# ---- program_counter_flat ----
$ cat src/rtl/program_counter_pkg.sv
// program_counter_pkg: fetch-stage PC constants and the address type
package program_counter_pkg;
  localparam int XLEN = 32;
  typedef logic [XLEN-1:0] addr_t;
  localparam addr_t RESET_VECTOR = 32'h0000_0000;
  localparam addr_t PC_STEP = 32'd4;
  localparam int IMM_SHIFT = 1;
endpackage

$ cat src/rtl/program_counter_if.sv
// program_counter_if: fetch control in, current instruction address out
interface program_counter_if;
  import program_counter_pkg::*;
  logic en;
  logic jmp;
  addr_t imm;
  addr_t pc_out;
  modport master (output en, jmp, imm, input pc_out);
  modport slave (input en, jmp, imm, output pc_out);
endinterface

$ cat src/rtl/program_counter_next_calc.sv
// program_counter_next_calc: picks sequential step or pc-relative target
module program_counter_next_calc
  import program_counter_pkg::*;
(
  input  addr_t i_pc,
  input  logic  i_jmp,
  input  addr_t i_imm,
  output addr_t o_next
);
  addr_t w_off;
  // imm is a signed halfword offset; the shift truncates to XLEN and the add wraps
  always_comb begin
    w_off = addr_t'($signed(i_imm) <<< IMM_SHIFT);
    o_next = i_jmp ? i_pc + w_off : i_pc + PC_STEP;
  end
endmodule

$ cat src/rtl/program_counter.sv
// program_counter: fetch-stage PC register with reset/stall priority
module program_counter
  import program_counter_pkg::*;
(
  input logic clk,
  input logic rst,
  program_counter_if.slave bus
);
  addr_t pc_reg;
  addr_t w_next;
  program_counter_next_calc u_next_calc (
    .i_pc   (pc_reg),
    .i_jmp  (bus.jmp),
    .i_imm  (bus.imm),
    .o_next (w_next)
  );
  // reset beats everything; a stall holds the PC and ignores jmp/imm
  always_ff @(posedge clk)
    if (rst) pc_reg <= RESET_VECTOR;
    else if (bus.en) pc_reg <= w_next;
  assign bus.pc_out = pc_reg;
endmodule

$ cat src/flat_wrapper.sv
// flat-port wrapper written by rule: the top's interface ports become plain ports
module program_counter_flat import program_counter_pkg::*;
  (clk, rst, bus_en, bus_jmp, bus_imm, bus_pc_out);
  program_counter_if bus_i ();
  input logic clk;
  input logic rst;
  input wire logic [$bits(bus_i.en)-1:0] bus_en;
  input wire logic [$bits(bus_i.jmp)-1:0] bus_jmp;
  input wire logic [$bits(bus_i.imm)-1:0] bus_imm;
  output wire logic [$bits(bus_i.pc_out)-1:0] bus_pc_out;
  assign bus_i.en = bus_en;
  assign bus_i.jmp = bus_jmp;
  assign bus_i.imm = bus_imm;
  assign bus_pc_out = bus_i.pc_out;
  program_counter u_core (.clk(clk), .rst(rst), .bus(bus_i));
endmodule
$ cat config.mk
export PLATFORM = sky130hd
export DESIGN_NAME = program_counter_flat
export DESIGN_NICKNAME = d
export VERILOG_FILES = /design/src/rtl/program_counter_pkg.sv /design/src/rtl/program_counter_if.sv /design/src/rtl/program_counter_next_calc.sv /design/src/rtl/program_counter.sv /design/src/flat_wrapper.sv
export SDC_FILE = /design/constraint.sdc
export NUM_CORES = 1
export LEC_CHECK = 0
export CAP_MARGIN = 0
export CORE_MARGIN = 2
export CORE_UTILIZATION = 49
export CTS_BUF_LIST = sky130_fd_sc_hd__clkbuf_8
export CTS_CLUSTER_DIAMETER = 40
export DETAILED_ROUTE_END_ITERATION = 12
export PLACE_DENSITY = 0.79
export SYNTH_ARGS = -nofsm -noshare
export SYNTH_HDL_FRONTEND = slang
export SYNTH_SLANG_ARGS = --single-unit
$ cat constraint.sdc
create_clock -name clk -period 2.8 [get_ports clk]
set_clock_uncertainty 0.2 [all_clocks]
set_input_delay 0.56 -clock clk [delete_from_list [all_inputs] [get_ports clk]]
set_output_delay 0.56 -clock clk [all_outputs]
set_load 0.02 [all_outputs]
# ---- mvu_agu_flat ----
===== config.mk =====
export PLATFORM = sky130hd
export DESIGN_NAME = mvu_agu_flat
export DESIGN_NICKNAME = d
export VERILOG_FILES = /design/src/rtl/mvu_agu_if.sv /design/src/rtl/mvu_agu.sv /design/src/flat_wrapper.sv
export SDC_FILE = /design/constraint.sdc
export NUM_CORES = 1
export LEC_CHECK = 0
export CORE_MARGIN = 2
export CORE_UTILIZATION = 38
export CTS_CLUSTER_SIZE = 40
export DETAILED_ROUTE_END_ITERATION = 6
export HOLD_SLACK_MARGIN = 0.02
export PLACE_DENSITY = 0.69
export SLEW_MARGIN = 20
export SYNTH_ARGS = -nofsm -noshare
export SYNTH_HDL_FRONTEND = slang
export SYNTH_SLANG_ARGS = --single-unit

===== constraint.sdc =====
create_clock -name clk -period 2.6 [get_ports clk]
set_input_delay 0.39 -clock clk [delete_from_list [all_inputs] [get_ports clk]]
set_output_delay 0.39 -clock clk [all_outputs]
set_load 0.01 [all_outputs]

===== src/rtl/mvu_agu_if.sv =====
// mvu_agu_if -- address bus between the address generator and its consumer.
//
// Signals:
//   addr_grnt : consumer accepts the current address (consumer -> AGU)
//   addr_en   : addr is valid                         (AGU -> consumer)
//   addr      : current data-bank address             (AGU -> consumer)
//   wrap0     : current beat is the last of the level-0 loop
//   wrap1     : current beat is the last of the level-1 loop
//
// Modports: master = address generator side, slave = consumer side.
interface mvu_agu_if #(
    parameter int BADDR = 15
);
    logic             addr_grnt;
    logic             addr_en;
    logic [BADDR-1:0] addr;
    logic             wrap0;
    logic             wrap1;

    modport master (
        input  addr_grnt,
        output addr_en,
        output addr,
        output wrap0,
        output wrap1
    );

    modport slave (
        output addr_grnt,
        input  addr_en,
        input  addr,
        input  wrap0,
        input  wrap1
    );
endinterface


===== src/rtl/mvu_agu.sv =====
// mvu_agu -- three-level nested-loop address generator.
//
// A job walks an address pattern built from three nested loops. Level 0
// steps by stride_0 for length_0 beats, then level 1 adds stride_1 and
// restarts level 0, and so on up to level 2. When every level is exhausted
// the pattern restarts from baseaddr. The job ends after countdown beats.
//
// Ports:
//   clk        : clock, rising edge
//   rst        : synchronous active-high reset
//   start      : job start request, sampled only in IDLE
//   countdown  : number of address beats in the job
//   baseaddr   : first address of the pattern
//   stride_0/1/2 : two's-complement increments per loop level
//   length_0/1/2 : loop reload values per level
//   bus        : address bus (master side), see mvu_agu_if
//   busy       : a job is in progress (RUN or DONE)
//   done       : one-cycle job-complete pulse
module mvu_agu #(
    parameter int BADDR   = 15,
    parameter int BLEN    = 32,
    parameter int BCNTDWN = 29
) (
    input  logic               clk,
    input  logic               rst,
    input  logic               start,
    input  logic [BCNTDWN-1:0] countdown,
    input  logic [BADDR-1:0]   baseaddr,
    input  logic [BADDR-1:0]   stride_0,
    input  logic [BADDR-1:0]   stride_1,
    input  logic [BADDR-1:0]   stride_2,
    input  logic [BLEN-1:0]    length_0,
    input  logic [BLEN-1:0]    length_1,
    input  logic [BLEN-1:0]    length_2,
    mvu_agu_if.master          bus,
    output logic               busy,
    output logic               done
);

    typedef enum logic [1:0] {
        IDLE,
        RUN,
        DONE
    } state_t;

    state_t state, state_nxt;

    // Job configuration, captured when start is accepted.
    logic [BADDR-1:0]   base_q;
    logic [BADDR-1:0]   s0_q, s1_q, s2_q;
    logic [BLEN-1:0]    l0_q, l1_q, l2_q;

    // Walk state.
    logic [BADDR-1:0]   addr_q;
    logic [BLEN-1:0]    c0, c1, c2;
    logic [BCNTDWN-1:0] remaining;

    logic addr_en;
    logic beat;
    logic last_beat;

    assign beat      = addr_en && bus.addr_grnt;
    assign last_beat = beat && (remaining == BCNTDWN'(1));

    // State register.
    always_ff @(posedge clk) begin
        if (rst) begin
            state <= IDLE;
        end else begin
            state <= state_nxt;
        end
    end

    // Next state and state-decoded outputs.
    always_comb begin
        // NOTE: every output gets a default before the case so that no
        // path leaves it unassigned, which would infer a latch.
        state_nxt = state;
        addr_en   = 1'b0;
        busy      = 1'b0;
        done      = 1'b0;
        unique case (state)
            IDLE: begin
                if (start) begin
                    state_nxt = (countdown != '0) ? RUN : DONE;
                end
            end
            RUN: begin
                addr_en = 1'b1;
                busy    = 1'b1;
                if (last_beat) begin
                    state_nxt = DONE;
                end
            end
            DONE: begin
                busy      = 1'b1;
                done      = 1'b1;
                state_nxt = IDLE;
            end
            default: state_nxt = IDLE;
        endcase
    end

    // Datapath: config capture and the nested-loop walk.
    always_ff @(posedge clk) begin
        // NOTE: sequential state uses non-blocking assignments so every
        // register samples the pre-edge values of the others.
        if (rst) begin
            base_q    <= '0;
            s0_q      <= '0;
            s1_q      <= '0;
            s2_q      <= '0;
            l0_q      <= '0;
            l1_q      <= '0;
            l2_q      <= '0;
            addr_q    <= '0;
            c0        <= '0;
            c1        <= '0;
            c2        <= '0;
            remaining <= '0;
        end else if (state == IDLE && start) begin
            base_q    <= baseaddr;
            s0_q      <= stride_0;
            s1_q      <= stride_1;
            s2_q      <= stride_2;
            l0_q      <= length_0;
            l1_q      <= length_1;
            l2_q      <= length_2;
            addr_q    <= baseaddr;
            c0        <= length_0;
            c1        <= length_1;
            c2        <= length_2;
            remaining <= countdown;
        end else if (beat) begin
            remaining <= remaining - BCNTDWN'(1);
            // Innermost non-exhausted level advances; every level inside
            // it is reloaded. Address sums wrap silently at 2^BADDR.
            if (c0 != '0) begin
                addr_q <= addr_q + s0_q;
                c0     <= c0 - BLEN'(1);
            end else if (c1 != '0) begin
                addr_q <= addr_q + s1_q;
                c0     <= l0_q;
                c1     <= c1 - BLEN'(1);
            end else if (c2 != '0) begin
                addr_q <= addr_q + s2_q;
                c0     <= l0_q;
                c1     <= l1_q;
                c2     <= c2 - BLEN'(1);
            end else begin
                addr_q <= base_q;
                c0     <= l0_q;
                c1     <= l1_q;
                c2     <= l2_q;
            end
        end
    end

    assign bus.addr_en = addr_en;
    assign bus.addr    = addr_q;
    assign bus.wrap0   = addr_en && (c0 == '0);
    assign bus.wrap1   = addr_en && (c0 == '0) && (c1 == '0);

endmodule


===== src/flat_wrapper.sv =====
// flat-port wrapper written by rule: the top's interface ports become plain ports
module mvu_agu_flat 
#(
    parameter int BADDR   = 15,
    parameter int BLEN    = 32,
    parameter int BCNTDWN = 29
)
  (clk, rst, start, countdown, baseaddr, stride_0, stride_1, stride_2, length_0, length_1, length_2, busy, done, bus_addr_grnt, bus_addr_en, bus_addr, bus_wrap0, bus_wrap1);
  mvu_agu_if #(.BADDR(BADDR)) bus_i ();
  input  logic clk;
  input  logic rst;
  input  logic start;
  input  logic [BCNTDWN-1:0] countdown;
  input  logic [BADDR-1:0] baseaddr;
  input  logic [BADDR-1:0] stride_0;
  input  logic [BADDR-1:0] stride_1;
  input  logic [BADDR-1:0] stride_2;
  input  logic [BLEN-1:0] length_0;
  input  logic [BLEN-1:0] length_1;
  input  logic [BLEN-1:0] length_2;
  output logic busy;
  output logic done;
  input wire logic [$bits(bus_i.addr_grnt)-1:0] bus_addr_grnt;
  output wire logic [$bits(bus_i.addr_en)-1:0] bus_addr_en;
  output wire logic [$bits(bus_i.addr)-1:0] bus_addr;
  output wire logic [$bits(bus_i.wrap0)-1:0] bus_wrap0;
  output wire logic [$bits(bus_i.wrap1)-1:0] bus_wrap1;
  assign bus_i.addr_grnt = bus_addr_grnt;
  assign bus_addr_en = bus_i.addr_en;
  assign bus_addr = bus_i.addr;
  assign bus_wrap0 = bus_i.wrap0;
  assign bus_wrap1 = bus_i.wrap1;
  mvu_agu #(.BADDR(BADDR), .BLEN(BLEN), .BCNTDWN(BCNTDWN)) u_core (.clk(clk), .rst(rst), .start(start), .countdown(countdown), .baseaddr(baseaddr), .stride_0(stride_0), .stride_1(stride_1), .stride_2(stride_2), .length_0(length_0), .length_1(length_1), .length_2(length_2), .bus(bus_i), .busy(busy), .done(done));
endmodule

# ---- instr_loader_flat ----
==> src/rtl/instr_loader_if.sv <==
// instr_loader_if: request, stream and memory-write bundle for instr_loader.
//   slave  : loader side (takes request + stream, drives ready, write, status)
//   master : host / testbench side
// Signals:
//   LoadReq, LoadBase, LoadLen   load request
//   InValid, InData, InReady     instruction word stream (valid/ready)
//   WrEn, WrAddr, WrData         instruction memory write port
//   Start, StartAddr             processor launch
//   Busy, Done, Error            status
interface instr_loader_if #(
    parameter int ADDR_W  = 8,
    parameter int INSTR_W = 9
) ();
    logic               LoadReq;
    logic [ADDR_W-1:0]  LoadBase;
    logic [ADDR_W:0]    LoadLen;
    logic               InValid;
    logic [INSTR_W-1:0] InData;
    logic               InReady;
    logic               WrEn;
    logic [ADDR_W-1:0]  WrAddr;
    logic [INSTR_W-1:0] WrData;
    logic               Start;
    logic [ADDR_W-1:0]  StartAddr;
    logic               Busy;
    logic               Done;
    logic               Error;

    modport slave (
        input  LoadReq, LoadBase, LoadLen, InValid, InData,
        output InReady, WrEn, WrAddr, WrData, Start, StartAddr, Busy, Done, Error
    );

    modport master (
        output LoadReq, LoadBase, LoadLen, InValid, InData,
        input  InReady, WrEn, WrAddr, WrData, Start, StartAddr, Busy, Done, Error
    );
endinterface

==> src/rtl/instr_loader.sv <==
// instr_loader: loads a length-prefixed burst of instruction words into
// instruction memory starting at a base address, then pulses Start with the
// base address as the processor start address.
// Ports:
//   CLK    clock, rising edge
//   RST_N  asynchronous active-low reset
//   bus    instr_loader_if.slave (request, stream, memory write, status)
// Build option:
//   LOADER_CHECKSUM_EN  adds a CHECK state that accepts one extra stream word
//                       and compares it against the XOR of all written words.
module instr_loader #(
    parameter int ADDR_W  = 8,
    parameter int INSTR_W = 9
) (
    input  logic          CLK,
    input  logic          RST_N,
    instr_loader_if.slave bus
);

    typedef enum logic [2:0] {
        S_IDLE,
        S_LOAD,
        S_FLUSH,
`ifdef LOADER_CHECKSUM_EN
        S_CHECK,
`endif
        S_LAUNCH
    } state_t;

    localparam logic [ADDR_W:0] LEN_MAX = {1'b1, {ADDR_W{1'b0}}};
    localparam logic [ADDR_W:0] LEN_ONE = {{ADDR_W{1'b0}}, 1'b1};

    state_t             state_q, state_d;
    logic [ADDR_W-1:0]  base_q, base_d;
    logic [ADDR_W:0]    len_q, len_d;
    // One bit wider than the address so a full 2^ADDR_W load can be counted.
    logic [ADDR_W:0]    cnt_q, cnt_d;
    logic               wr_en_q, wr_en_d;
    logic [ADDR_W-1:0]  wr_addr_q, wr_addr_d;
    logic [INSTR_W-1:0] wr_data_q, wr_data_d;
    logic [ADDR_W-1:0]  start_addr_q, start_addr_d;
    logic               err_q, err_d;
`ifdef LOADER_CHECKSUM_EN
    logic [INSTR_W-1:0] csum_q, csum_d;
`endif

    logic in_ready;
    logic beat;
    logic len_ok;

`ifdef LOADER_CHECKSUM_EN
    assign in_ready = (state_q == S_LOAD) || (state_q == S_CHECK);
`else
    assign in_ready = (state_q == S_LOAD);
`endif
    assign beat   = bus.InValid && in_ready;
    assign len_ok = (bus.LoadLen != '0) && (bus.LoadLen <= LEN_MAX);

    always_ff @(posedge CLK or negedge RST_N) begin
        if (!RST_N) begin
            state_q      <= S_IDLE;
            base_q       <= '0;
            len_q        <= '0;
            cnt_q        <= '0;
            wr_en_q      <= 1'b0;
            wr_addr_q    <= '0;
            wr_data_q    <= '0;
            start_addr_q <= '0;
            err_q        <= 1'b0;
`ifdef LOADER_CHECKSUM_EN
            csum_q       <= '0;
`endif
        end else begin
            state_q      <= state_d;
            base_q       <= base_d;
            len_q        <= len_d;
            cnt_q        <= cnt_d;
            wr_en_q      <= wr_en_d;
            wr_addr_q    <= wr_addr_d;
            wr_data_q    <= wr_data_d;
            start_addr_q <= start_addr_d;
            err_q        <= err_d;
`ifdef LOADER_CHECKSUM_EN
            csum_q       <= csum_d;
`endif
        end
    end

    always_comb begin
        state_d      = state_q;
        base_d       = base_q;
        len_d        = len_q;
        cnt_d        = cnt_q;
        wr_en_d      = 1'b0;
        wr_addr_d    = wr_addr_q;
        wr_data_d    = wr_data_q;
        start_addr_d = start_addr_q;
        err_d        = 1'b0;
`ifdef LOADER_CHECKSUM_EN
        csum_d       = csum_q;
`endif
        case (state_q)
            S_IDLE: begin
                if (bus.LoadReq) begin
                    if (len_ok) begin
                        base_d       = bus.LoadBase;
                        len_d        = bus.LoadLen;
                        cnt_d        = '0;
                        start_addr_d = bus.LoadBase;
`ifdef LOADER_CHECKSUM_EN
                        csum_d       = '0;
`endif
                        state_d      = S_LOAD;
                    end else begin
                        // Rejected: StartAddr keeps the previous load's base.
                        err_d = 1'b1;
                    end
                end
            end
            S_LOAD: begin
                if (beat) begin
                    wr_en_d   = 1'b1;
                    // Carry out of the address is dropped, giving the wrap.
                    wr_addr_d = base_q + cnt_q[ADDR_W-1:0];
                    wr_data_d = bus.InData;
                    cnt_d     = cnt_q + LEN_ONE;
`ifdef LOADER_CHECKSUM_EN
                    csum_d    = csum_q ^ bus.InData;
`endif
                    if (cnt_q == len_q - LEN_ONE) begin
                        state_d = S_FLUSH;
                    end
                end
            end
            S_FLUSH: begin
`ifdef LOADER_CHECKSUM_EN
                state_d = S_CHECK;
`else
                state_d = S_LAUNCH;
`endif
            end
`ifdef LOADER_CHECKSUM_EN
            S_CHECK: begin
                // The checksum word is consumed but never written.
                if (beat) begin
                    if (bus.InData == csum_q) begin
                        state_d = S_LAUNCH;
                    end else begin
                        err_d   = 1'b1;
                        state_d = S_IDLE;
                    end
                end
            end
`endif
            S_LAUNCH: begin
                state_d = S_IDLE;
            end
            default: begin
                state_d = S_IDLE;
            end
        endcase
    end

    assign bus.InReady   = in_ready;
    assign bus.WrEn      = wr_en_q;
    assign bus.WrAddr    = wr_addr_q;
    assign bus.WrData    = wr_data_q;
    assign bus.Start     = (state_q == S_LAUNCH);
    assign bus.Done      = (state_q == S_LAUNCH);
    assign bus.StartAddr = start_addr_q;
    assign bus.Busy      = (state_q != S_IDLE);
    assign bus.Error     = err_q;

endmodule
==> src/flat_wrapper.sv <==
// flat-port wrapper written by rule: the top's interface ports become plain ports
module instr_loader_flat 
#(
    parameter int ADDR_W  = 8,
    parameter int INSTR_W = 9
)
  (CLK, RST_N, bus_LoadReq, bus_LoadBase, bus_LoadLen, bus_InValid, bus_InData, bus_InReady, bus_WrEn, bus_WrAddr, bus_WrData, bus_Start, bus_StartAddr, bus_Busy, bus_Done, bus_Error);
  instr_loader_if #(.ADDR_W(ADDR_W), .INSTR_W(INSTR_W)) bus_i ();
  input  logic CLK;
  input  logic RST_N;
  input wire logic [$bits(bus_i.LoadReq)-1:0] bus_LoadReq;
  input wire logic [$bits(bus_i.LoadBase)-1:0] bus_LoadBase;
  input wire logic [$bits(bus_i.LoadLen)-1:0] bus_LoadLen;
  input wire logic [$bits(bus_i.InValid)-1:0] bus_InValid;
  input wire logic [$bits(bus_i.InData)-1:0] bus_InData;
  output wire logic [$bits(bus_i.InReady)-1:0] bus_InReady;
  output wire logic [$bits(bus_i.WrEn)-1:0] bus_WrEn;
  output wire logic [$bits(bus_i.WrAddr)-1:0] bus_WrAddr;
  output wire logic [$bits(bus_i.WrData)-1:0] bus_WrData;
  output wire logic [$bits(bus_i.Start)-1:0] bus_Start;
  output wire logic [$bits(bus_i.StartAddr)-1:0] bus_StartAddr;
  output wire logic [$bits(bus_i.Busy)-1:0] bus_Busy;
  output wire logic [$bits(bus_i.Done)-1:0] bus_Done;
  output wire logic [$bits(bus_i.Error)-1:0] bus_Error;
  assign bus_i.LoadReq = bus_LoadReq;
  assign bus_i.LoadBase = bus_LoadBase;
  assign bus_i.LoadLen = bus_LoadLen;
  assign bus_i.InValid = bus_InValid;
  assign bus_i.InData = bus_InData;
  assign bus_InReady = bus_i.InReady;
  assign bus_WrEn = bus_i.WrEn;
  assign bus_WrAddr = bus_i.WrAddr;
  assign bus_WrData = bus_i.WrData;
  assign bus_Start = bus_i.Start;
  assign bus_StartAddr = bus_i.StartAddr;
  assign bus_Busy = bus_i.Busy;
  assign bus_Done = bus_i.Done;
  assign bus_Error = bus_i.Error;
  instr_loader #(.ADDR_W(ADDR_W), .INSTR_W(INSTR_W)) u_core (.CLK(CLK), .RST_N(RST_N), .bus(bus_i));
endmodule
==> config.mk <==
export PLATFORM = sky130hd
export DESIGN_NAME = instr_loader_flat
export DESIGN_NICKNAME = d
export VERILOG_FILES = /design/src/rtl/instr_loader_if.sv /design/src/rtl/instr_loader.sv /design/src/flat_wrapper.sv
export SDC_FILE = /design/constraint.sdc
export NUM_CORES = 1
export LEC_CHECK = 0
export ABC_AREA = 1
export ABC_CLOCK_PERIOD_IN_PS = 2400
export CORE_AREA = 2 2 77 79
export DETAILED_ROUTE_END_ITERATION = 16
export DIE_AREA = 0 0 79 81
export GPL_TIMING_DRIVEN = 0
export PLACE_DENSITY = 0.9
export SLEW_MARGIN = 40
export SYNTH_ARGS = -nofsm -noshare
export SYNTH_HDL_FRONTEND = slang
export SYNTH_SLANG_ARGS = --single-unit
==> constraint.sdc <==
create_clock -name CLK -period 2.4 [get_ports CLK]
set_input_delay 0.36 -clock CLK [delete_from_list [all_inputs] [get_ports CLK]]
set_output_delay 0.36 -clock CLK [all_outputs]
set_load 0.02 [all_outputs]
# ---- lane_gate_arbiter ----
`src/rtl/lane_gate_arbiter.sv`:
```
// Shared gate-lane arbiter: latches entry/exit requests, grants one direction at a time,
// closes on car pass or timeout. Optional served-car counters under LANE_STATS_EN.
module lane_gate_arbiter #(
  parameter int CAPACITY     = 16,
  parameter int CNT_W        = 5,
  parameter int OPEN_CYCLES  = 100_000_000,
  parameter int CLOSE_CYCLES = 25_000_000,
  parameter int TMR_W        = 27
) (
  input  logic             clk,
  input  logic             reset_n,
  input  logic             entry_req,
  input  logic             exit_req,
  input  logic [CNT_W-1:0] count,
  input  logic             car_entered,
  input  logic             car_exited,
  output logic             gate_open,
  output logic             grant_entry,
  output logic             grant_exit,
  output logic             full,
  output logic             deny,
  output logic             timeout,
  output logic [15:0]      n_entries,
  output logic [15:0]      n_exits
);

  typedef enum logic [1:0] {
    S_IDLE     = 2'd0,
    S_OPEN_IN  = 2'd1,
    S_OPEN_OUT = 2'd2,
    S_CLOSING  = 2'd3
  } state_t;

  localparam logic [CNT_W:0]   CAP_V      = (CNT_W+1)'(CAPACITY);
  localparam logic [TMR_W-1:0] OPEN_LAST  = TMR_W'(OPEN_CYCLES - 1);
  localparam logic [TMR_W-1:0] CLOSE_LAST = TMR_W'(CLOSE_CYCLES - 1);
  localparam logic [TMR_W-1:0] TMR_ONE    = TMR_W'(1);

  state_t           r_state;
  state_t           w_state_nxt;
  logic [TMR_W-1:0] r_tmr;
  logic [TMR_W-1:0] w_tmr_nxt;
  logic             r_pend_in;
  logic             r_pend_out;
  logic             r_last_out;
  logic             w_pend_in_nxt;
  logic             w_pend_out_nxt;
  logic             w_last_out_nxt;
  logic             w_at_cap;
  logic             w_in_ok;
  logic             w_drop;
  logic             w_grant_in;
  logic             w_grant_out;
  logic             w_timeout;
  logic             w_deny;

  logic r_gate_open;
  logic r_grant_entry;
  logic r_grant_exit;
  logic r_full;
  logic r_deny;
  logic r_timeout;

  assign w_at_cap = ({1'b0, count} >= CAP_V);

  // Next-state, arbitration and pending-flag update
  always_comb begin
    w_state_nxt    = r_state;
    w_last_out_nxt = r_last_out;
    w_in_ok        = 1'b0;
    w_drop         = 1'b0;
    w_grant_in     = 1'b0;
    w_grant_out    = 1'b0;
    w_timeout      = 1'b0;
    case (r_state)
      S_IDLE: begin
        w_drop  = r_pend_in & w_at_cap;
        w_in_ok = r_pend_in & ~w_at_cap;
        if (w_in_ok && (!r_pend_out || r_last_out)) begin
          w_grant_in     = 1'b1;
          w_state_nxt    = S_OPEN_IN;
          w_last_out_nxt = 1'b0;
        end else if (r_pend_out) begin
          w_grant_out    = 1'b1;
          w_state_nxt    = S_OPEN_OUT;
          w_last_out_nxt = 1'b1;
        end else begin
          w_state_nxt    = S_IDLE;
        end
      end
      S_OPEN_IN: begin
        if (car_entered) begin
          w_state_nxt = S_CLOSING;
        end else if (r_tmr == OPEN_LAST) begin
          w_state_nxt = S_CLOSING;
          w_timeout   = 1'b1;
        end else begin
          w_state_nxt = S_OPEN_IN;
        end
      end
      S_OPEN_OUT: begin
        if (car_exited) begin
          w_state_nxt = S_CLOSING;
        end else if (r_tmr == OPEN_LAST) begin
          w_state_nxt = S_CLOSING;
          w_timeout   = 1'b1;
        end else begin
          w_state_nxt = S_OPEN_OUT;
        end
      end
      S_CLOSING: begin
        if (r_tmr == CLOSE_LAST) begin
          w_state_nxt = S_IDLE;
        end else begin
          w_state_nxt = S_CLOSING;
        end
      end
      default: begin
        w_state_nxt = S_IDLE;
      end
    endcase

    // A request arriving on the grant cycle merges into the flag being cleared
    w_pend_in_nxt  = r_pend_in | (entry_req & ~w_at_cap);
    w_pend_out_nxt = r_pend_out | exit_req;
    if (w_grant_in || w_drop) begin
      w_pend_in_nxt = 1'b0;
    end else begin
      w_pend_in_nxt = w_pend_in_nxt;
    end
    if (w_grant_out) begin
      w_pend_out_nxt = 1'b0;
    end else begin
      w_pend_out_nxt = w_pend_out_nxt;
    end

    w_deny = (entry_req & w_at_cap) | w_drop;

    if (w_state_nxt != r_state) begin
      w_tmr_nxt = '0;
    end else if (r_state == S_IDLE) begin
      w_tmr_nxt = '0;
    end else begin
      w_tmr_nxt = r_tmr + TMR_ONE;
    end
  end

  // State, timer, flags and registered outputs
  always_ff @(posedge clk or negedge reset_n) begin
    if (!reset_n) begin
      r_state       <= S_IDLE;
      r_tmr         <= '0;
      r_pend_in     <= 1'b0;
      r_pend_out    <= 1'b0;
      r_last_out    <= 1'b0;
      r_gate_open   <= 1'b0;
      r_grant_entry <= 1'b0;
      r_grant_exit  <= 1'b0;
      r_full        <= 1'b0;
      r_deny        <= 1'b0;
      r_timeout     <= 1'b0;
    end else begin
      r_state       <= w_state_nxt;
      r_tmr         <= w_tmr_nxt;
      r_pend_in     <= w_pend_in_nxt;
      r_pend_out    <= w_pend_out_nxt;
      r_last_out    <= w_last_out_nxt;
      r_gate_open   <= (w_state_nxt == S_OPEN_IN) | (w_state_nxt == S_OPEN_OUT);
      r_grant_entry <= (w_state_nxt == S_OPEN_IN);
      r_grant_exit  <= (w_state_nxt == S_OPEN_OUT);
      r_full        <= w_at_cap;
      r_deny        <= w_deny;
      r_timeout     <= w_timeout;
    end
  end

  assign gate_open   = r_gate_open;
  assign grant_entry = r_grant_entry;
  assign grant_exit  = r_grant_exit;
  assign full        = r_full;
  assign deny        = r_deny;
  assign timeout     = r_timeout;

`ifdef LANE_STATS_EN
  logic [15:0] r_n_entries;
  logic [15:0] r_n_exits;
  logic        w_pass_in;
  logic        w_pass_out;

  assign w_pass_in  = (r_state == S_OPEN_IN) & car_entered;
  assign w_pass_out = (r_state == S_OPEN_OUT) & car_exited;

  // Saturating served-car counters
  always_ff @(posedge clk or negedge reset_n) begin
    if (!reset_n) begin
      r_n_entries <= 16'h0000;
      r_n_exits   <= 16'h0000;
    end else begin
      if (w_pass_in && (r_n_entries != 16'hFFFF)) begin
        r_n_entries <= r_n_entries + 16'h0001;
      end
      if (w_pass_out && (r_n_exits != 16'hFFFF)) begin
        r_n_exits <= r_n_exits + 16'h0001;
      end
    end
  end

  assign n_entries = r_n_entries;
  assign n_exits   = r_n_exits;
`else
  assign n_entries = 16'h0000;
  assign n_exits   = 16'h0000;
`endif

endmodule

```
`config.mk`:
```
export PLATFORM = sky130hd
export DESIGN_NAME = lane_gate_arbiter
export DESIGN_NICKNAME = d
export VERILOG_FILES = /design/src/rtl/lane_gate_arbiter.sv
export SDC_FILE = /design/constraint.sdc
export NUM_CORES = 1
export LEC_CHECK = 0
export ABC_AREA = 1
export CORE_ASPECT_RATIO = 0.5
export CORE_MARGIN = 3
export CORE_UTILIZATION = 50
export CTS_BUF_LIST = sky130_fd_sc_hd__clkbuf_4
export DETAILED_ROUTE_END_ITERATION = 8
export DONT_BUFFER_PORTS = 1
export SYNTH_ARGS = -nofsm -noshare
export SYNTH_HDL_FRONTEND = slang
export SYNTH_SLANG_ARGS = --single-unit
export TNS_END_PERCENT = 30
```
`constraint.sdc`:
```
create_clock -name clk -period 2.3 [get_ports clk]
set_input_delay 0.46 -clock clk [delete_from_list [all_inputs] [get_ports clk]]
set_output_delay 0.46 -clock clk [all_outputs]
set_load 0.01 [all_outputs]
```
Fig. 1: lane_gate_arbiter, placement view
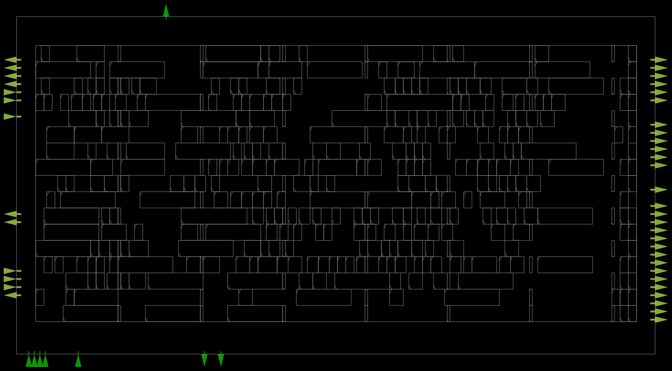
FP Rows: 17
flop share of the area: 35.3%

==> qor.yml, lane_gate_arbiter <==
status:
  status: "complete, no violations"
cells_and_area:
  clock_buffers: 5
  area_growth_pct: 5.49
  final_nets: 365
  largestRegisters: "r_tmr: 27 flops, r_state: 2 flops"
synthesis:
  top_area_share_pct: 37.2
  ys_area_um2: 2550
global_routing:
  antenna_found_initial: 0
  grt_max_degree: 39
power:
  power.density_nw_per_um2: 991
setup_path:
  crit_cells: 15
  cp-endpoint: "r_tmr[1]$_DFF_PN0_"
floorplanning:
  core-area_um2: 4660
worst_hold_path:
  hp-class: "in2reg"
job:
  max_cap_violations: 0
lane_gate_arbiter: per-layer routing:
metal / vias to the layer above / part of all wire [%] / global-route usage, %
li1: 1017 / - / -
met1: 934 / 49 / 23.7
met2: 76 / 42 / 26.7
met3: 4 / 8.1 / 4.25
met4: 0 / 0.60 / 4.19
met5: - / 0 / 0
lane_gate_arbiter: repair_timing:
| action | CTS | global route |
|---|---|---|
| buffers inserted | 0 | 2 |
| endpoints found under the setup margin | 0 | 27 |
| hold buffers | 2 | 0 |
| hold endpoints to repair | 38 | 0 |
| gates resized | 0 | 5 |
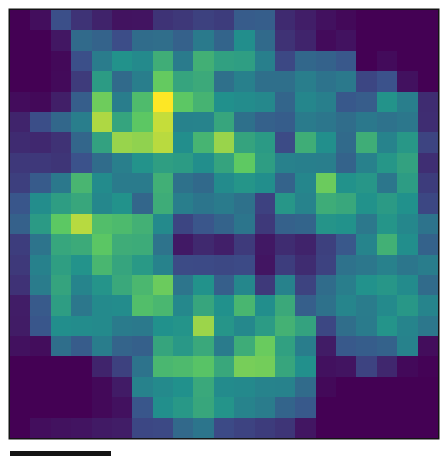
Fig. 2. Wire density map (mvu_agu_flat).
Scale bar: 50 µm. The die is cut into 21 by 21 equal tiles; dark purple is low, yellow is high, scaled to the fullest tile. Values are wire area over tile area, all layers added.
fullest tile = 0.58
mean over tiles = 0.20
nearly empty tiles = 11%
vias: 17,400
Total GRT Usage: 23.8%

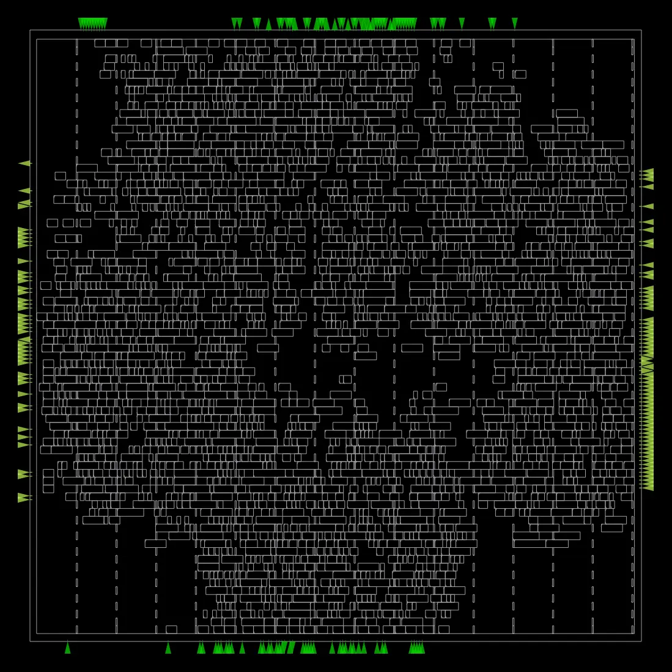
Fig. 3. Placement view (mvu_agu_flat).
core area: 43,000 µm²
flop share of the area: 26.0%
Fillers: 4,035
# Taps: 585
FP Rows: 76

==> qor.yml, mvu_agu_flat <==
cts:
  cts_resized: 97
  clockBufferDepth: 3
  path_clk_slew_ns: 0.06
  cts_buffers: 36
power:
  p_int_mw: 10.4
  p_seq_share_pct: 35.5
placed_design:
  globalplace.congestion: 0.900
synthesis:
  ys_area_um2: 16500
  synthDistinctLibCells: 80
final_timing:
  period_minus_slack_ns: 2.80
  worst_slack_ns: -0.202
  setup_viol: 47
cells_and_area:
  sh_comb_area_pct: 45.9
setup_path:
  cpPeakStageDelay_ns: 0.51
  r2r_cells: 10
  crit_arrival_ns: 2.41
  crit_cells: 5
status:
  status: "complete, but fails checks"
  violations: "negative setup slack"
route:
  drc: 0
[mvu_agu_flat: metal layers]
layer  part of all wire, %  GRT usage, %  up-vias
met3                   6.0          3.50      110
met2                    47          40.2      553
met4                   3.1          8.75        0
met5                     0             0        -
li1                      -             -     8467
met1                    44          30.9     8314
[mvu_agu_flat: registers in the layout (all words and copies together) (netlist names)]
name,cells
u_core.state,2
u_core.l1_q,32
u_core.remaining,29
u_core.c0,32
u_core.c2,32
u_core.c1,32
u_core.s1_q,15
u_core.s2_q,15
u_core.bus.addr,15
u_core.l2_q,32
u_core.base_q,15
u_core.l0_q,32
u_core.s0_q,15
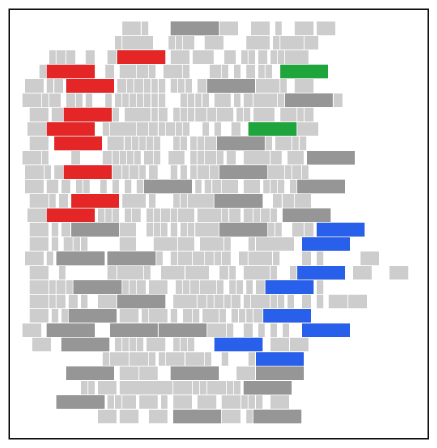
Fig. 4. Where the registers sit (instr_loader_flat).
red -> u_core.len_q  # sequential cells 9
green -> u_core.state_q  # sequential cells 2
blue -> u_core.bus.WrAddr  # sequential cells 8
not colored = 28

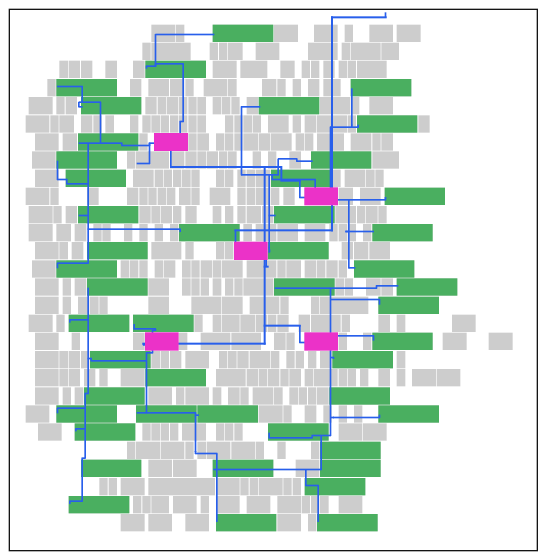
Fig. 5. Routed clock nets over the placement (instr_loader_flat).
magenta -> clock drivers  # count 5
blue -> clock wires  # length 568 µm
green -> flip-flops  # count 47
routed clock nets = 6
P_clk: 0.489 mW
Clock power frac: 12.3%

==> qor.yml, instr_loader_flat <==
status:
  status: "complete, no violations"
synthesis:
  synth.top_cells.by_count: "124 x nand2_1, 51 x inv_1, 47 x dfrtp_1, 21 x nand3_1, 18 x nor2_1"
  yosysWarnings: 0
  top_area_cell: "dfrtp_1"
setup_path:
  cpPeakStageDelay_ns: 0.60
  worstReg2RegStart: "u_core.state_q[1]$_DFFE_PN0P_"
  end_kind: "output pin"
global_routing:
  grt_max_degree: 26
  track_usage_pct: 21.6
floorplanning:
  fp-utilization_pct: 48.4
  placementRows: 28
  pin_count: 61
  core-area_um2: 5680
cells_and_area:
  area_growth_pct: 29.8
  stdcell_count: 504
cts:
  cts_sinks: 47
  postCtsSetupRepairBufs: 0
  cts_hold_buffers: 1
  clock_latency_ns: 0.30
placed_design:
  placed_area_um2: 3460
worst_hold_path:
  hold_end: "u_core.bus.WrData[5]$_DFFE_PN0P_"
  hp-class: "reg2reg"
route:
  drc: 0
  vias_per_cell: 5.01
final_timing:
  timing.hold.ws_ns: 0.482
  period_minus_slack_ns: 2.18
  max_freq_mhz: 458
[instr_loader_flat: layout make-up]
cell class                 instances  area (µm²)
buffer                            10        55.1
clock buffer                       6        82.6
tap                               75        93.8
sequential                        47        1180
inverter                          52         195
multi-input combinational        251        1320
fill                             474        2110
clock inverter                     1        5.00
timing repair buffer              62         636
[instr_loader_flat: where the power goes]
group	internal, mW	total [mW]	leakage (nW)	switching (mW)
Combinational	0.906	2.16	1.19	1.25
Clock	0.226	0.489	0.0470	0.262
Sequential	1.09	1.34	0.601	0.255
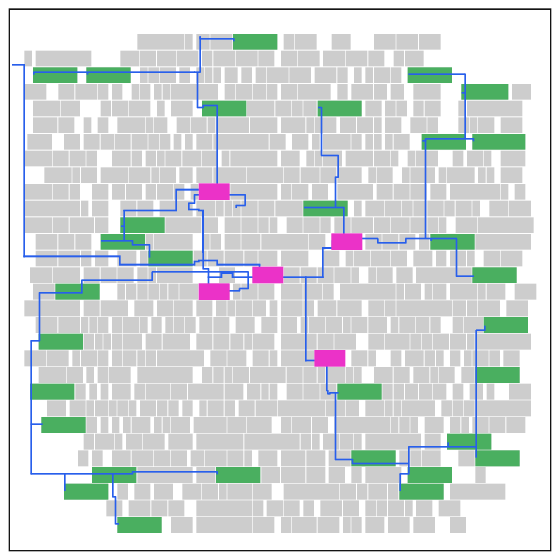
Fig. 6. Routed clock nets over the placement (program_counter_flat).
blue -> clock wires  # length 549 µm
green -> flip-flops  # count 31
magenta -> clock drivers  # count 5
flops lie = spread over the die

==> qor.yml, program_counter_flat <==
synthesis:
  fp_nets: 553
  syn_area_per_cell_um2: 7.16
  ys_sh_xor_pct: 4.54
floorplanning:
  pin_count: 68
  num_tap_cells: 96
worst_hold_path:
  hold_path.startpoint: "u_core.bus.pc_out[1]$_SDFFE_PP0P_"
  hold_end: "u_core.bus.pc_out[1]$_SDFFE_PP0P_"
placed_design:
  post-dp-hpwl_um: 9220
cells_and_area:
  regArea_um2: 626
power:
  power.density_nw_per_um2: 357
status:
  status: "complete, but fails checks"
  violations: "negative setup slack"
setup_path:
  rrSetupSlack_ns: 0.06
  worstPathBufferInverterCount: 1
  worstReg2RegStart: "u_core.bus.pc_out[1]$_SDFFE_PP0P_"
job:
  max_cap_violations: 0
cts:
  cts_hold_buffers: 0
global_routing:
  grt_pass1_wl_um: 21300
route:
  wirelength_um: 15500
final_timing:
  worst_slack_ns: -0.0666
  setup_viol: 3
-- program_counter_flat: cell usage after synthesis, types with 8 or more instances --
cell type / instances
o21ai_0: 31
a211oi_1: 14
a21o_1: 13
o21ai_1: 9
xnor2_1: 10
inv_1: 15
nor2_1: 50
ha_1: 31
clkbuf_1: 19
nor3_1: 12
dfxtp_1: 31
a21oi_1: 52
nand3_1: 22
nand2_1: 52
xor2_1: 8
-- program_counter_flat: report_power, final --
group	internal (mW)	switching, mW	leakage, nW
Sequential	0.478	0.0502	0.256
Combinational	0.554	0.601	2.09
Clock	0.162	0.181	0.0413

# ---- cache_control_nway ----
Fig. 7: cache_control_nway, drive-strength map
Scale bar: 20 µm.
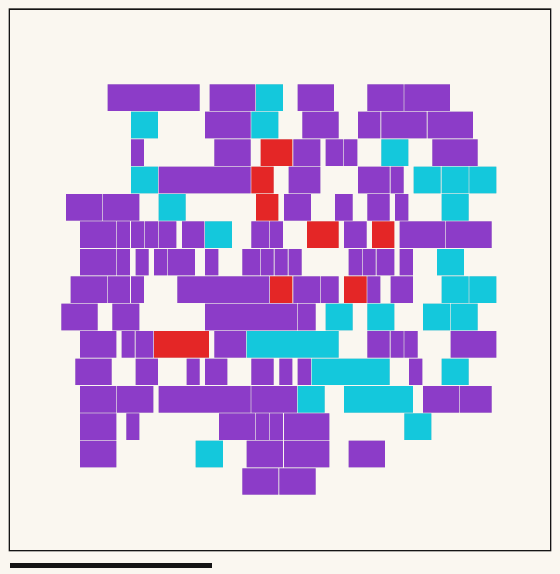

**config.mk**
```make
export PLATFORM = sky130hd
export DESIGN_NAME = cache_control_nway
export DESIGN_NICKNAME = d
export VERILOG_FILES = /design/src/rtl/cache_ctrl_pkg.sv /design/src/rtl/cache_victim_sel.sv /design/src/rtl/cache_control_nway.sv
export SDC_FILE = /design/constraint.sdc
export NUM_CORES = 1
export LEC_CHECK = 0
export CORE_MARGIN = 5
export CORE_UTILIZATION = 33
export CTS_CLUSTER_SIZE = 8
export DETAILED_ROUTE_END_ITERATION = 12
export PLACE_DENSITY = 0.88
export SKIP_LAST_GASP = 1
export SLEW_MARGIN = 30
export SYNTH_ARGS = -nofsm -noshare
export SYNTH_HDL_FRONTEND = slang
export SYNTH_SLANG_ARGS = --single-unit
```
**constraint.sdc**
```tcl
create_clock -name clk -period 2.5 [get_ports clk]
set_clock_uncertainty 0.1 [all_clocks]
set_input_delay 0.5 -clock clk [delete_from_list [all_inputs] [get_ports clk]]
set_output_delay 0.5 -clock clk [all_outputs]
set_load 0.03 [all_outputs]
```
**src/rtl/cache_ctrl_pkg.sv**
```systemverilog
`default_nettype none
// +------------------------------------------------------------------+
// | Module  : cache_ctrl_pkg                                          |
// | Brief   : Shared types and helpers for N-way cache controllers:   |
// |           FSM state encoding, lowest-set-bit encoder, multi-bit   |
// |           detector and associativity legality check.              |
// | Rev     : 1.0  initial release                                    |
// +------------------------------------------------------------------+
package cache_ctrl_pkg;

  typedef enum logic [1:0] {
    IDLE      = 2'd0,
    WRITEBACK = 2'd1,
    FILL      = 2'd2,
    INSTALL   = 2'd3
  } state_t;

  localparam int c_MAX_WAYS = 8;

  // Index of the lowest set bit; 0 when the vector is empty.
  function automatic logic [2:0] prio_enc8(input logic [7:0] v);
    logic [2:0] idx;
    idx = 3'd0;
    for (int i = 7; i >= 0; i--) begin
      if (v[i]) idx = 3'(i);
    end
    return idx;
  endfunction

  // True when more than one bit of the vector is set.
  function automatic logic multi_bit8(input logic [7:0] v);
    return (v & (v - 8'd1)) != 8'd0;
  endfunction

  // Only 2-, 4- and 8-way configurations are supported.
  function automatic bit ways_legal(input int w);
    return (w == 2) || (w == 4) || (w == 8);
  endfunction

endpackage
`default_nettype wire

```
**src/rtl/cache_victim_sel.sv**
```systemverilog
`default_nettype none
// +------------------------------------------------------------------+
// | Module  : cache_victim_sel                                        |
// | Brief   : Combinational victim chooser: lowest-index invalid way  |
// |           if one exists, otherwise the pseudo-LRU victim.         |
// | Rev     : 1.0  initial release                                    |
// +------------------------------------------------------------------+
module cache_victim_sel
  import cache_ctrl_pkg::*;
#(
  parameter  int WAYS  = 4,
  localparam int IDX_W = $clog2(WAYS)
) (
  input  logic [WAYS-1:0]  i_valid_vec,
  input  logic [IDX_W-1:0] i_plru_victim,
  output logic [IDX_W-1:0] o_victim
);

  logic [WAYS-1:0] w_invalid;
  logic [2:0]      w_first_invalid;

  assign w_invalid       = ~i_valid_vec;
  assign w_first_invalid = prio_enc8(8'(w_invalid));

  // Filling an empty way never costs a writeback, so it beats PLRU.
  always_comb begin
    o_victim = i_plru_victim;
    if (|w_invalid) o_victim = w_first_invalid[IDX_W-1:0];
  end

endmodule
`default_nettype wire

```
**src/rtl/cache_control_nway.sv**
```systemverilog
`default_nettype none
// +------------------------------------------------------------------+
// | Module  : cache_control_nway                                      |
// | Brief   : N-way set-associative cache controller FSM with victim  |
// |           capture, sticky multi-hit error and write-wins request  |
// |           priority. Optional macro CACHE_CTRL_PERF_CNT_EN adds    |
// |           hit/miss/writeback counters.                            |
// | Rev     : 1.0  initial release                                    |
// +------------------------------------------------------------------+
module cache_control_nway
  import cache_ctrl_pkg::*;
#(
  parameter  int WAYS  = 4,
  localparam int IDX_W = $clog2(WAYS)
) (
  input  logic             clk,
  input  logic             rst_n,
  input  logic             mem_read,
  input  logic             mem_write,
  output logic             mem_resp,
  input  logic [WAYS-1:0]  hit_vec,
  input  logic [WAYS-1:0]  valid_vec,
  input  logic [WAYS-1:0]  dirty_vec,
  input  logic [IDX_W-1:0] plru_victim,
  output logic             plru_update,
  output logic [IDX_W-1:0] plru_way,
  output logic             pmem_read,
  output logic             pmem_write,
  input  logic             pmem_resp,
  output logic [IDX_W-1:0] way_sel,
  output logic             phys_sel,
  output logic             data_src,
  output logic [WAYS-1:0]  load_data,
  output logic [WAYS-1:0]  load_tag,
  output logic [WAYS-1:0]  load_valid,
  output logic [WAYS-1:0]  load_dirty,
  output logic             dirty_in,
`ifdef CACHE_CTRL_PERF_CNT_EN
  output logic [31:0]      hit_cnt,
  output logic [31:0]      miss_cnt,
  output logic [31:0]      wb_cnt,
`endif
  output logic             multi_hit_err
);

  if (!ways_legal(WAYS)) begin : g_bad_ways
    $error("cache_control_nway: WAYS must be 2, 4 or 8");
  end

  localparam logic [WAYS-1:0] c_ONE = {{(WAYS-1){1'b0}}, 1'b1};

  state_t           r_state;
  logic [IDX_W-1:0] r_victim;
  logic             r_multi_hit_err;

  logic             w_req;
  logic             w_hit;
  logic [2:0]       w_hit_enc;
  logic [IDX_W-1:0] w_hit_idx;
  logic [WAYS-1:0]  w_hit_oh;
  logic [WAYS-1:0]  w_vic_oh;
  logic [IDX_W-1:0] w_new_victim;
  logic             w_new_victim_dirty;

  assign w_req     = mem_read | mem_write;
  assign w_hit     = |hit_vec;
  assign w_hit_enc = prio_enc8(8'(hit_vec));
  assign w_hit_idx = w_hit_enc[IDX_W-1:0];
  assign w_hit_oh  = c_ONE << w_hit_idx;
  assign w_vic_oh  = c_ONE << r_victim;

  cache_victim_sel #(.WAYS(WAYS)) u_victim_sel (
    .i_valid_vec   (valid_vec),
    .i_plru_victim (plru_victim),
    .o_victim      (w_new_victim)
  );

  assign w_new_victim_dirty = valid_vec[w_new_victim] & dirty_vec[w_new_victim];
  assign multi_hit_err      = r_multi_hit_err;

  // FSM, victim capture at miss time and sticky multi-hit detection.
  always_ff @(posedge clk or negedge rst_n) begin
    if (!rst_n) begin
      r_state         <= IDLE;
      r_victim        <= '0;
      r_multi_hit_err <= 1'b0;
    end else begin
      case (r_state)
        IDLE: begin
          if (w_req && multi_bit8(8'(hit_vec))) r_multi_hit_err <= 1'b1;
          if (w_req && !w_hit) begin
            r_victim <= w_new_victim;
            r_state  <= w_new_victim_dirty ? WRITEBACK : FILL;
          end
        end
        WRITEBACK: if (pmem_resp) r_state <= FILL;
        FILL:      if (pmem_resp) r_state <= INSTALL;
        INSTALL:   r_state <= IDLE;
        default:   r_state <= IDLE;
      endcase
    end
  end

  // Output decode; a simultaneous read and write is served as a write.
  always_comb begin
    mem_resp    = 1'b0;
    plru_update = 1'b0;
    plru_way    = '0;
    pmem_read   = 1'b0;
    pmem_write  = 1'b0;
    way_sel     = '0;
    phys_sel    = 1'b0;
    data_src    = 1'b0;
    load_data   = '0;
    load_tag    = '0;
    load_valid  = '0;
    load_dirty  = '0;
    dirty_in    = 1'b0;
    case (r_state)
      IDLE: begin
        if (w_req && w_hit) begin
          mem_resp    = 1'b1;
          way_sel     = w_hit_idx;
          plru_update = 1'b1;
          plru_way    = w_hit_idx;
          if (mem_write) begin
            load_data  = w_hit_oh;
            load_dirty = w_hit_oh;
            dirty_in   = 1'b1;
          end
        end
      end
      WRITEBACK: begin
        pmem_write = 1'b1;
        phys_sel   = 1'b1;
        way_sel    = r_victim;
      end
      FILL: begin
        pmem_read = 1'b1;
      end
      INSTALL: begin
        load_data   = w_vic_oh;
        load_tag    = w_vic_oh;
        load_valid  = w_vic_oh;
        load_dirty  = w_vic_oh;
        data_src    = 1'b1;
        plru_update = 1'b1;
        plru_way    = r_victim;
      end
      default: ;
    endcase
  end

`ifdef CACHE_CTRL_PERF_CNT_EN
  logic [31:0] r_hit_cnt;
  logic [31:0] r_miss_cnt;
  logic [31:0] r_wb_cnt;

  // Free-running wrapping event counters.
  always_ff @(posedge clk or negedge rst_n) begin
    if (!rst_n) begin
      r_hit_cnt  <= '0;
      r_miss_cnt <= '0;
      r_wb_cnt   <= '0;
    end else begin
      if (r_state == IDLE && w_req && w_hit)  r_hit_cnt  <= r_hit_cnt + 32'd1;
      if (r_state == IDLE && w_req && !w_hit) r_miss_cnt <= r_miss_cnt + 32'd1;
      if (r_state == WRITEBACK && pmem_resp)  r_wb_cnt   <= r_wb_cnt + 32'd1;
    end
  end

  assign hit_cnt  = r_hit_cnt;
  assign miss_cnt = r_miss_cnt;
  assign wb_cnt   = r_wb_cnt;
`endif

endmodule
`default_nettype wire

```
# ---- rr_mux_arbiter ----
<file path="src/rtl/rr_mux_arbiter_pkg.sv">
// Shared types and constants for the 4-requester round-robin mux arbiter.
package rr_mux_arbiter_pkg;

  localparam int NREQ = 4;

  typedef enum logic {
    IDLE  = 1'b0,
    GRANT = 1'b1
  } state_e;

endpackage

</file>
<file path="src/rtl/rr_mux_arbiter_mux4_w.sv">
// Combinational 4:1 data mux with a 2-bit select.
module mux4_w #(
  parameter int WIDTH = 32
) (
  input  logic [WIDTH-1:0] d0_i,
  input  logic [WIDTH-1:0] d1_i,
  input  logic [WIDTH-1:0] d2_i,
  input  logic [WIDTH-1:0] d3_i,
  input  logic [1:0]       sel_i,
  output logic [WIDTH-1:0] y_o
);

  always_comb begin
    y_o = d0_i;
    case (sel_i)
      2'd0: y_o = d0_i;
      2'd1: y_o = d1_i;
      2'd2: y_o = d2_i;
      2'd3: y_o = d3_i;
      default: y_o = d0_i;
    endcase
  end

endmodule

</file>
<file path="src/rtl/rr_mux_arbiter.sv">
// Round-robin arbiter for 4 requesters driving a shared valid/ready output port.
module rr_mux_arbiter
  import rr_mux_arbiter_pkg::*;
#(
  parameter int WIDTH = 32
) (
  input  logic             clk,
  input  logic             rst_n,
  input  logic [NREQ-1:0]  req,
  input  logic [WIDTH-1:0] in1,
  input  logic [WIDTH-1:0] in2,
  input  logic [WIDTH-1:0] in3,
  input  logic [WIDTH-1:0] in4,
  output logic             out_valid,
  input  logic             out_ready,
  output logic [WIDTH-1:0] out_data,
  output logic [1:0]       op,
  output logic [NREQ-1:0]  ack,
  output state_e           dbg_state
);

  // Handshake: a transfer happens in a cycle where out_valid && out_ready and
  // req[op] is still high; a requester dropping req[op] withdraws its offer
  // (abort) even if out_ready is high in that same cycle.

  state_e           state_q, state_d;
  logic [1:0]       ptr_q, ptr_d;
  logic [1:0]       op_q, op_d;
  logic [WIDTH-1:0] mux_data;
  logic [2:0]       pick_idle;
  logic [2:0]       pick_next;
  logic [NREQ-1:0]  req_masked;

  // Returns {found, index}: first set bit of r at or after start, cyclically.
  function automatic logic [2:0] rr_pick(input logic [NREQ-1:0] r,
                                         input logic [1:0]      start);
    logic [2:0] res;
    logic [1:0] idx;
    res = 3'b000;
    for (int k = NREQ - 1; k >= 0; k--) begin
      idx = start + 2'(k);
      if (r[idx]) res = {1'b1, idx};
    end
    return res;
  endfunction

  assign req_masked = req & ~(NREQ'(1) << op_q);
  assign pick_idle  = rr_pick(req, ptr_q);
  assign pick_next  = rr_pick(req_masked, op_q + 2'd1);

  always_comb begin
    state_d = state_q;
    ptr_d   = ptr_q;
    op_d    = op_q;
    ack     = '0;
    case (state_q)
      IDLE: begin
        if (pick_idle[2]) begin
          op_d    = pick_idle[1:0];
          state_d = GRANT;
        end
      end
      GRANT: begin
        if (!req[op_q]) begin
          state_d = IDLE;
        end else if (out_ready) begin
          ack[op_q] = 1'b1;
          ptr_d     = op_q + 2'd1;
          if (pick_next[2]) begin
            op_d = pick_next[1:0];
          end else begin
            state_d = IDLE;
          end
        end
      end
      default: state_d = IDLE;
    endcase
  end

  always_ff @(posedge clk or negedge rst_n) begin
    if (!rst_n) begin
      state_q <= IDLE;
      ptr_q   <= 2'd0;
      op_q    <= 2'd0;
    end else begin
      state_q <= state_d;
      ptr_q   <= ptr_d;
      op_q    <= op_d;
    end
  end

  mux4_w #(.WIDTH(WIDTH)) u_mux (
    .d0_i  (in1),
    .d1_i  (in2),
    .d2_i  (in3),
    .d3_i  (in4),
    .sel_i (op_q),
    .y_o   (mux_data)
  );

  assign out_valid = (state_q == GRANT);
  assign out_data  = out_valid ? mux_data : '0;
  assign op        = op_q;
  assign dbg_state = state_q;

endmodule

</file>
<file path="config.mk">
export PLATFORM = sky130hd
export DESIGN_NAME = rr_mux_arbiter
export DESIGN_NICKNAME = d
export VERILOG_FILES = /design/src/rtl/rr_mux_arbiter_pkg.sv /design/src/rtl/rr_mux_arbiter_mux4_w.sv /design/src/rtl/rr_mux_arbiter.sv
export SDC_FILE = /design/constraint.sdc
export NUM_CORES = 1
export LEC_CHECK = 0
export CAP_MARGIN = 5
export CORE_MARGIN = 5
export CORE_UTILIZATION = 28
export CTS_CLUSTER_DIAMETER = 200
export CTS_CLUSTER_SIZE = 20
export DETAILED_ROUTE_END_ITERATION = 10
export GPL_TIMING_DRIVEN = 0
export PLACE_DENSITY_LB_ADDON = 0.1
export SYNTH_ARGS = -nofsm -noshare
export SYNTH_HDL_FRONTEND = slang
export SYNTH_SLANG_ARGS = --single-unit
</file>
<file path="constraint.sdc">
create_clock -name clk -period 2.5 [get_ports clk]
set_clock_uncertainty 0.15 [all_clocks]
set_input_delay 0.375 -clock clk [delete_from_list [all_inputs] [get_ports clk]]
set_output_delay 0.375 -clock clk [all_outputs]
set_load 0.005 [all_outputs]
</file>
# ---- sid_cmd_parser ----
### src/rtl/sid_pkg.sv
// Shared types for the SID command path: the queued write record and the
// parser/bus state encodings.
package sid_pkg;

  typedef struct packed {
    logic [4:0] addr;
    logic [7:0] data;
  } sid_wr_t;

  localparam logic [4:0] SID_ADDR_MAX = 5'h1F;

  typedef enum logic {P_ADDR, P_DATA} parser_state_t;
  typedef enum logic {B_IDLE, B_ACTIVE} bus_state_t;

endpackage

### src/rtl/sid_wr_fifo.sv
// Small synchronous FIFO holding decoded SID writes between the byte parser
// and the clk_en-paced bus sequencer. Head entry is readable combinationally
// from the storage array; pops advance the read pointer.
module sid_wr_fifo
  import sid_pkg::*;
#(
  parameter int unsigned DEPTH = 8,
  parameter type         T     = sid_wr_t
) (
  input  logic                   clk,
  input  logic                   rst,
  input  logic                   push,
  input  T                       din,
  input  logic                   pop,
  output T                       dout,
  output logic                   full,
  output logic                   empty,
  output logic [$clog2(DEPTH):0] level
);

  localparam int unsigned AW = $clog2(DEPTH);

  T                 r_mem [DEPTH];
  logic [AW-1:0]    r_wr_ptr;
  logic [AW-1:0]    r_rd_ptr;
  logic [AW:0]      r_level;
  logic             w_do_push;
  logic             w_do_pop;

  assign full      = (r_level == (AW+1)'(DEPTH));
  assign empty     = (r_level == '0);
  assign level     = r_level;
  assign dout      = r_mem[r_rd_ptr];
  assign w_do_push = push & ~full;
  assign w_do_pop  = pop & ~empty;

  // Storage write; contents need no reset since level gates every read.
  always_ff @(posedge clk) begin
    if (w_do_push) begin
      r_mem[r_wr_ptr] <= din;
    end
  end

  // Pointer and occupancy bookkeeping; simultaneous push/pop keeps level.
  always_ff @(posedge clk) begin
    if (rst) begin
      r_wr_ptr <= '0;
      r_rd_ptr <= '0;
      r_level  <= '0;
    end else begin
      if (w_do_push) r_wr_ptr <= r_wr_ptr + 1'b1;
      if (w_do_pop)  r_rd_ptr <= r_rd_ptr + 1'b1;
      case ({w_do_push, w_do_pop})
        2'b10:   r_level <= r_level + 1'b1;
        2'b01:   r_level <= r_level - 1'b1;
        default: r_level <= r_level;
      endcase
    end
  end

endmodule

### src/rtl/sid_cmd_parser.sv
// Turns the UART byte stream into SID register writes: address/data pairs
// are validated, queued, and replayed onto the mos6581 bus one write per
// clk_en period with an n_cs low pulse lasting exactly one clk_en period.
module sid_cmd_parser
  import sid_pkg::*;
#(
  parameter int unsigned DEPTH          = 8,
  parameter int unsigned TIMEOUT_CYCLES = 5000000
) (
  input  logic                   clk,
  input  logic                   rst,
  input  logic [7:0]             s_axis_tdata,
  input  logic                   s_axis_tvalid,
  output logic                   s_axis_tready,
  input  logic                   clk_en,
  output logic [4:0]             sid_addr,
  output logic [7:0]             sid_data,
  output logic                   sid_n_cs,
  output logic [$clog2(DEPTH):0] fifo_level,
  output logic [7:0]             err_count,
  output logic                   busy
);

  localparam int unsigned TW = (TIMEOUT_CYCLES > 1) ? $clog2(TIMEOUT_CYCLES) : 1;
  localparam logic [TW-1:0] TIMER_LAST = TW'(TIMEOUT_CYCLES - 1);

  parser_state_t r_p_state, w_p_next;
  logic [4:0]    r_addr_lat, w_addr_next;
  logic [TW-1:0] r_timer, w_timer_next;
  logic          w_accept;
  logic          w_push;
  logic          w_err;

  bus_state_t    r_b_state, w_b_next;
  logic          w_pop;
  logic [4:0]    r_sid_addr;
  logic [7:0]    r_sid_data;
  logic          r_sid_n_cs;
  logic [7:0]    r_err_count;

  sid_wr_t       w_din;
  sid_wr_t       w_dout;
  logic          w_full;
  logic          w_empty;

  sid_wr_fifo #(
    .DEPTH (DEPTH),
    .T     (sid_wr_t)
  ) u_fifo (
    .clk   (clk),
    .rst   (rst),
    .push  (w_push),
    .din   (w_din),
    .pop   (w_pop),
    .dout  (w_dout),
    .full  (w_full),
    .empty (w_empty),
    .level (fifo_level)
  );

  assign s_axis_tready = ~w_full;
  assign w_accept      = s_axis_tvalid & ~w_full;
  assign w_din         = '{addr: r_addr_lat, data: s_axis_tdata};
  assign sid_addr      = r_sid_addr;
  assign sid_data      = r_sid_data;
  assign sid_n_cs      = r_sid_n_cs;
  assign err_count     = r_err_count;
  assign busy          = ~w_empty | (r_b_state == B_ACTIVE);

  // Parser next-state: an accepted byte always takes priority over timeout.
  always_comb begin
    w_p_next     = r_p_state;
    w_addr_next  = r_addr_lat;
    w_timer_next = r_timer;
    w_push       = 1'b0;
    w_err        = 1'b0;
    case (r_p_state)
      P_ADDR: begin
        if (w_accept) begin
          if (s_axis_tdata <= {3'b000, SID_ADDR_MAX}) begin
            w_addr_next  = s_axis_tdata[4:0];
            w_timer_next = '0;
            w_p_next     = P_DATA;
          end else begin
            w_err = 1'b1;
          end
        end
      end
      P_DATA: begin
        if (w_accept) begin
          w_push   = 1'b1;
          w_p_next = P_ADDR;
        end else if (r_timer == TIMER_LAST) begin
          w_err    = 1'b1;
          w_p_next = P_ADDR;
        end else begin
          w_timer_next = r_timer + 1'b1;
        end
      end
      default: w_p_next = P_ADDR;
    endcase
  end

  // Parser state, latched address and orphan timer.
  always_ff @(posedge clk) begin
    if (rst) begin
      r_p_state  <= P_ADDR;
      r_addr_lat <= '0;
      r_timer    <= '0;
    end else begin
      r_p_state  <= w_p_next;
      r_addr_lat <= w_addr_next;
      r_timer    <= w_timer_next;
    end
  end

  // Saturating error counter; rejected address and timeout never coincide.
  always_ff @(posedge clk) begin
    if (rst) begin
      r_err_count <= '0;
    end else if (w_err && (r_err_count != 8'hFF)) begin
      r_err_count <= r_err_count + 1'b1;
    end
  end

  // Bus next-state: pop on a clk_en when idle, release on the following one.
  always_comb begin
    w_b_next = r_b_state;
    w_pop    = 1'b0;
    case (r_b_state)
      B_IDLE: begin
        if (clk_en && !w_empty) begin
          w_pop    = 1'b1;
          w_b_next = B_ACTIVE;
        end
      end
      B_ACTIVE: begin
        if (clk_en) w_b_next = B_IDLE;
      end
      default: w_b_next = B_IDLE;
    endcase
  end

  // Bus state and outputs; n_cs is registered as the inverse of B_ACTIVE so
  // it is low exactly while a write is presented.
  always_ff @(posedge clk) begin
    if (rst) begin
      r_b_state  <= B_IDLE;
      r_sid_addr <= '0;
      r_sid_data <= '0;
      r_sid_n_cs <= 1'b1;
    end else begin
      r_b_state  <= w_b_next;
      r_sid_n_cs <= (w_b_next != B_ACTIVE);
      if (w_pop) begin
        r_sid_addr <= w_dout.addr;
        r_sid_data <= w_dout.data;
      end
    end
  end

endmodule

### config.mk
export PLATFORM = sky130hd
export DESIGN_NAME = sid_cmd_parser
export DESIGN_NICKNAME = d
export VERILOG_FILES = /design/src/rtl/sid_pkg.sv /design/src/rtl/sid_wr_fifo.sv /design/src/rtl/sid_cmd_parser.sv
export SDC_FILE = /design/constraint.sdc
export NUM_CORES = 1
export LEC_CHECK = 0
export CAP_MARGIN = 20
export CORE_ASPECT_RATIO = 0.8
export CORE_MARGIN = 5
export CORE_UTILIZATION = 56
export DETAILED_ROUTE_END_ITERATION = 16
export GPL_ROUTABILITY_DRIVEN = 0
export PLACE_DENSITY = 0.77
export SYNTH_ARGS = -nofsm -noshare
export SYNTH_HDL_FRONTEND = slang
export SYNTH_SLANG_ARGS = --single-unit
### constraint.sdc
create_clock -name clk -period 4.98 [get_ports clk]
set_input_delay 0.498 -clock clk [delete_from_list [all_inputs] [get_ports clk]]
set_output_delay 0.498 -clock clk [all_outputs]
set_load 0.1 [all_outputs]
# ---- peripheral_bus_responder ----
[config.mk]
export PLATFORM = sky130hd
export DESIGN_NAME = peripheral_bus_responder
export DESIGN_NICKNAME = d
export VERILOG_FILES = /design/src/rtl/peripheral_bus_responder.sv
export SDC_FILE = /design/constraint.sdc
export NUM_CORES = 1
export LEC_CHECK = 0
export CORE_MARGIN = 2
export CORE_UTILIZATION = 47
export CTS_BUF_LIST = sky130_fd_sc_hd__clkbuf_8
export DETAILED_ROUTE_END_ITERATION = 8
export PLACE_DENSITY_LB_ADDON = 0.15
export SLEW_MARGIN = 15
export SYNTH_ARGS = -nofsm -noshare
export SYNTH_HDL_FRONTEND = slang
export SYNTH_SLANG_ARGS = --single-unit
[constraint.sdc]
create_clock -name clk -period 2.75 [get_ports clk]
set_clock_uncertainty 0.15 [all_clocks]
set_input_delay 0.55 -clock clk [delete_from_list [all_inputs] [get_ports clk]]
set_output_delay 0.55 -clock clk [all_outputs]
set_load 0.02 [all_outputs]
[src/rtl/peripheral_bus_responder.sv]
// Memory-mapped peripheral block: timer with reload/IRQ, LED, switch and seven-segment registers.
// Latency: reads are combinational in the strobe cycle; writes commit at the next rising clk.
// Backpressure: none, every access completes in one cycle. Define PERIPH_SYSTICK_EN to add SYSTICK at 0x18.
module peripheral_bus_responder (
    input  logic        clk,
    input  logic        reset,
    input  logic [31:0] iMemAddr,
    input  logic        iMemRead,
    input  logic        iMemWrite,
    input  logic [31:0] iMemWriteData,
    output logic [31:0] oMemReadData,
    output logic        oInterrupt,
    output logic [7:0]  oLed,
    input  logic [7:0]  iSwitch,
    output logic [11:0] oDigit
);

    // Word index (iMemAddr[7:2]) of each mapped register inside the 256-byte window
    localparam logic [5:0] WORD_TH      = 6'h00;
    localparam logic [5:0] WORD_TL      = 6'h01;
    localparam logic [5:0] WORD_TCON    = 6'h02;
    localparam logic [5:0] WORD_LED     = 6'h03;
    localparam logic [5:0] WORD_SWITCH  = 6'h04;
    localparam logic [5:0] WORD_DIGI    = 6'h05;
`ifdef PERIPH_SYSTICK_EN
    localparam logic [5:0] WORD_SYSTICK = 6'h06;
`endif

    localparam logic [23:0] BASE_PAGE = 24'h400000;
    localparam logic [31:0] TL_MAX    = 32'hFFFF_FFFF;

    // TCON bit positions
    localparam int TCON_EN     = 0;
    localparam int TCON_IRQ_EN = 1;
    localparam int TCON_IRQ    = 2;

    // Architectural state
    logic [31:0] r_th;
    logic [31:0] r_tl;
    logic [2:0]  r_tcon;
    logic [7:0]  r_led;
    logic [11:0] r_digi;
    logic [7:0]  r_sw_meta;
    logic [7:0]  r_sw_sync;
`ifdef PERIPH_SYSTICK_EN
    logic [31:0] r_systick;
`endif

    // Decode
    logic        w_hit;
    logic [5:0]  w_word;
    logic        w_wr_th;
    logic        w_wr_tl;
    logic        w_wr_tcon;
    logic        w_wr_led;
    logic        w_wr_digi;

    // Timer datapath
    logic        w_reload;
    logic        w_irq_set;
    logic [31:0] w_tl_nxt;
    logic [2:0]  w_tcon_nxt;
    logic [31:0] w_rdata;

    // Byte-lane bits are don't-care: the bus is word addressed
    logic        w_unused_addr;
    assign w_unused_addr = &{1'b0, iMemAddr[1:0]};

    assign w_hit  = (iMemAddr[31:8] == BASE_PAGE);
    assign w_word = iMemAddr[7:2];

    // SWITCH and SYSTICK have no write enable, so writes to them fall through harmlessly
    assign w_wr_th   = iMemWrite && w_hit && (w_word == WORD_TH);
    assign w_wr_tl   = iMemWrite && w_hit && (w_word == WORD_TL);
    assign w_wr_tcon = iMemWrite && w_hit && (w_word == WORD_TCON);
    assign w_wr_led  = iMemWrite && w_hit && (w_word == WORD_LED);
    assign w_wr_digi = iMemWrite && w_hit && (w_word == WORD_DIGI);

    // A reload happens on the edge where a running counter sits at all-ones
    assign w_reload  = r_tcon[TCON_EN] && (r_tl == TL_MAX);
    assign w_irq_set = w_reload && r_tcon[TCON_IRQ_EN];

    // Next-state for TL and TCON: CPU writes win over counting, but an IRQ set is never lost
    always_comb begin
        w_tl_nxt   = r_tl;
        w_tcon_nxt = r_tcon;

        if (w_wr_tl) begin
            w_tl_nxt = iMemWriteData;
        end else if (r_tcon[TCON_EN]) begin
            w_tl_nxt = w_reload ? r_th : (r_tl + 32'd1);
        end

        if (w_wr_tcon) begin
            w_tcon_nxt = iMemWriteData[2:0];
        end
        // Set beats a simultaneous clear of the status bit
        if (w_irq_set) begin
            w_tcon_nxt[TCON_IRQ] = 1'b1;
        end
    end

    // Timer and control registers; reset overrides any write or reload in the same cycle
    always_ff @(posedge clk) begin
        if (!reset) begin
            r_th   <= '0;
            r_tl   <= '0;
            r_tcon <= '0;
        end else begin
            if (w_wr_th) begin
                r_th <= iMemWriteData;
            end
            r_tl   <= w_tl_nxt;
            r_tcon <= w_tcon_nxt;
        end
    end

    // LED and seven-segment output registers
    always_ff @(posedge clk) begin
        if (!reset) begin
            r_led  <= '0;
            r_digi <= '0;
        end else begin
            if (w_wr_led) begin
                r_led <= iMemWriteData[7:0];
            end
            if (w_wr_digi) begin
                r_digi <= iMemWriteData[11:0];
            end
        end
    end

    // Two-flop synchronizer for the asynchronous switch inputs
    always_ff @(posedge clk) begin
        if (!reset) begin
            r_sw_meta <= '0;
            r_sw_sync <= '0;
        end else begin
            r_sw_meta <= iSwitch;
            r_sw_sync <= r_sw_meta;
        end
    end

`ifdef PERIPH_SYSTICK_EN
    // Free-running tick counter, wraps naturally at 2^32
    always_ff @(posedge clk) begin
        if (!reset) begin
            r_systick <= '0;
        end else begin
            r_systick <= r_systick + 32'd1;
        end
    end
`endif

    // Read mux: zero unless a strobed read hits a mapped register
    always_comb begin
        w_rdata = 32'h0;
        if (iMemRead && w_hit) begin
            case (w_word)
                WORD_TH:      w_rdata = r_th;
                WORD_TL:      w_rdata = r_tl;
                WORD_TCON:    w_rdata = {29'h0, r_tcon};
                WORD_LED:     w_rdata = {24'h0, r_led};
                WORD_SWITCH:  w_rdata = {24'h0, r_sw_sync};
                WORD_DIGI:    w_rdata = {20'h0, r_digi};
`ifdef PERIPH_SYSTICK_EN
                WORD_SYSTICK: w_rdata = r_systick;
`endif
                default:      w_rdata = 32'h0;
            endcase
        end
    end

    assign oMemReadData = w_rdata;
    assign oInterrupt   = r_tcon[TCON_IRQ];
    assign oLed         = r_led;
    assign oDigit       = r_digi;

endmodule

Fig. 8: sid_cmd_parser, wire density map
Scale bar: 50 µm. The die is cut into 27 by 22 equal tiles; dark purple is low, yellow is high, scaled to the fullest tile. Values are wire area over tile area, all layers added.
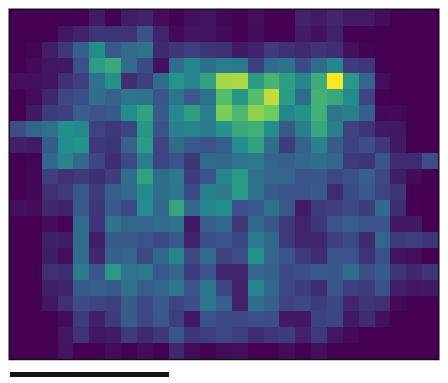
mean over tiles = 0.16
emptiest ninth of the die = south-east
nearly empty tiles = 19%
fullest tile = 0.74

==> qor.yml, sid_cmd_parser <==
status:
  status: "complete, no violations"
final_timing:
  drv_slew: 0
synthesis:
  synthDistinctLibCells: 54
  syn_inst: 524
  ys_sh_aoi_pct: 8.07
  top_area_share_pct: 45.2
  yosys.cell_count.top_type: "edfxtp_1"
cts:
  cts_hold_buffers: 0
  cts_tree: "yes"
  clockBufferDepth: 2
cells_and_area:
  clockNetworkAreaShare_pct: 7.41
  fin_area_um2: 8140
  inverters: 10
  biggestCellCategory: "flip-flops and latches"
  largest_reg_flops: 104
power:
  power.density_nw_per_um2: 368
floorplanning:
  die_x_um: 134
  die_area_um2: 14700
setup_path:
  crit_arrival_ns: 2.64
  crit_chain: "nor4_1, nand2b_1, clkdlybuf4s50_1"
  end_kind: "output pin"
  r2r_end: "u_fifo.level[2]$_SDFFE_PP0P_"
route:
  dr.pass1.iters: 5
  drt_iter0_markers: 415
  wl_met2_um: 6800
  drc: 0
  vias_per_cell: 6.16
[sid_cmd_parser: critical path: cells and delay by family (launching register included)]
family,cells,cell delay (ns)
buf+inv,1,1.00
simple gates,2,0.82
flops,1,0.38
[sid_cmd_parser: power groups by stage]
stage / clock, mW / combinational, mW / sequential [mW]
after CTS: 1.35 / 0.179 / 1.48
after floorplan: 0 / 0.0738 / 1.56
after global routing: 1.41 / 0.195 / 1.48
final: 1.33 / 0.184 / 1.48
after global placement: 0 / 0.174 / 1.51
after detailed placement: 0 / 0.178 / 1.51
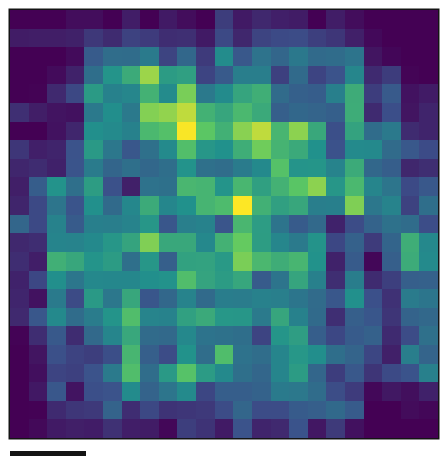
Fig. 9. Wire density map (peripheral_bus_responder).
Scale bar: 20 µm. The die is cut into 23 by 23 equal tiles; dark purple is low, yellow is high, scaled to the fullest tile. Values are wire area over tile area, all layers added.
fullest tile = 0.69
densest ninth of the die = center
tiles over half the peak = 22%
nearly empty tiles = 8.3%
final WL: 18,000 µm
vias: 5,660
Total GRT Usage: 27.4%

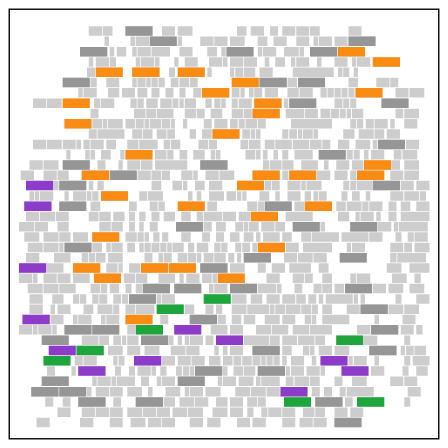
Fig. 10. Where the registers sit (peripheral_bus_responder).
purple -> oDigit  # sequential cells 12
orange -> r_tl  # sequential cells 32
green -> r_sw_sync  # sequential cells 8
Power Sequential: 1.50 mW
register area: 2060 µm²
post-layout util: 68.4%
flop share of the area: 26.2%

==> qor.yml, peripheral_bus_responder <==
job:
  warnings: 31
placed_design:
  placed_area_um2: 7340
synthesis:
  synthDistinctLibCells: 53
  fp_nets: 737
  yosysSeqAreaShare_pct: 36.9
  adder_share_pct: 0.224
  edf_count: 0
  area_leaders: "dfxtp_1 37%, mux2i_1 16%, nor2_1 7.7%"
  syn_area_per_cell_um2: 8.46
setup_path:
  startpoint: "iMemAddr[28]"
  r2r_cells: 8
  crit_cells: 10
  crit_type: "in2out"
status:
  status: "complete, but fails checks"
  violations: "design-rule violations, negative setup slack"
cts:
  cts_sinks: 103
final_timing:
  setup_viol: 19
  max_freq_mhz: 343
  worst_slack_ns: -0.169
route:
  drc: 13
  ant_nets: 0
floorplanning:
  pin_count: 129
power:
  p_leak_nw: 2.89
  pg_comb_mw: 0.240
-- peripheral_bus_responder: layer usage --
layer	wire length (µm)	vias up	global-route usage (%)
met1	7680	2700	35.6
li1	-	2690	-
met5	0	-	0
met4	370	0	11.0
met2	8710	231	45.8
met3	1220	39	4.45
-- peripheral_bus_responder: cell type report --
cell class,instances,area (µm²)
clock inverter,7,100
clock buffer,9,124
inverter,2,7.51
sequential,103,2060
fill,936,3640
multi-input combinational,510,3600
timing repair buffer,189,1800
tap,143,179
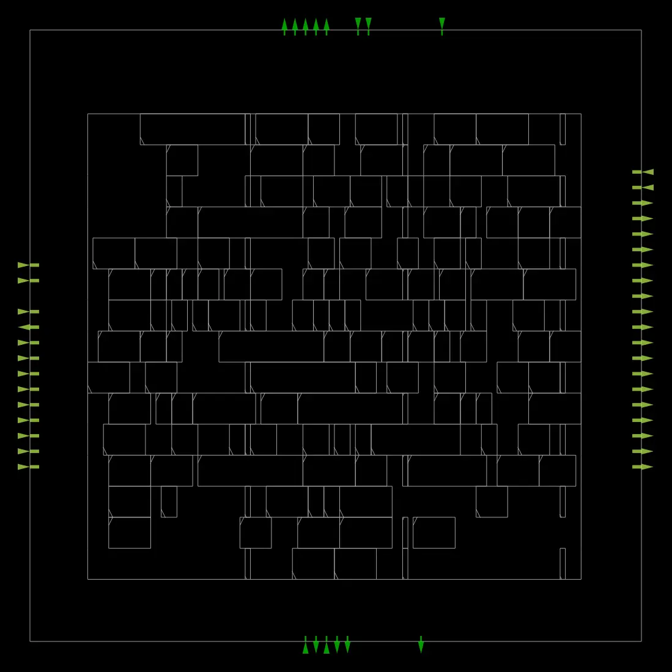
Fig. 11. Placement view (cache_control_nway).
Fillers: 178
flop share of the area: 11.2%
Layout Cells excl Fill: 155
FP Rows: 15

About Fig. 7:
purple -> _0 and _1 cells  # cells 97
cyan -> _3 and _4 cells  # cells 25
red -> _2 cells  # cells 8
Finished Cell Area: 1110 µm²
number of non-clock buffers in the layout: 50

==> qor.yml, cache_control_nway <==
status:
  status: "complete, no violations"
final_timing:
  hold_viol: 0
  rsz0062_at_grt: "yes"
  period_minus_slack_ns: 2.45
  drv_slew: 0
cells_and_area:
  drive_gt1_share_pct: 25.4
  final_cell_mix: "21 x clkdlybuf4s50_1, 19 x buf_4, 16 x nand2_1, 11 x nor2_1, 9 x dlymetal6s2s_1"
  mi_logic_area_um2: 449
synthesis:
  async_flop_share_pct: 100
  synthMuxAreaShare_pct: 1.60
  ys_area_um2: 627
  edf_count: 0
cts:
  htree_levels: 1
  cts_hold_buffers: 0
  clock_latency_ns: 0.25
  cts_tree: "yes"
global_routing:
  grt_overflow: 0
  antenna_found_initial: 0
setup_path:
  crit_type: "in2out"
  worstPathBufferInverterCount: 2
  cp_top_family: "buffers and inverters"
route:
  wl_per_cell_um: 13.0
  drc: 0
  vias_per_cell: 4.89
job:
  warnings: 31
power:
  p_seq_share_pct: 15.8
worst_hold_path:
  hp-class: "in2async"
floorplanning:
  pin_count: 47
[cache_control_nway: routing by layer]
layer	wire, µm	track usage [%]	vias to the layer above
met5	0	0	-
li1	-	-	385
met4	45	8.51	0
met3	196	3.60	5
met1	787	15.3	325
met2	987	25.7	43
[cache_control_nway: state kept, by name, indices dropped and copies added (netlist names)]
signal	flops
r_victim	2
multi_hit_err	1
r_state	2
[cache_control_nway: per-stage QoR]
stage | cells | setup WS, ns
finish | 155 | 0.0470
global route | 155 | -0.0572
CTS | 154 | 0.0000413
detailed placement | 150 | 0.0498
global placement | 150 | 0.0744
floorplan | 87 | -0.130
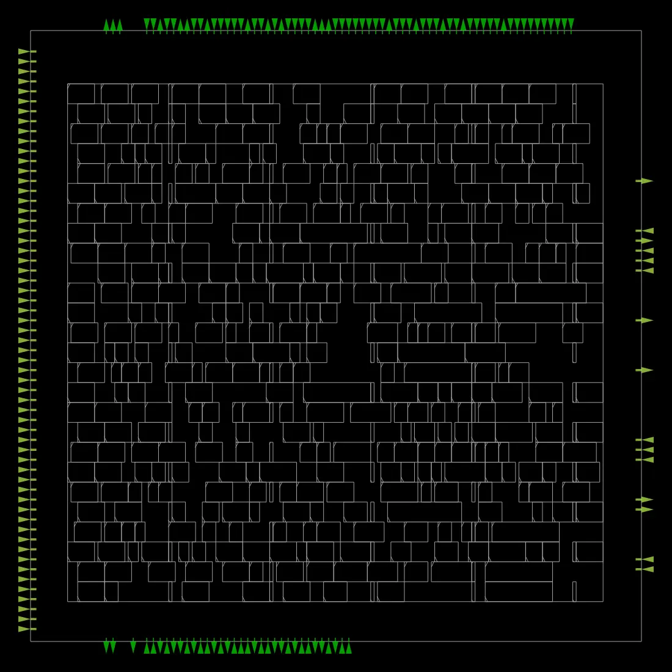
Fig. 12. Placement view (rr_mux_arbiter).
FFs & Latches: 5
post-layout util: 68.5%
flop share of the area: 3.57%
Fillers: 450

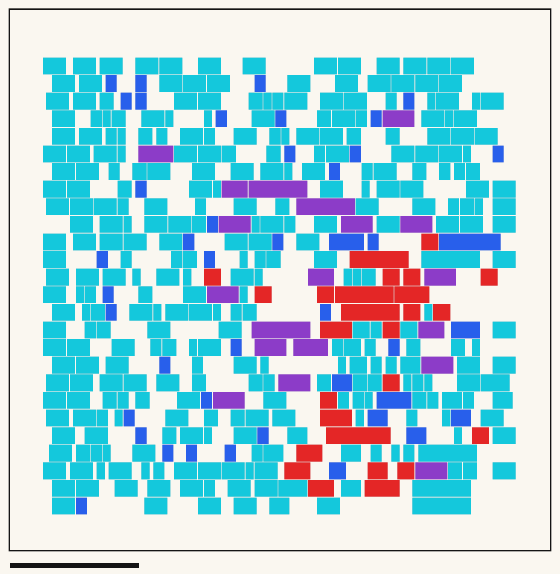
Fig. 13. Drive-strength map (rr_mux_arbiter).
Scale bar: 20 µm.
red -> _3 and _4 cells  # cells 26
purple -> _6 and larger  # cells 19
blue -> _2 cells  # cells 43
cyan -> _0 and _1 cells  # cells 319

==> qor.yml, rr_mux_arbiter <==
global_routing:
  grt-busiest-layer: "met2"
  met3_usage_pct: 6.14
floorplanning:
  core-area_um2: 5170
  placementRows: 26
placed_design:
  place_ws_ns: -0.522
  post-dp-hpwl_um: 6680
  placed_area_um2: 3340
power:
  maxPowerGroup: "combinational cells"
  p_switching_mw: 1.50
  seq-power_mw: 0.181
  p_int_mw: 1.92
  comb_power_share_pct: 90.5
  pwr-share-clk_pct: 4.3
cells_and_area:
  area_growth_pct: 135
  sh_comb_area_pct: 37.0
  comb_cells: 186
  num_antenna_cells: 0
  drive_gt1_share_pct: 21.6
synthesis:
  edf_count: 0
  top_area_cell: "a222oi_1"
status:
  status: "complete, no violations"
final_timing:
  worst_slack_ns: 0.0349
  tns_ns: 0
  slew_headroom_pct: 77.0
cts:
  cts_resized: 205
  cts_hold_buffers: 0
route:
  dr.pass1.iters: 6
rr_mux_arbiter: cells by family (layout without fill, tap and decap cells):
kind of cell / Yosys count / after routing / share of synthesized area (%)
flip-flops: 5 / 5 / 8.29
AND/OR/NAND/NOR: 94 / 94 / 33.8
buffers and inverters: 28 / 216 / 8.37
AND-OR/OR-AND: 84 / 84 / 42.9
adder cells (fa/ha/maj): 4 / 4 / 3.31
multiplexers: 4 / 4 / 3.31
rr_mux_arbiter: per-layer routing:
metal | vias up | share of wire [%]
li1 | 1219 | -
met1 | 1171 | 36
met2 | 111 | 53
met3 | 12 | 8.5
met4 | 0 | 1.7
met5 | - | 0

==> screenshots <==
Routed clock nets over the placement.
(a)
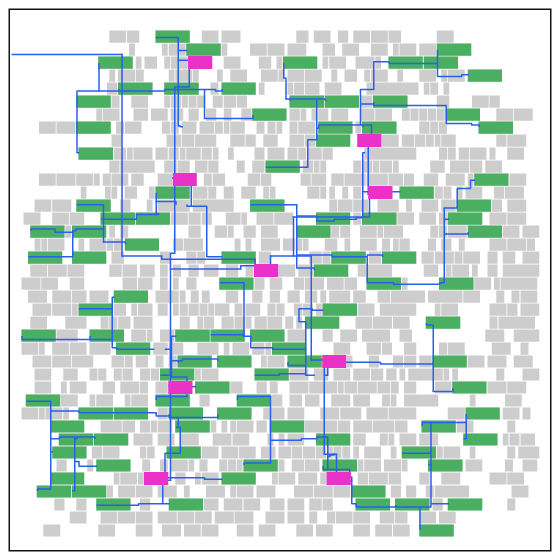
(b)
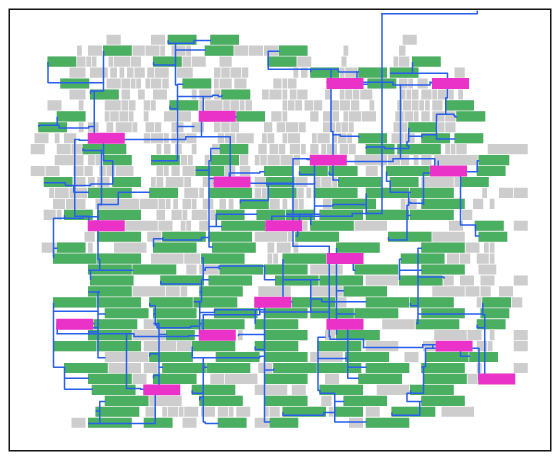
(c)
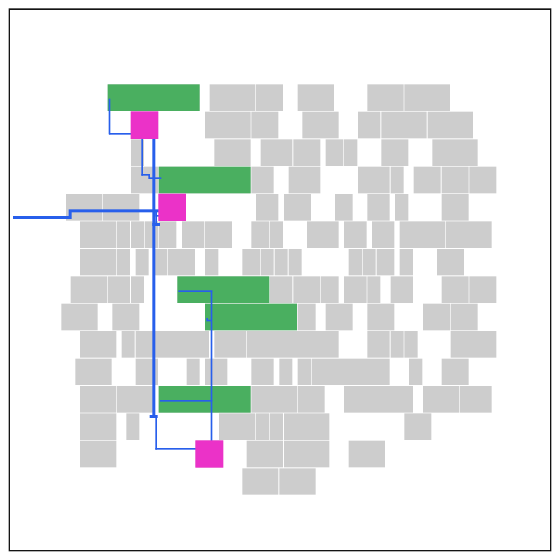
(d)
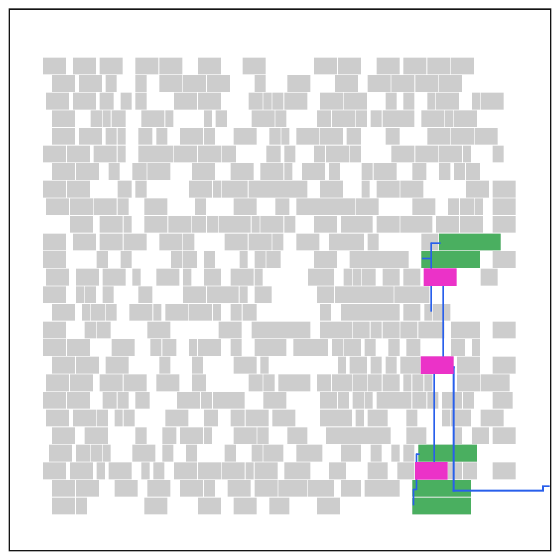
cache_control_nway: (c)
rr_mux_arbiter: (d)
sid_cmd_parser: (b)
peripheral_bus_responder: (a)
The one with the most sequential cells is (b).

Key to (a):
blue -> clock wires  # length 1,280 µm
green -> flip-flops  # count 103
magenta -> clock drivers  # count 9
flops lie = spread over the die



==> layout pictures side by side <==
Met4 routing.
picture 1
Scale bar: 20 µm. Supply wires on this layer in gray.
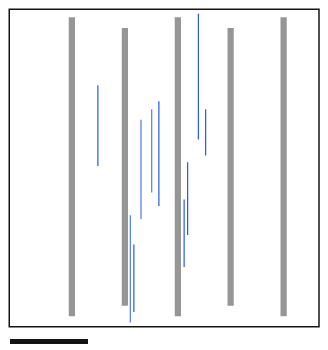
picture 2
Scale bar: 50 µm. Supply wires on this layer in gray.
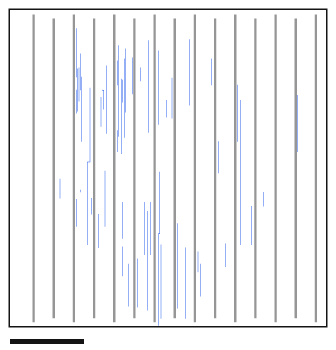
picture 3
Scale bar: 20 µm. Supply wires on this layer in gray.
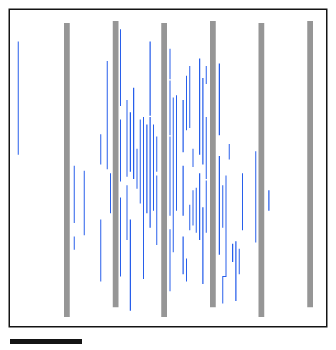
picture 4
Scale bar: 50 µm. Supply wires on this layer in gray.
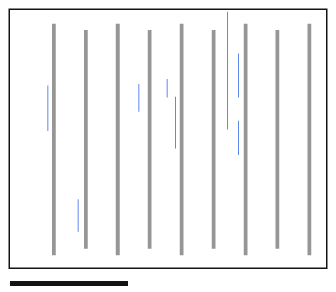
picture 5
Scale bar: 20 µm. Supply wires on this layer in gray.
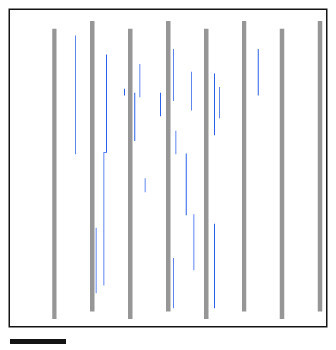
The one with the smallest die is picture 1.
| picture | from |
|---|---|
| picture 1 | instr_loader_flat |
| picture 2 | mvu_agu_flat |
| picture 5 | peripheral_bus_responder |
| picture 3 | program_counter_flat |
| picture 4 | sid_cmd_parser |


==> screenshots <==
Placement view.
image #1
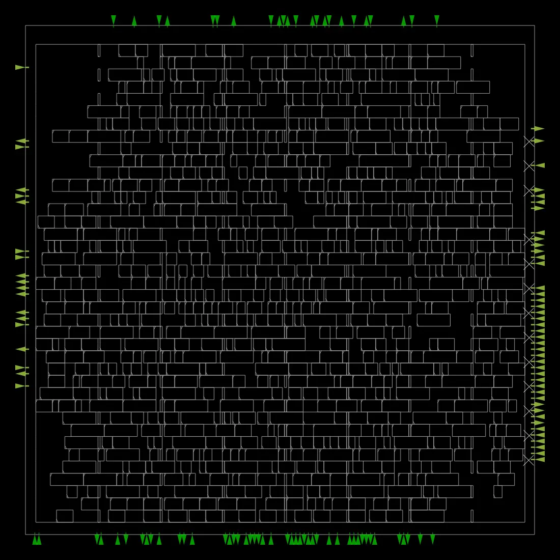
image #2
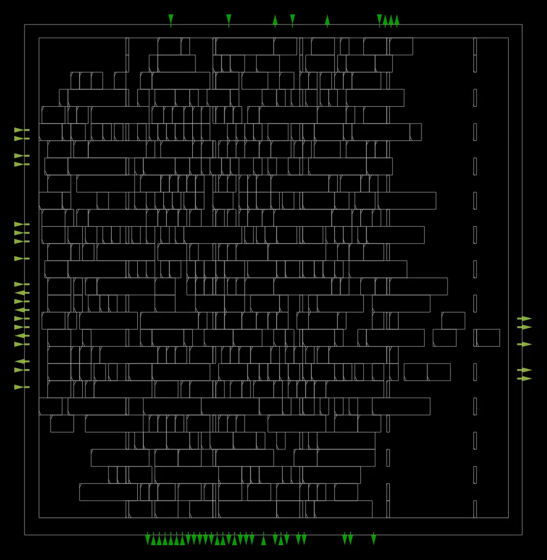
image #3
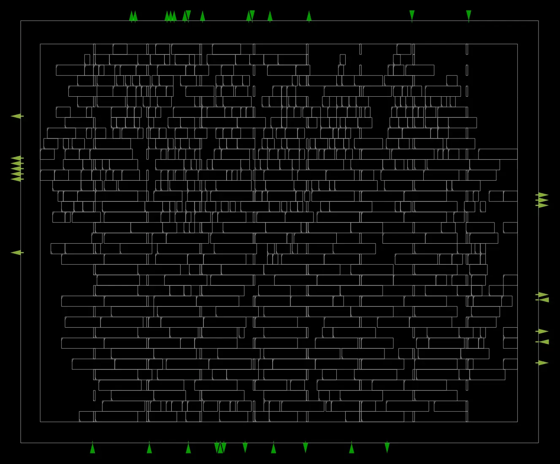
image #4
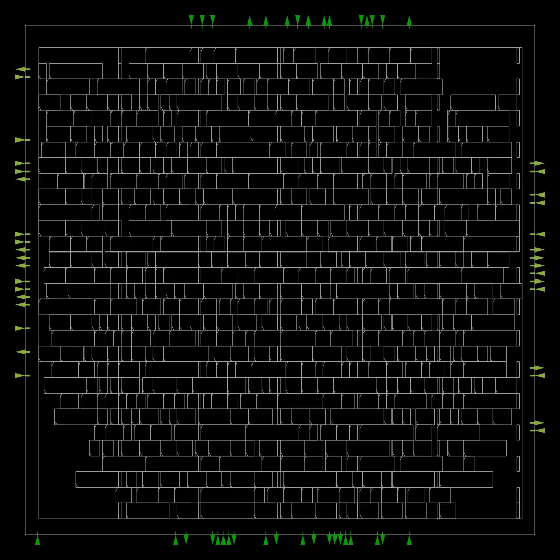
- sid_cmd_parser = image #3
- program_counter_flat = image #4
- peripheral_bus_responder = image #1
- instr_loader_flat = image #2

Power and IR drop assume default switching activity.
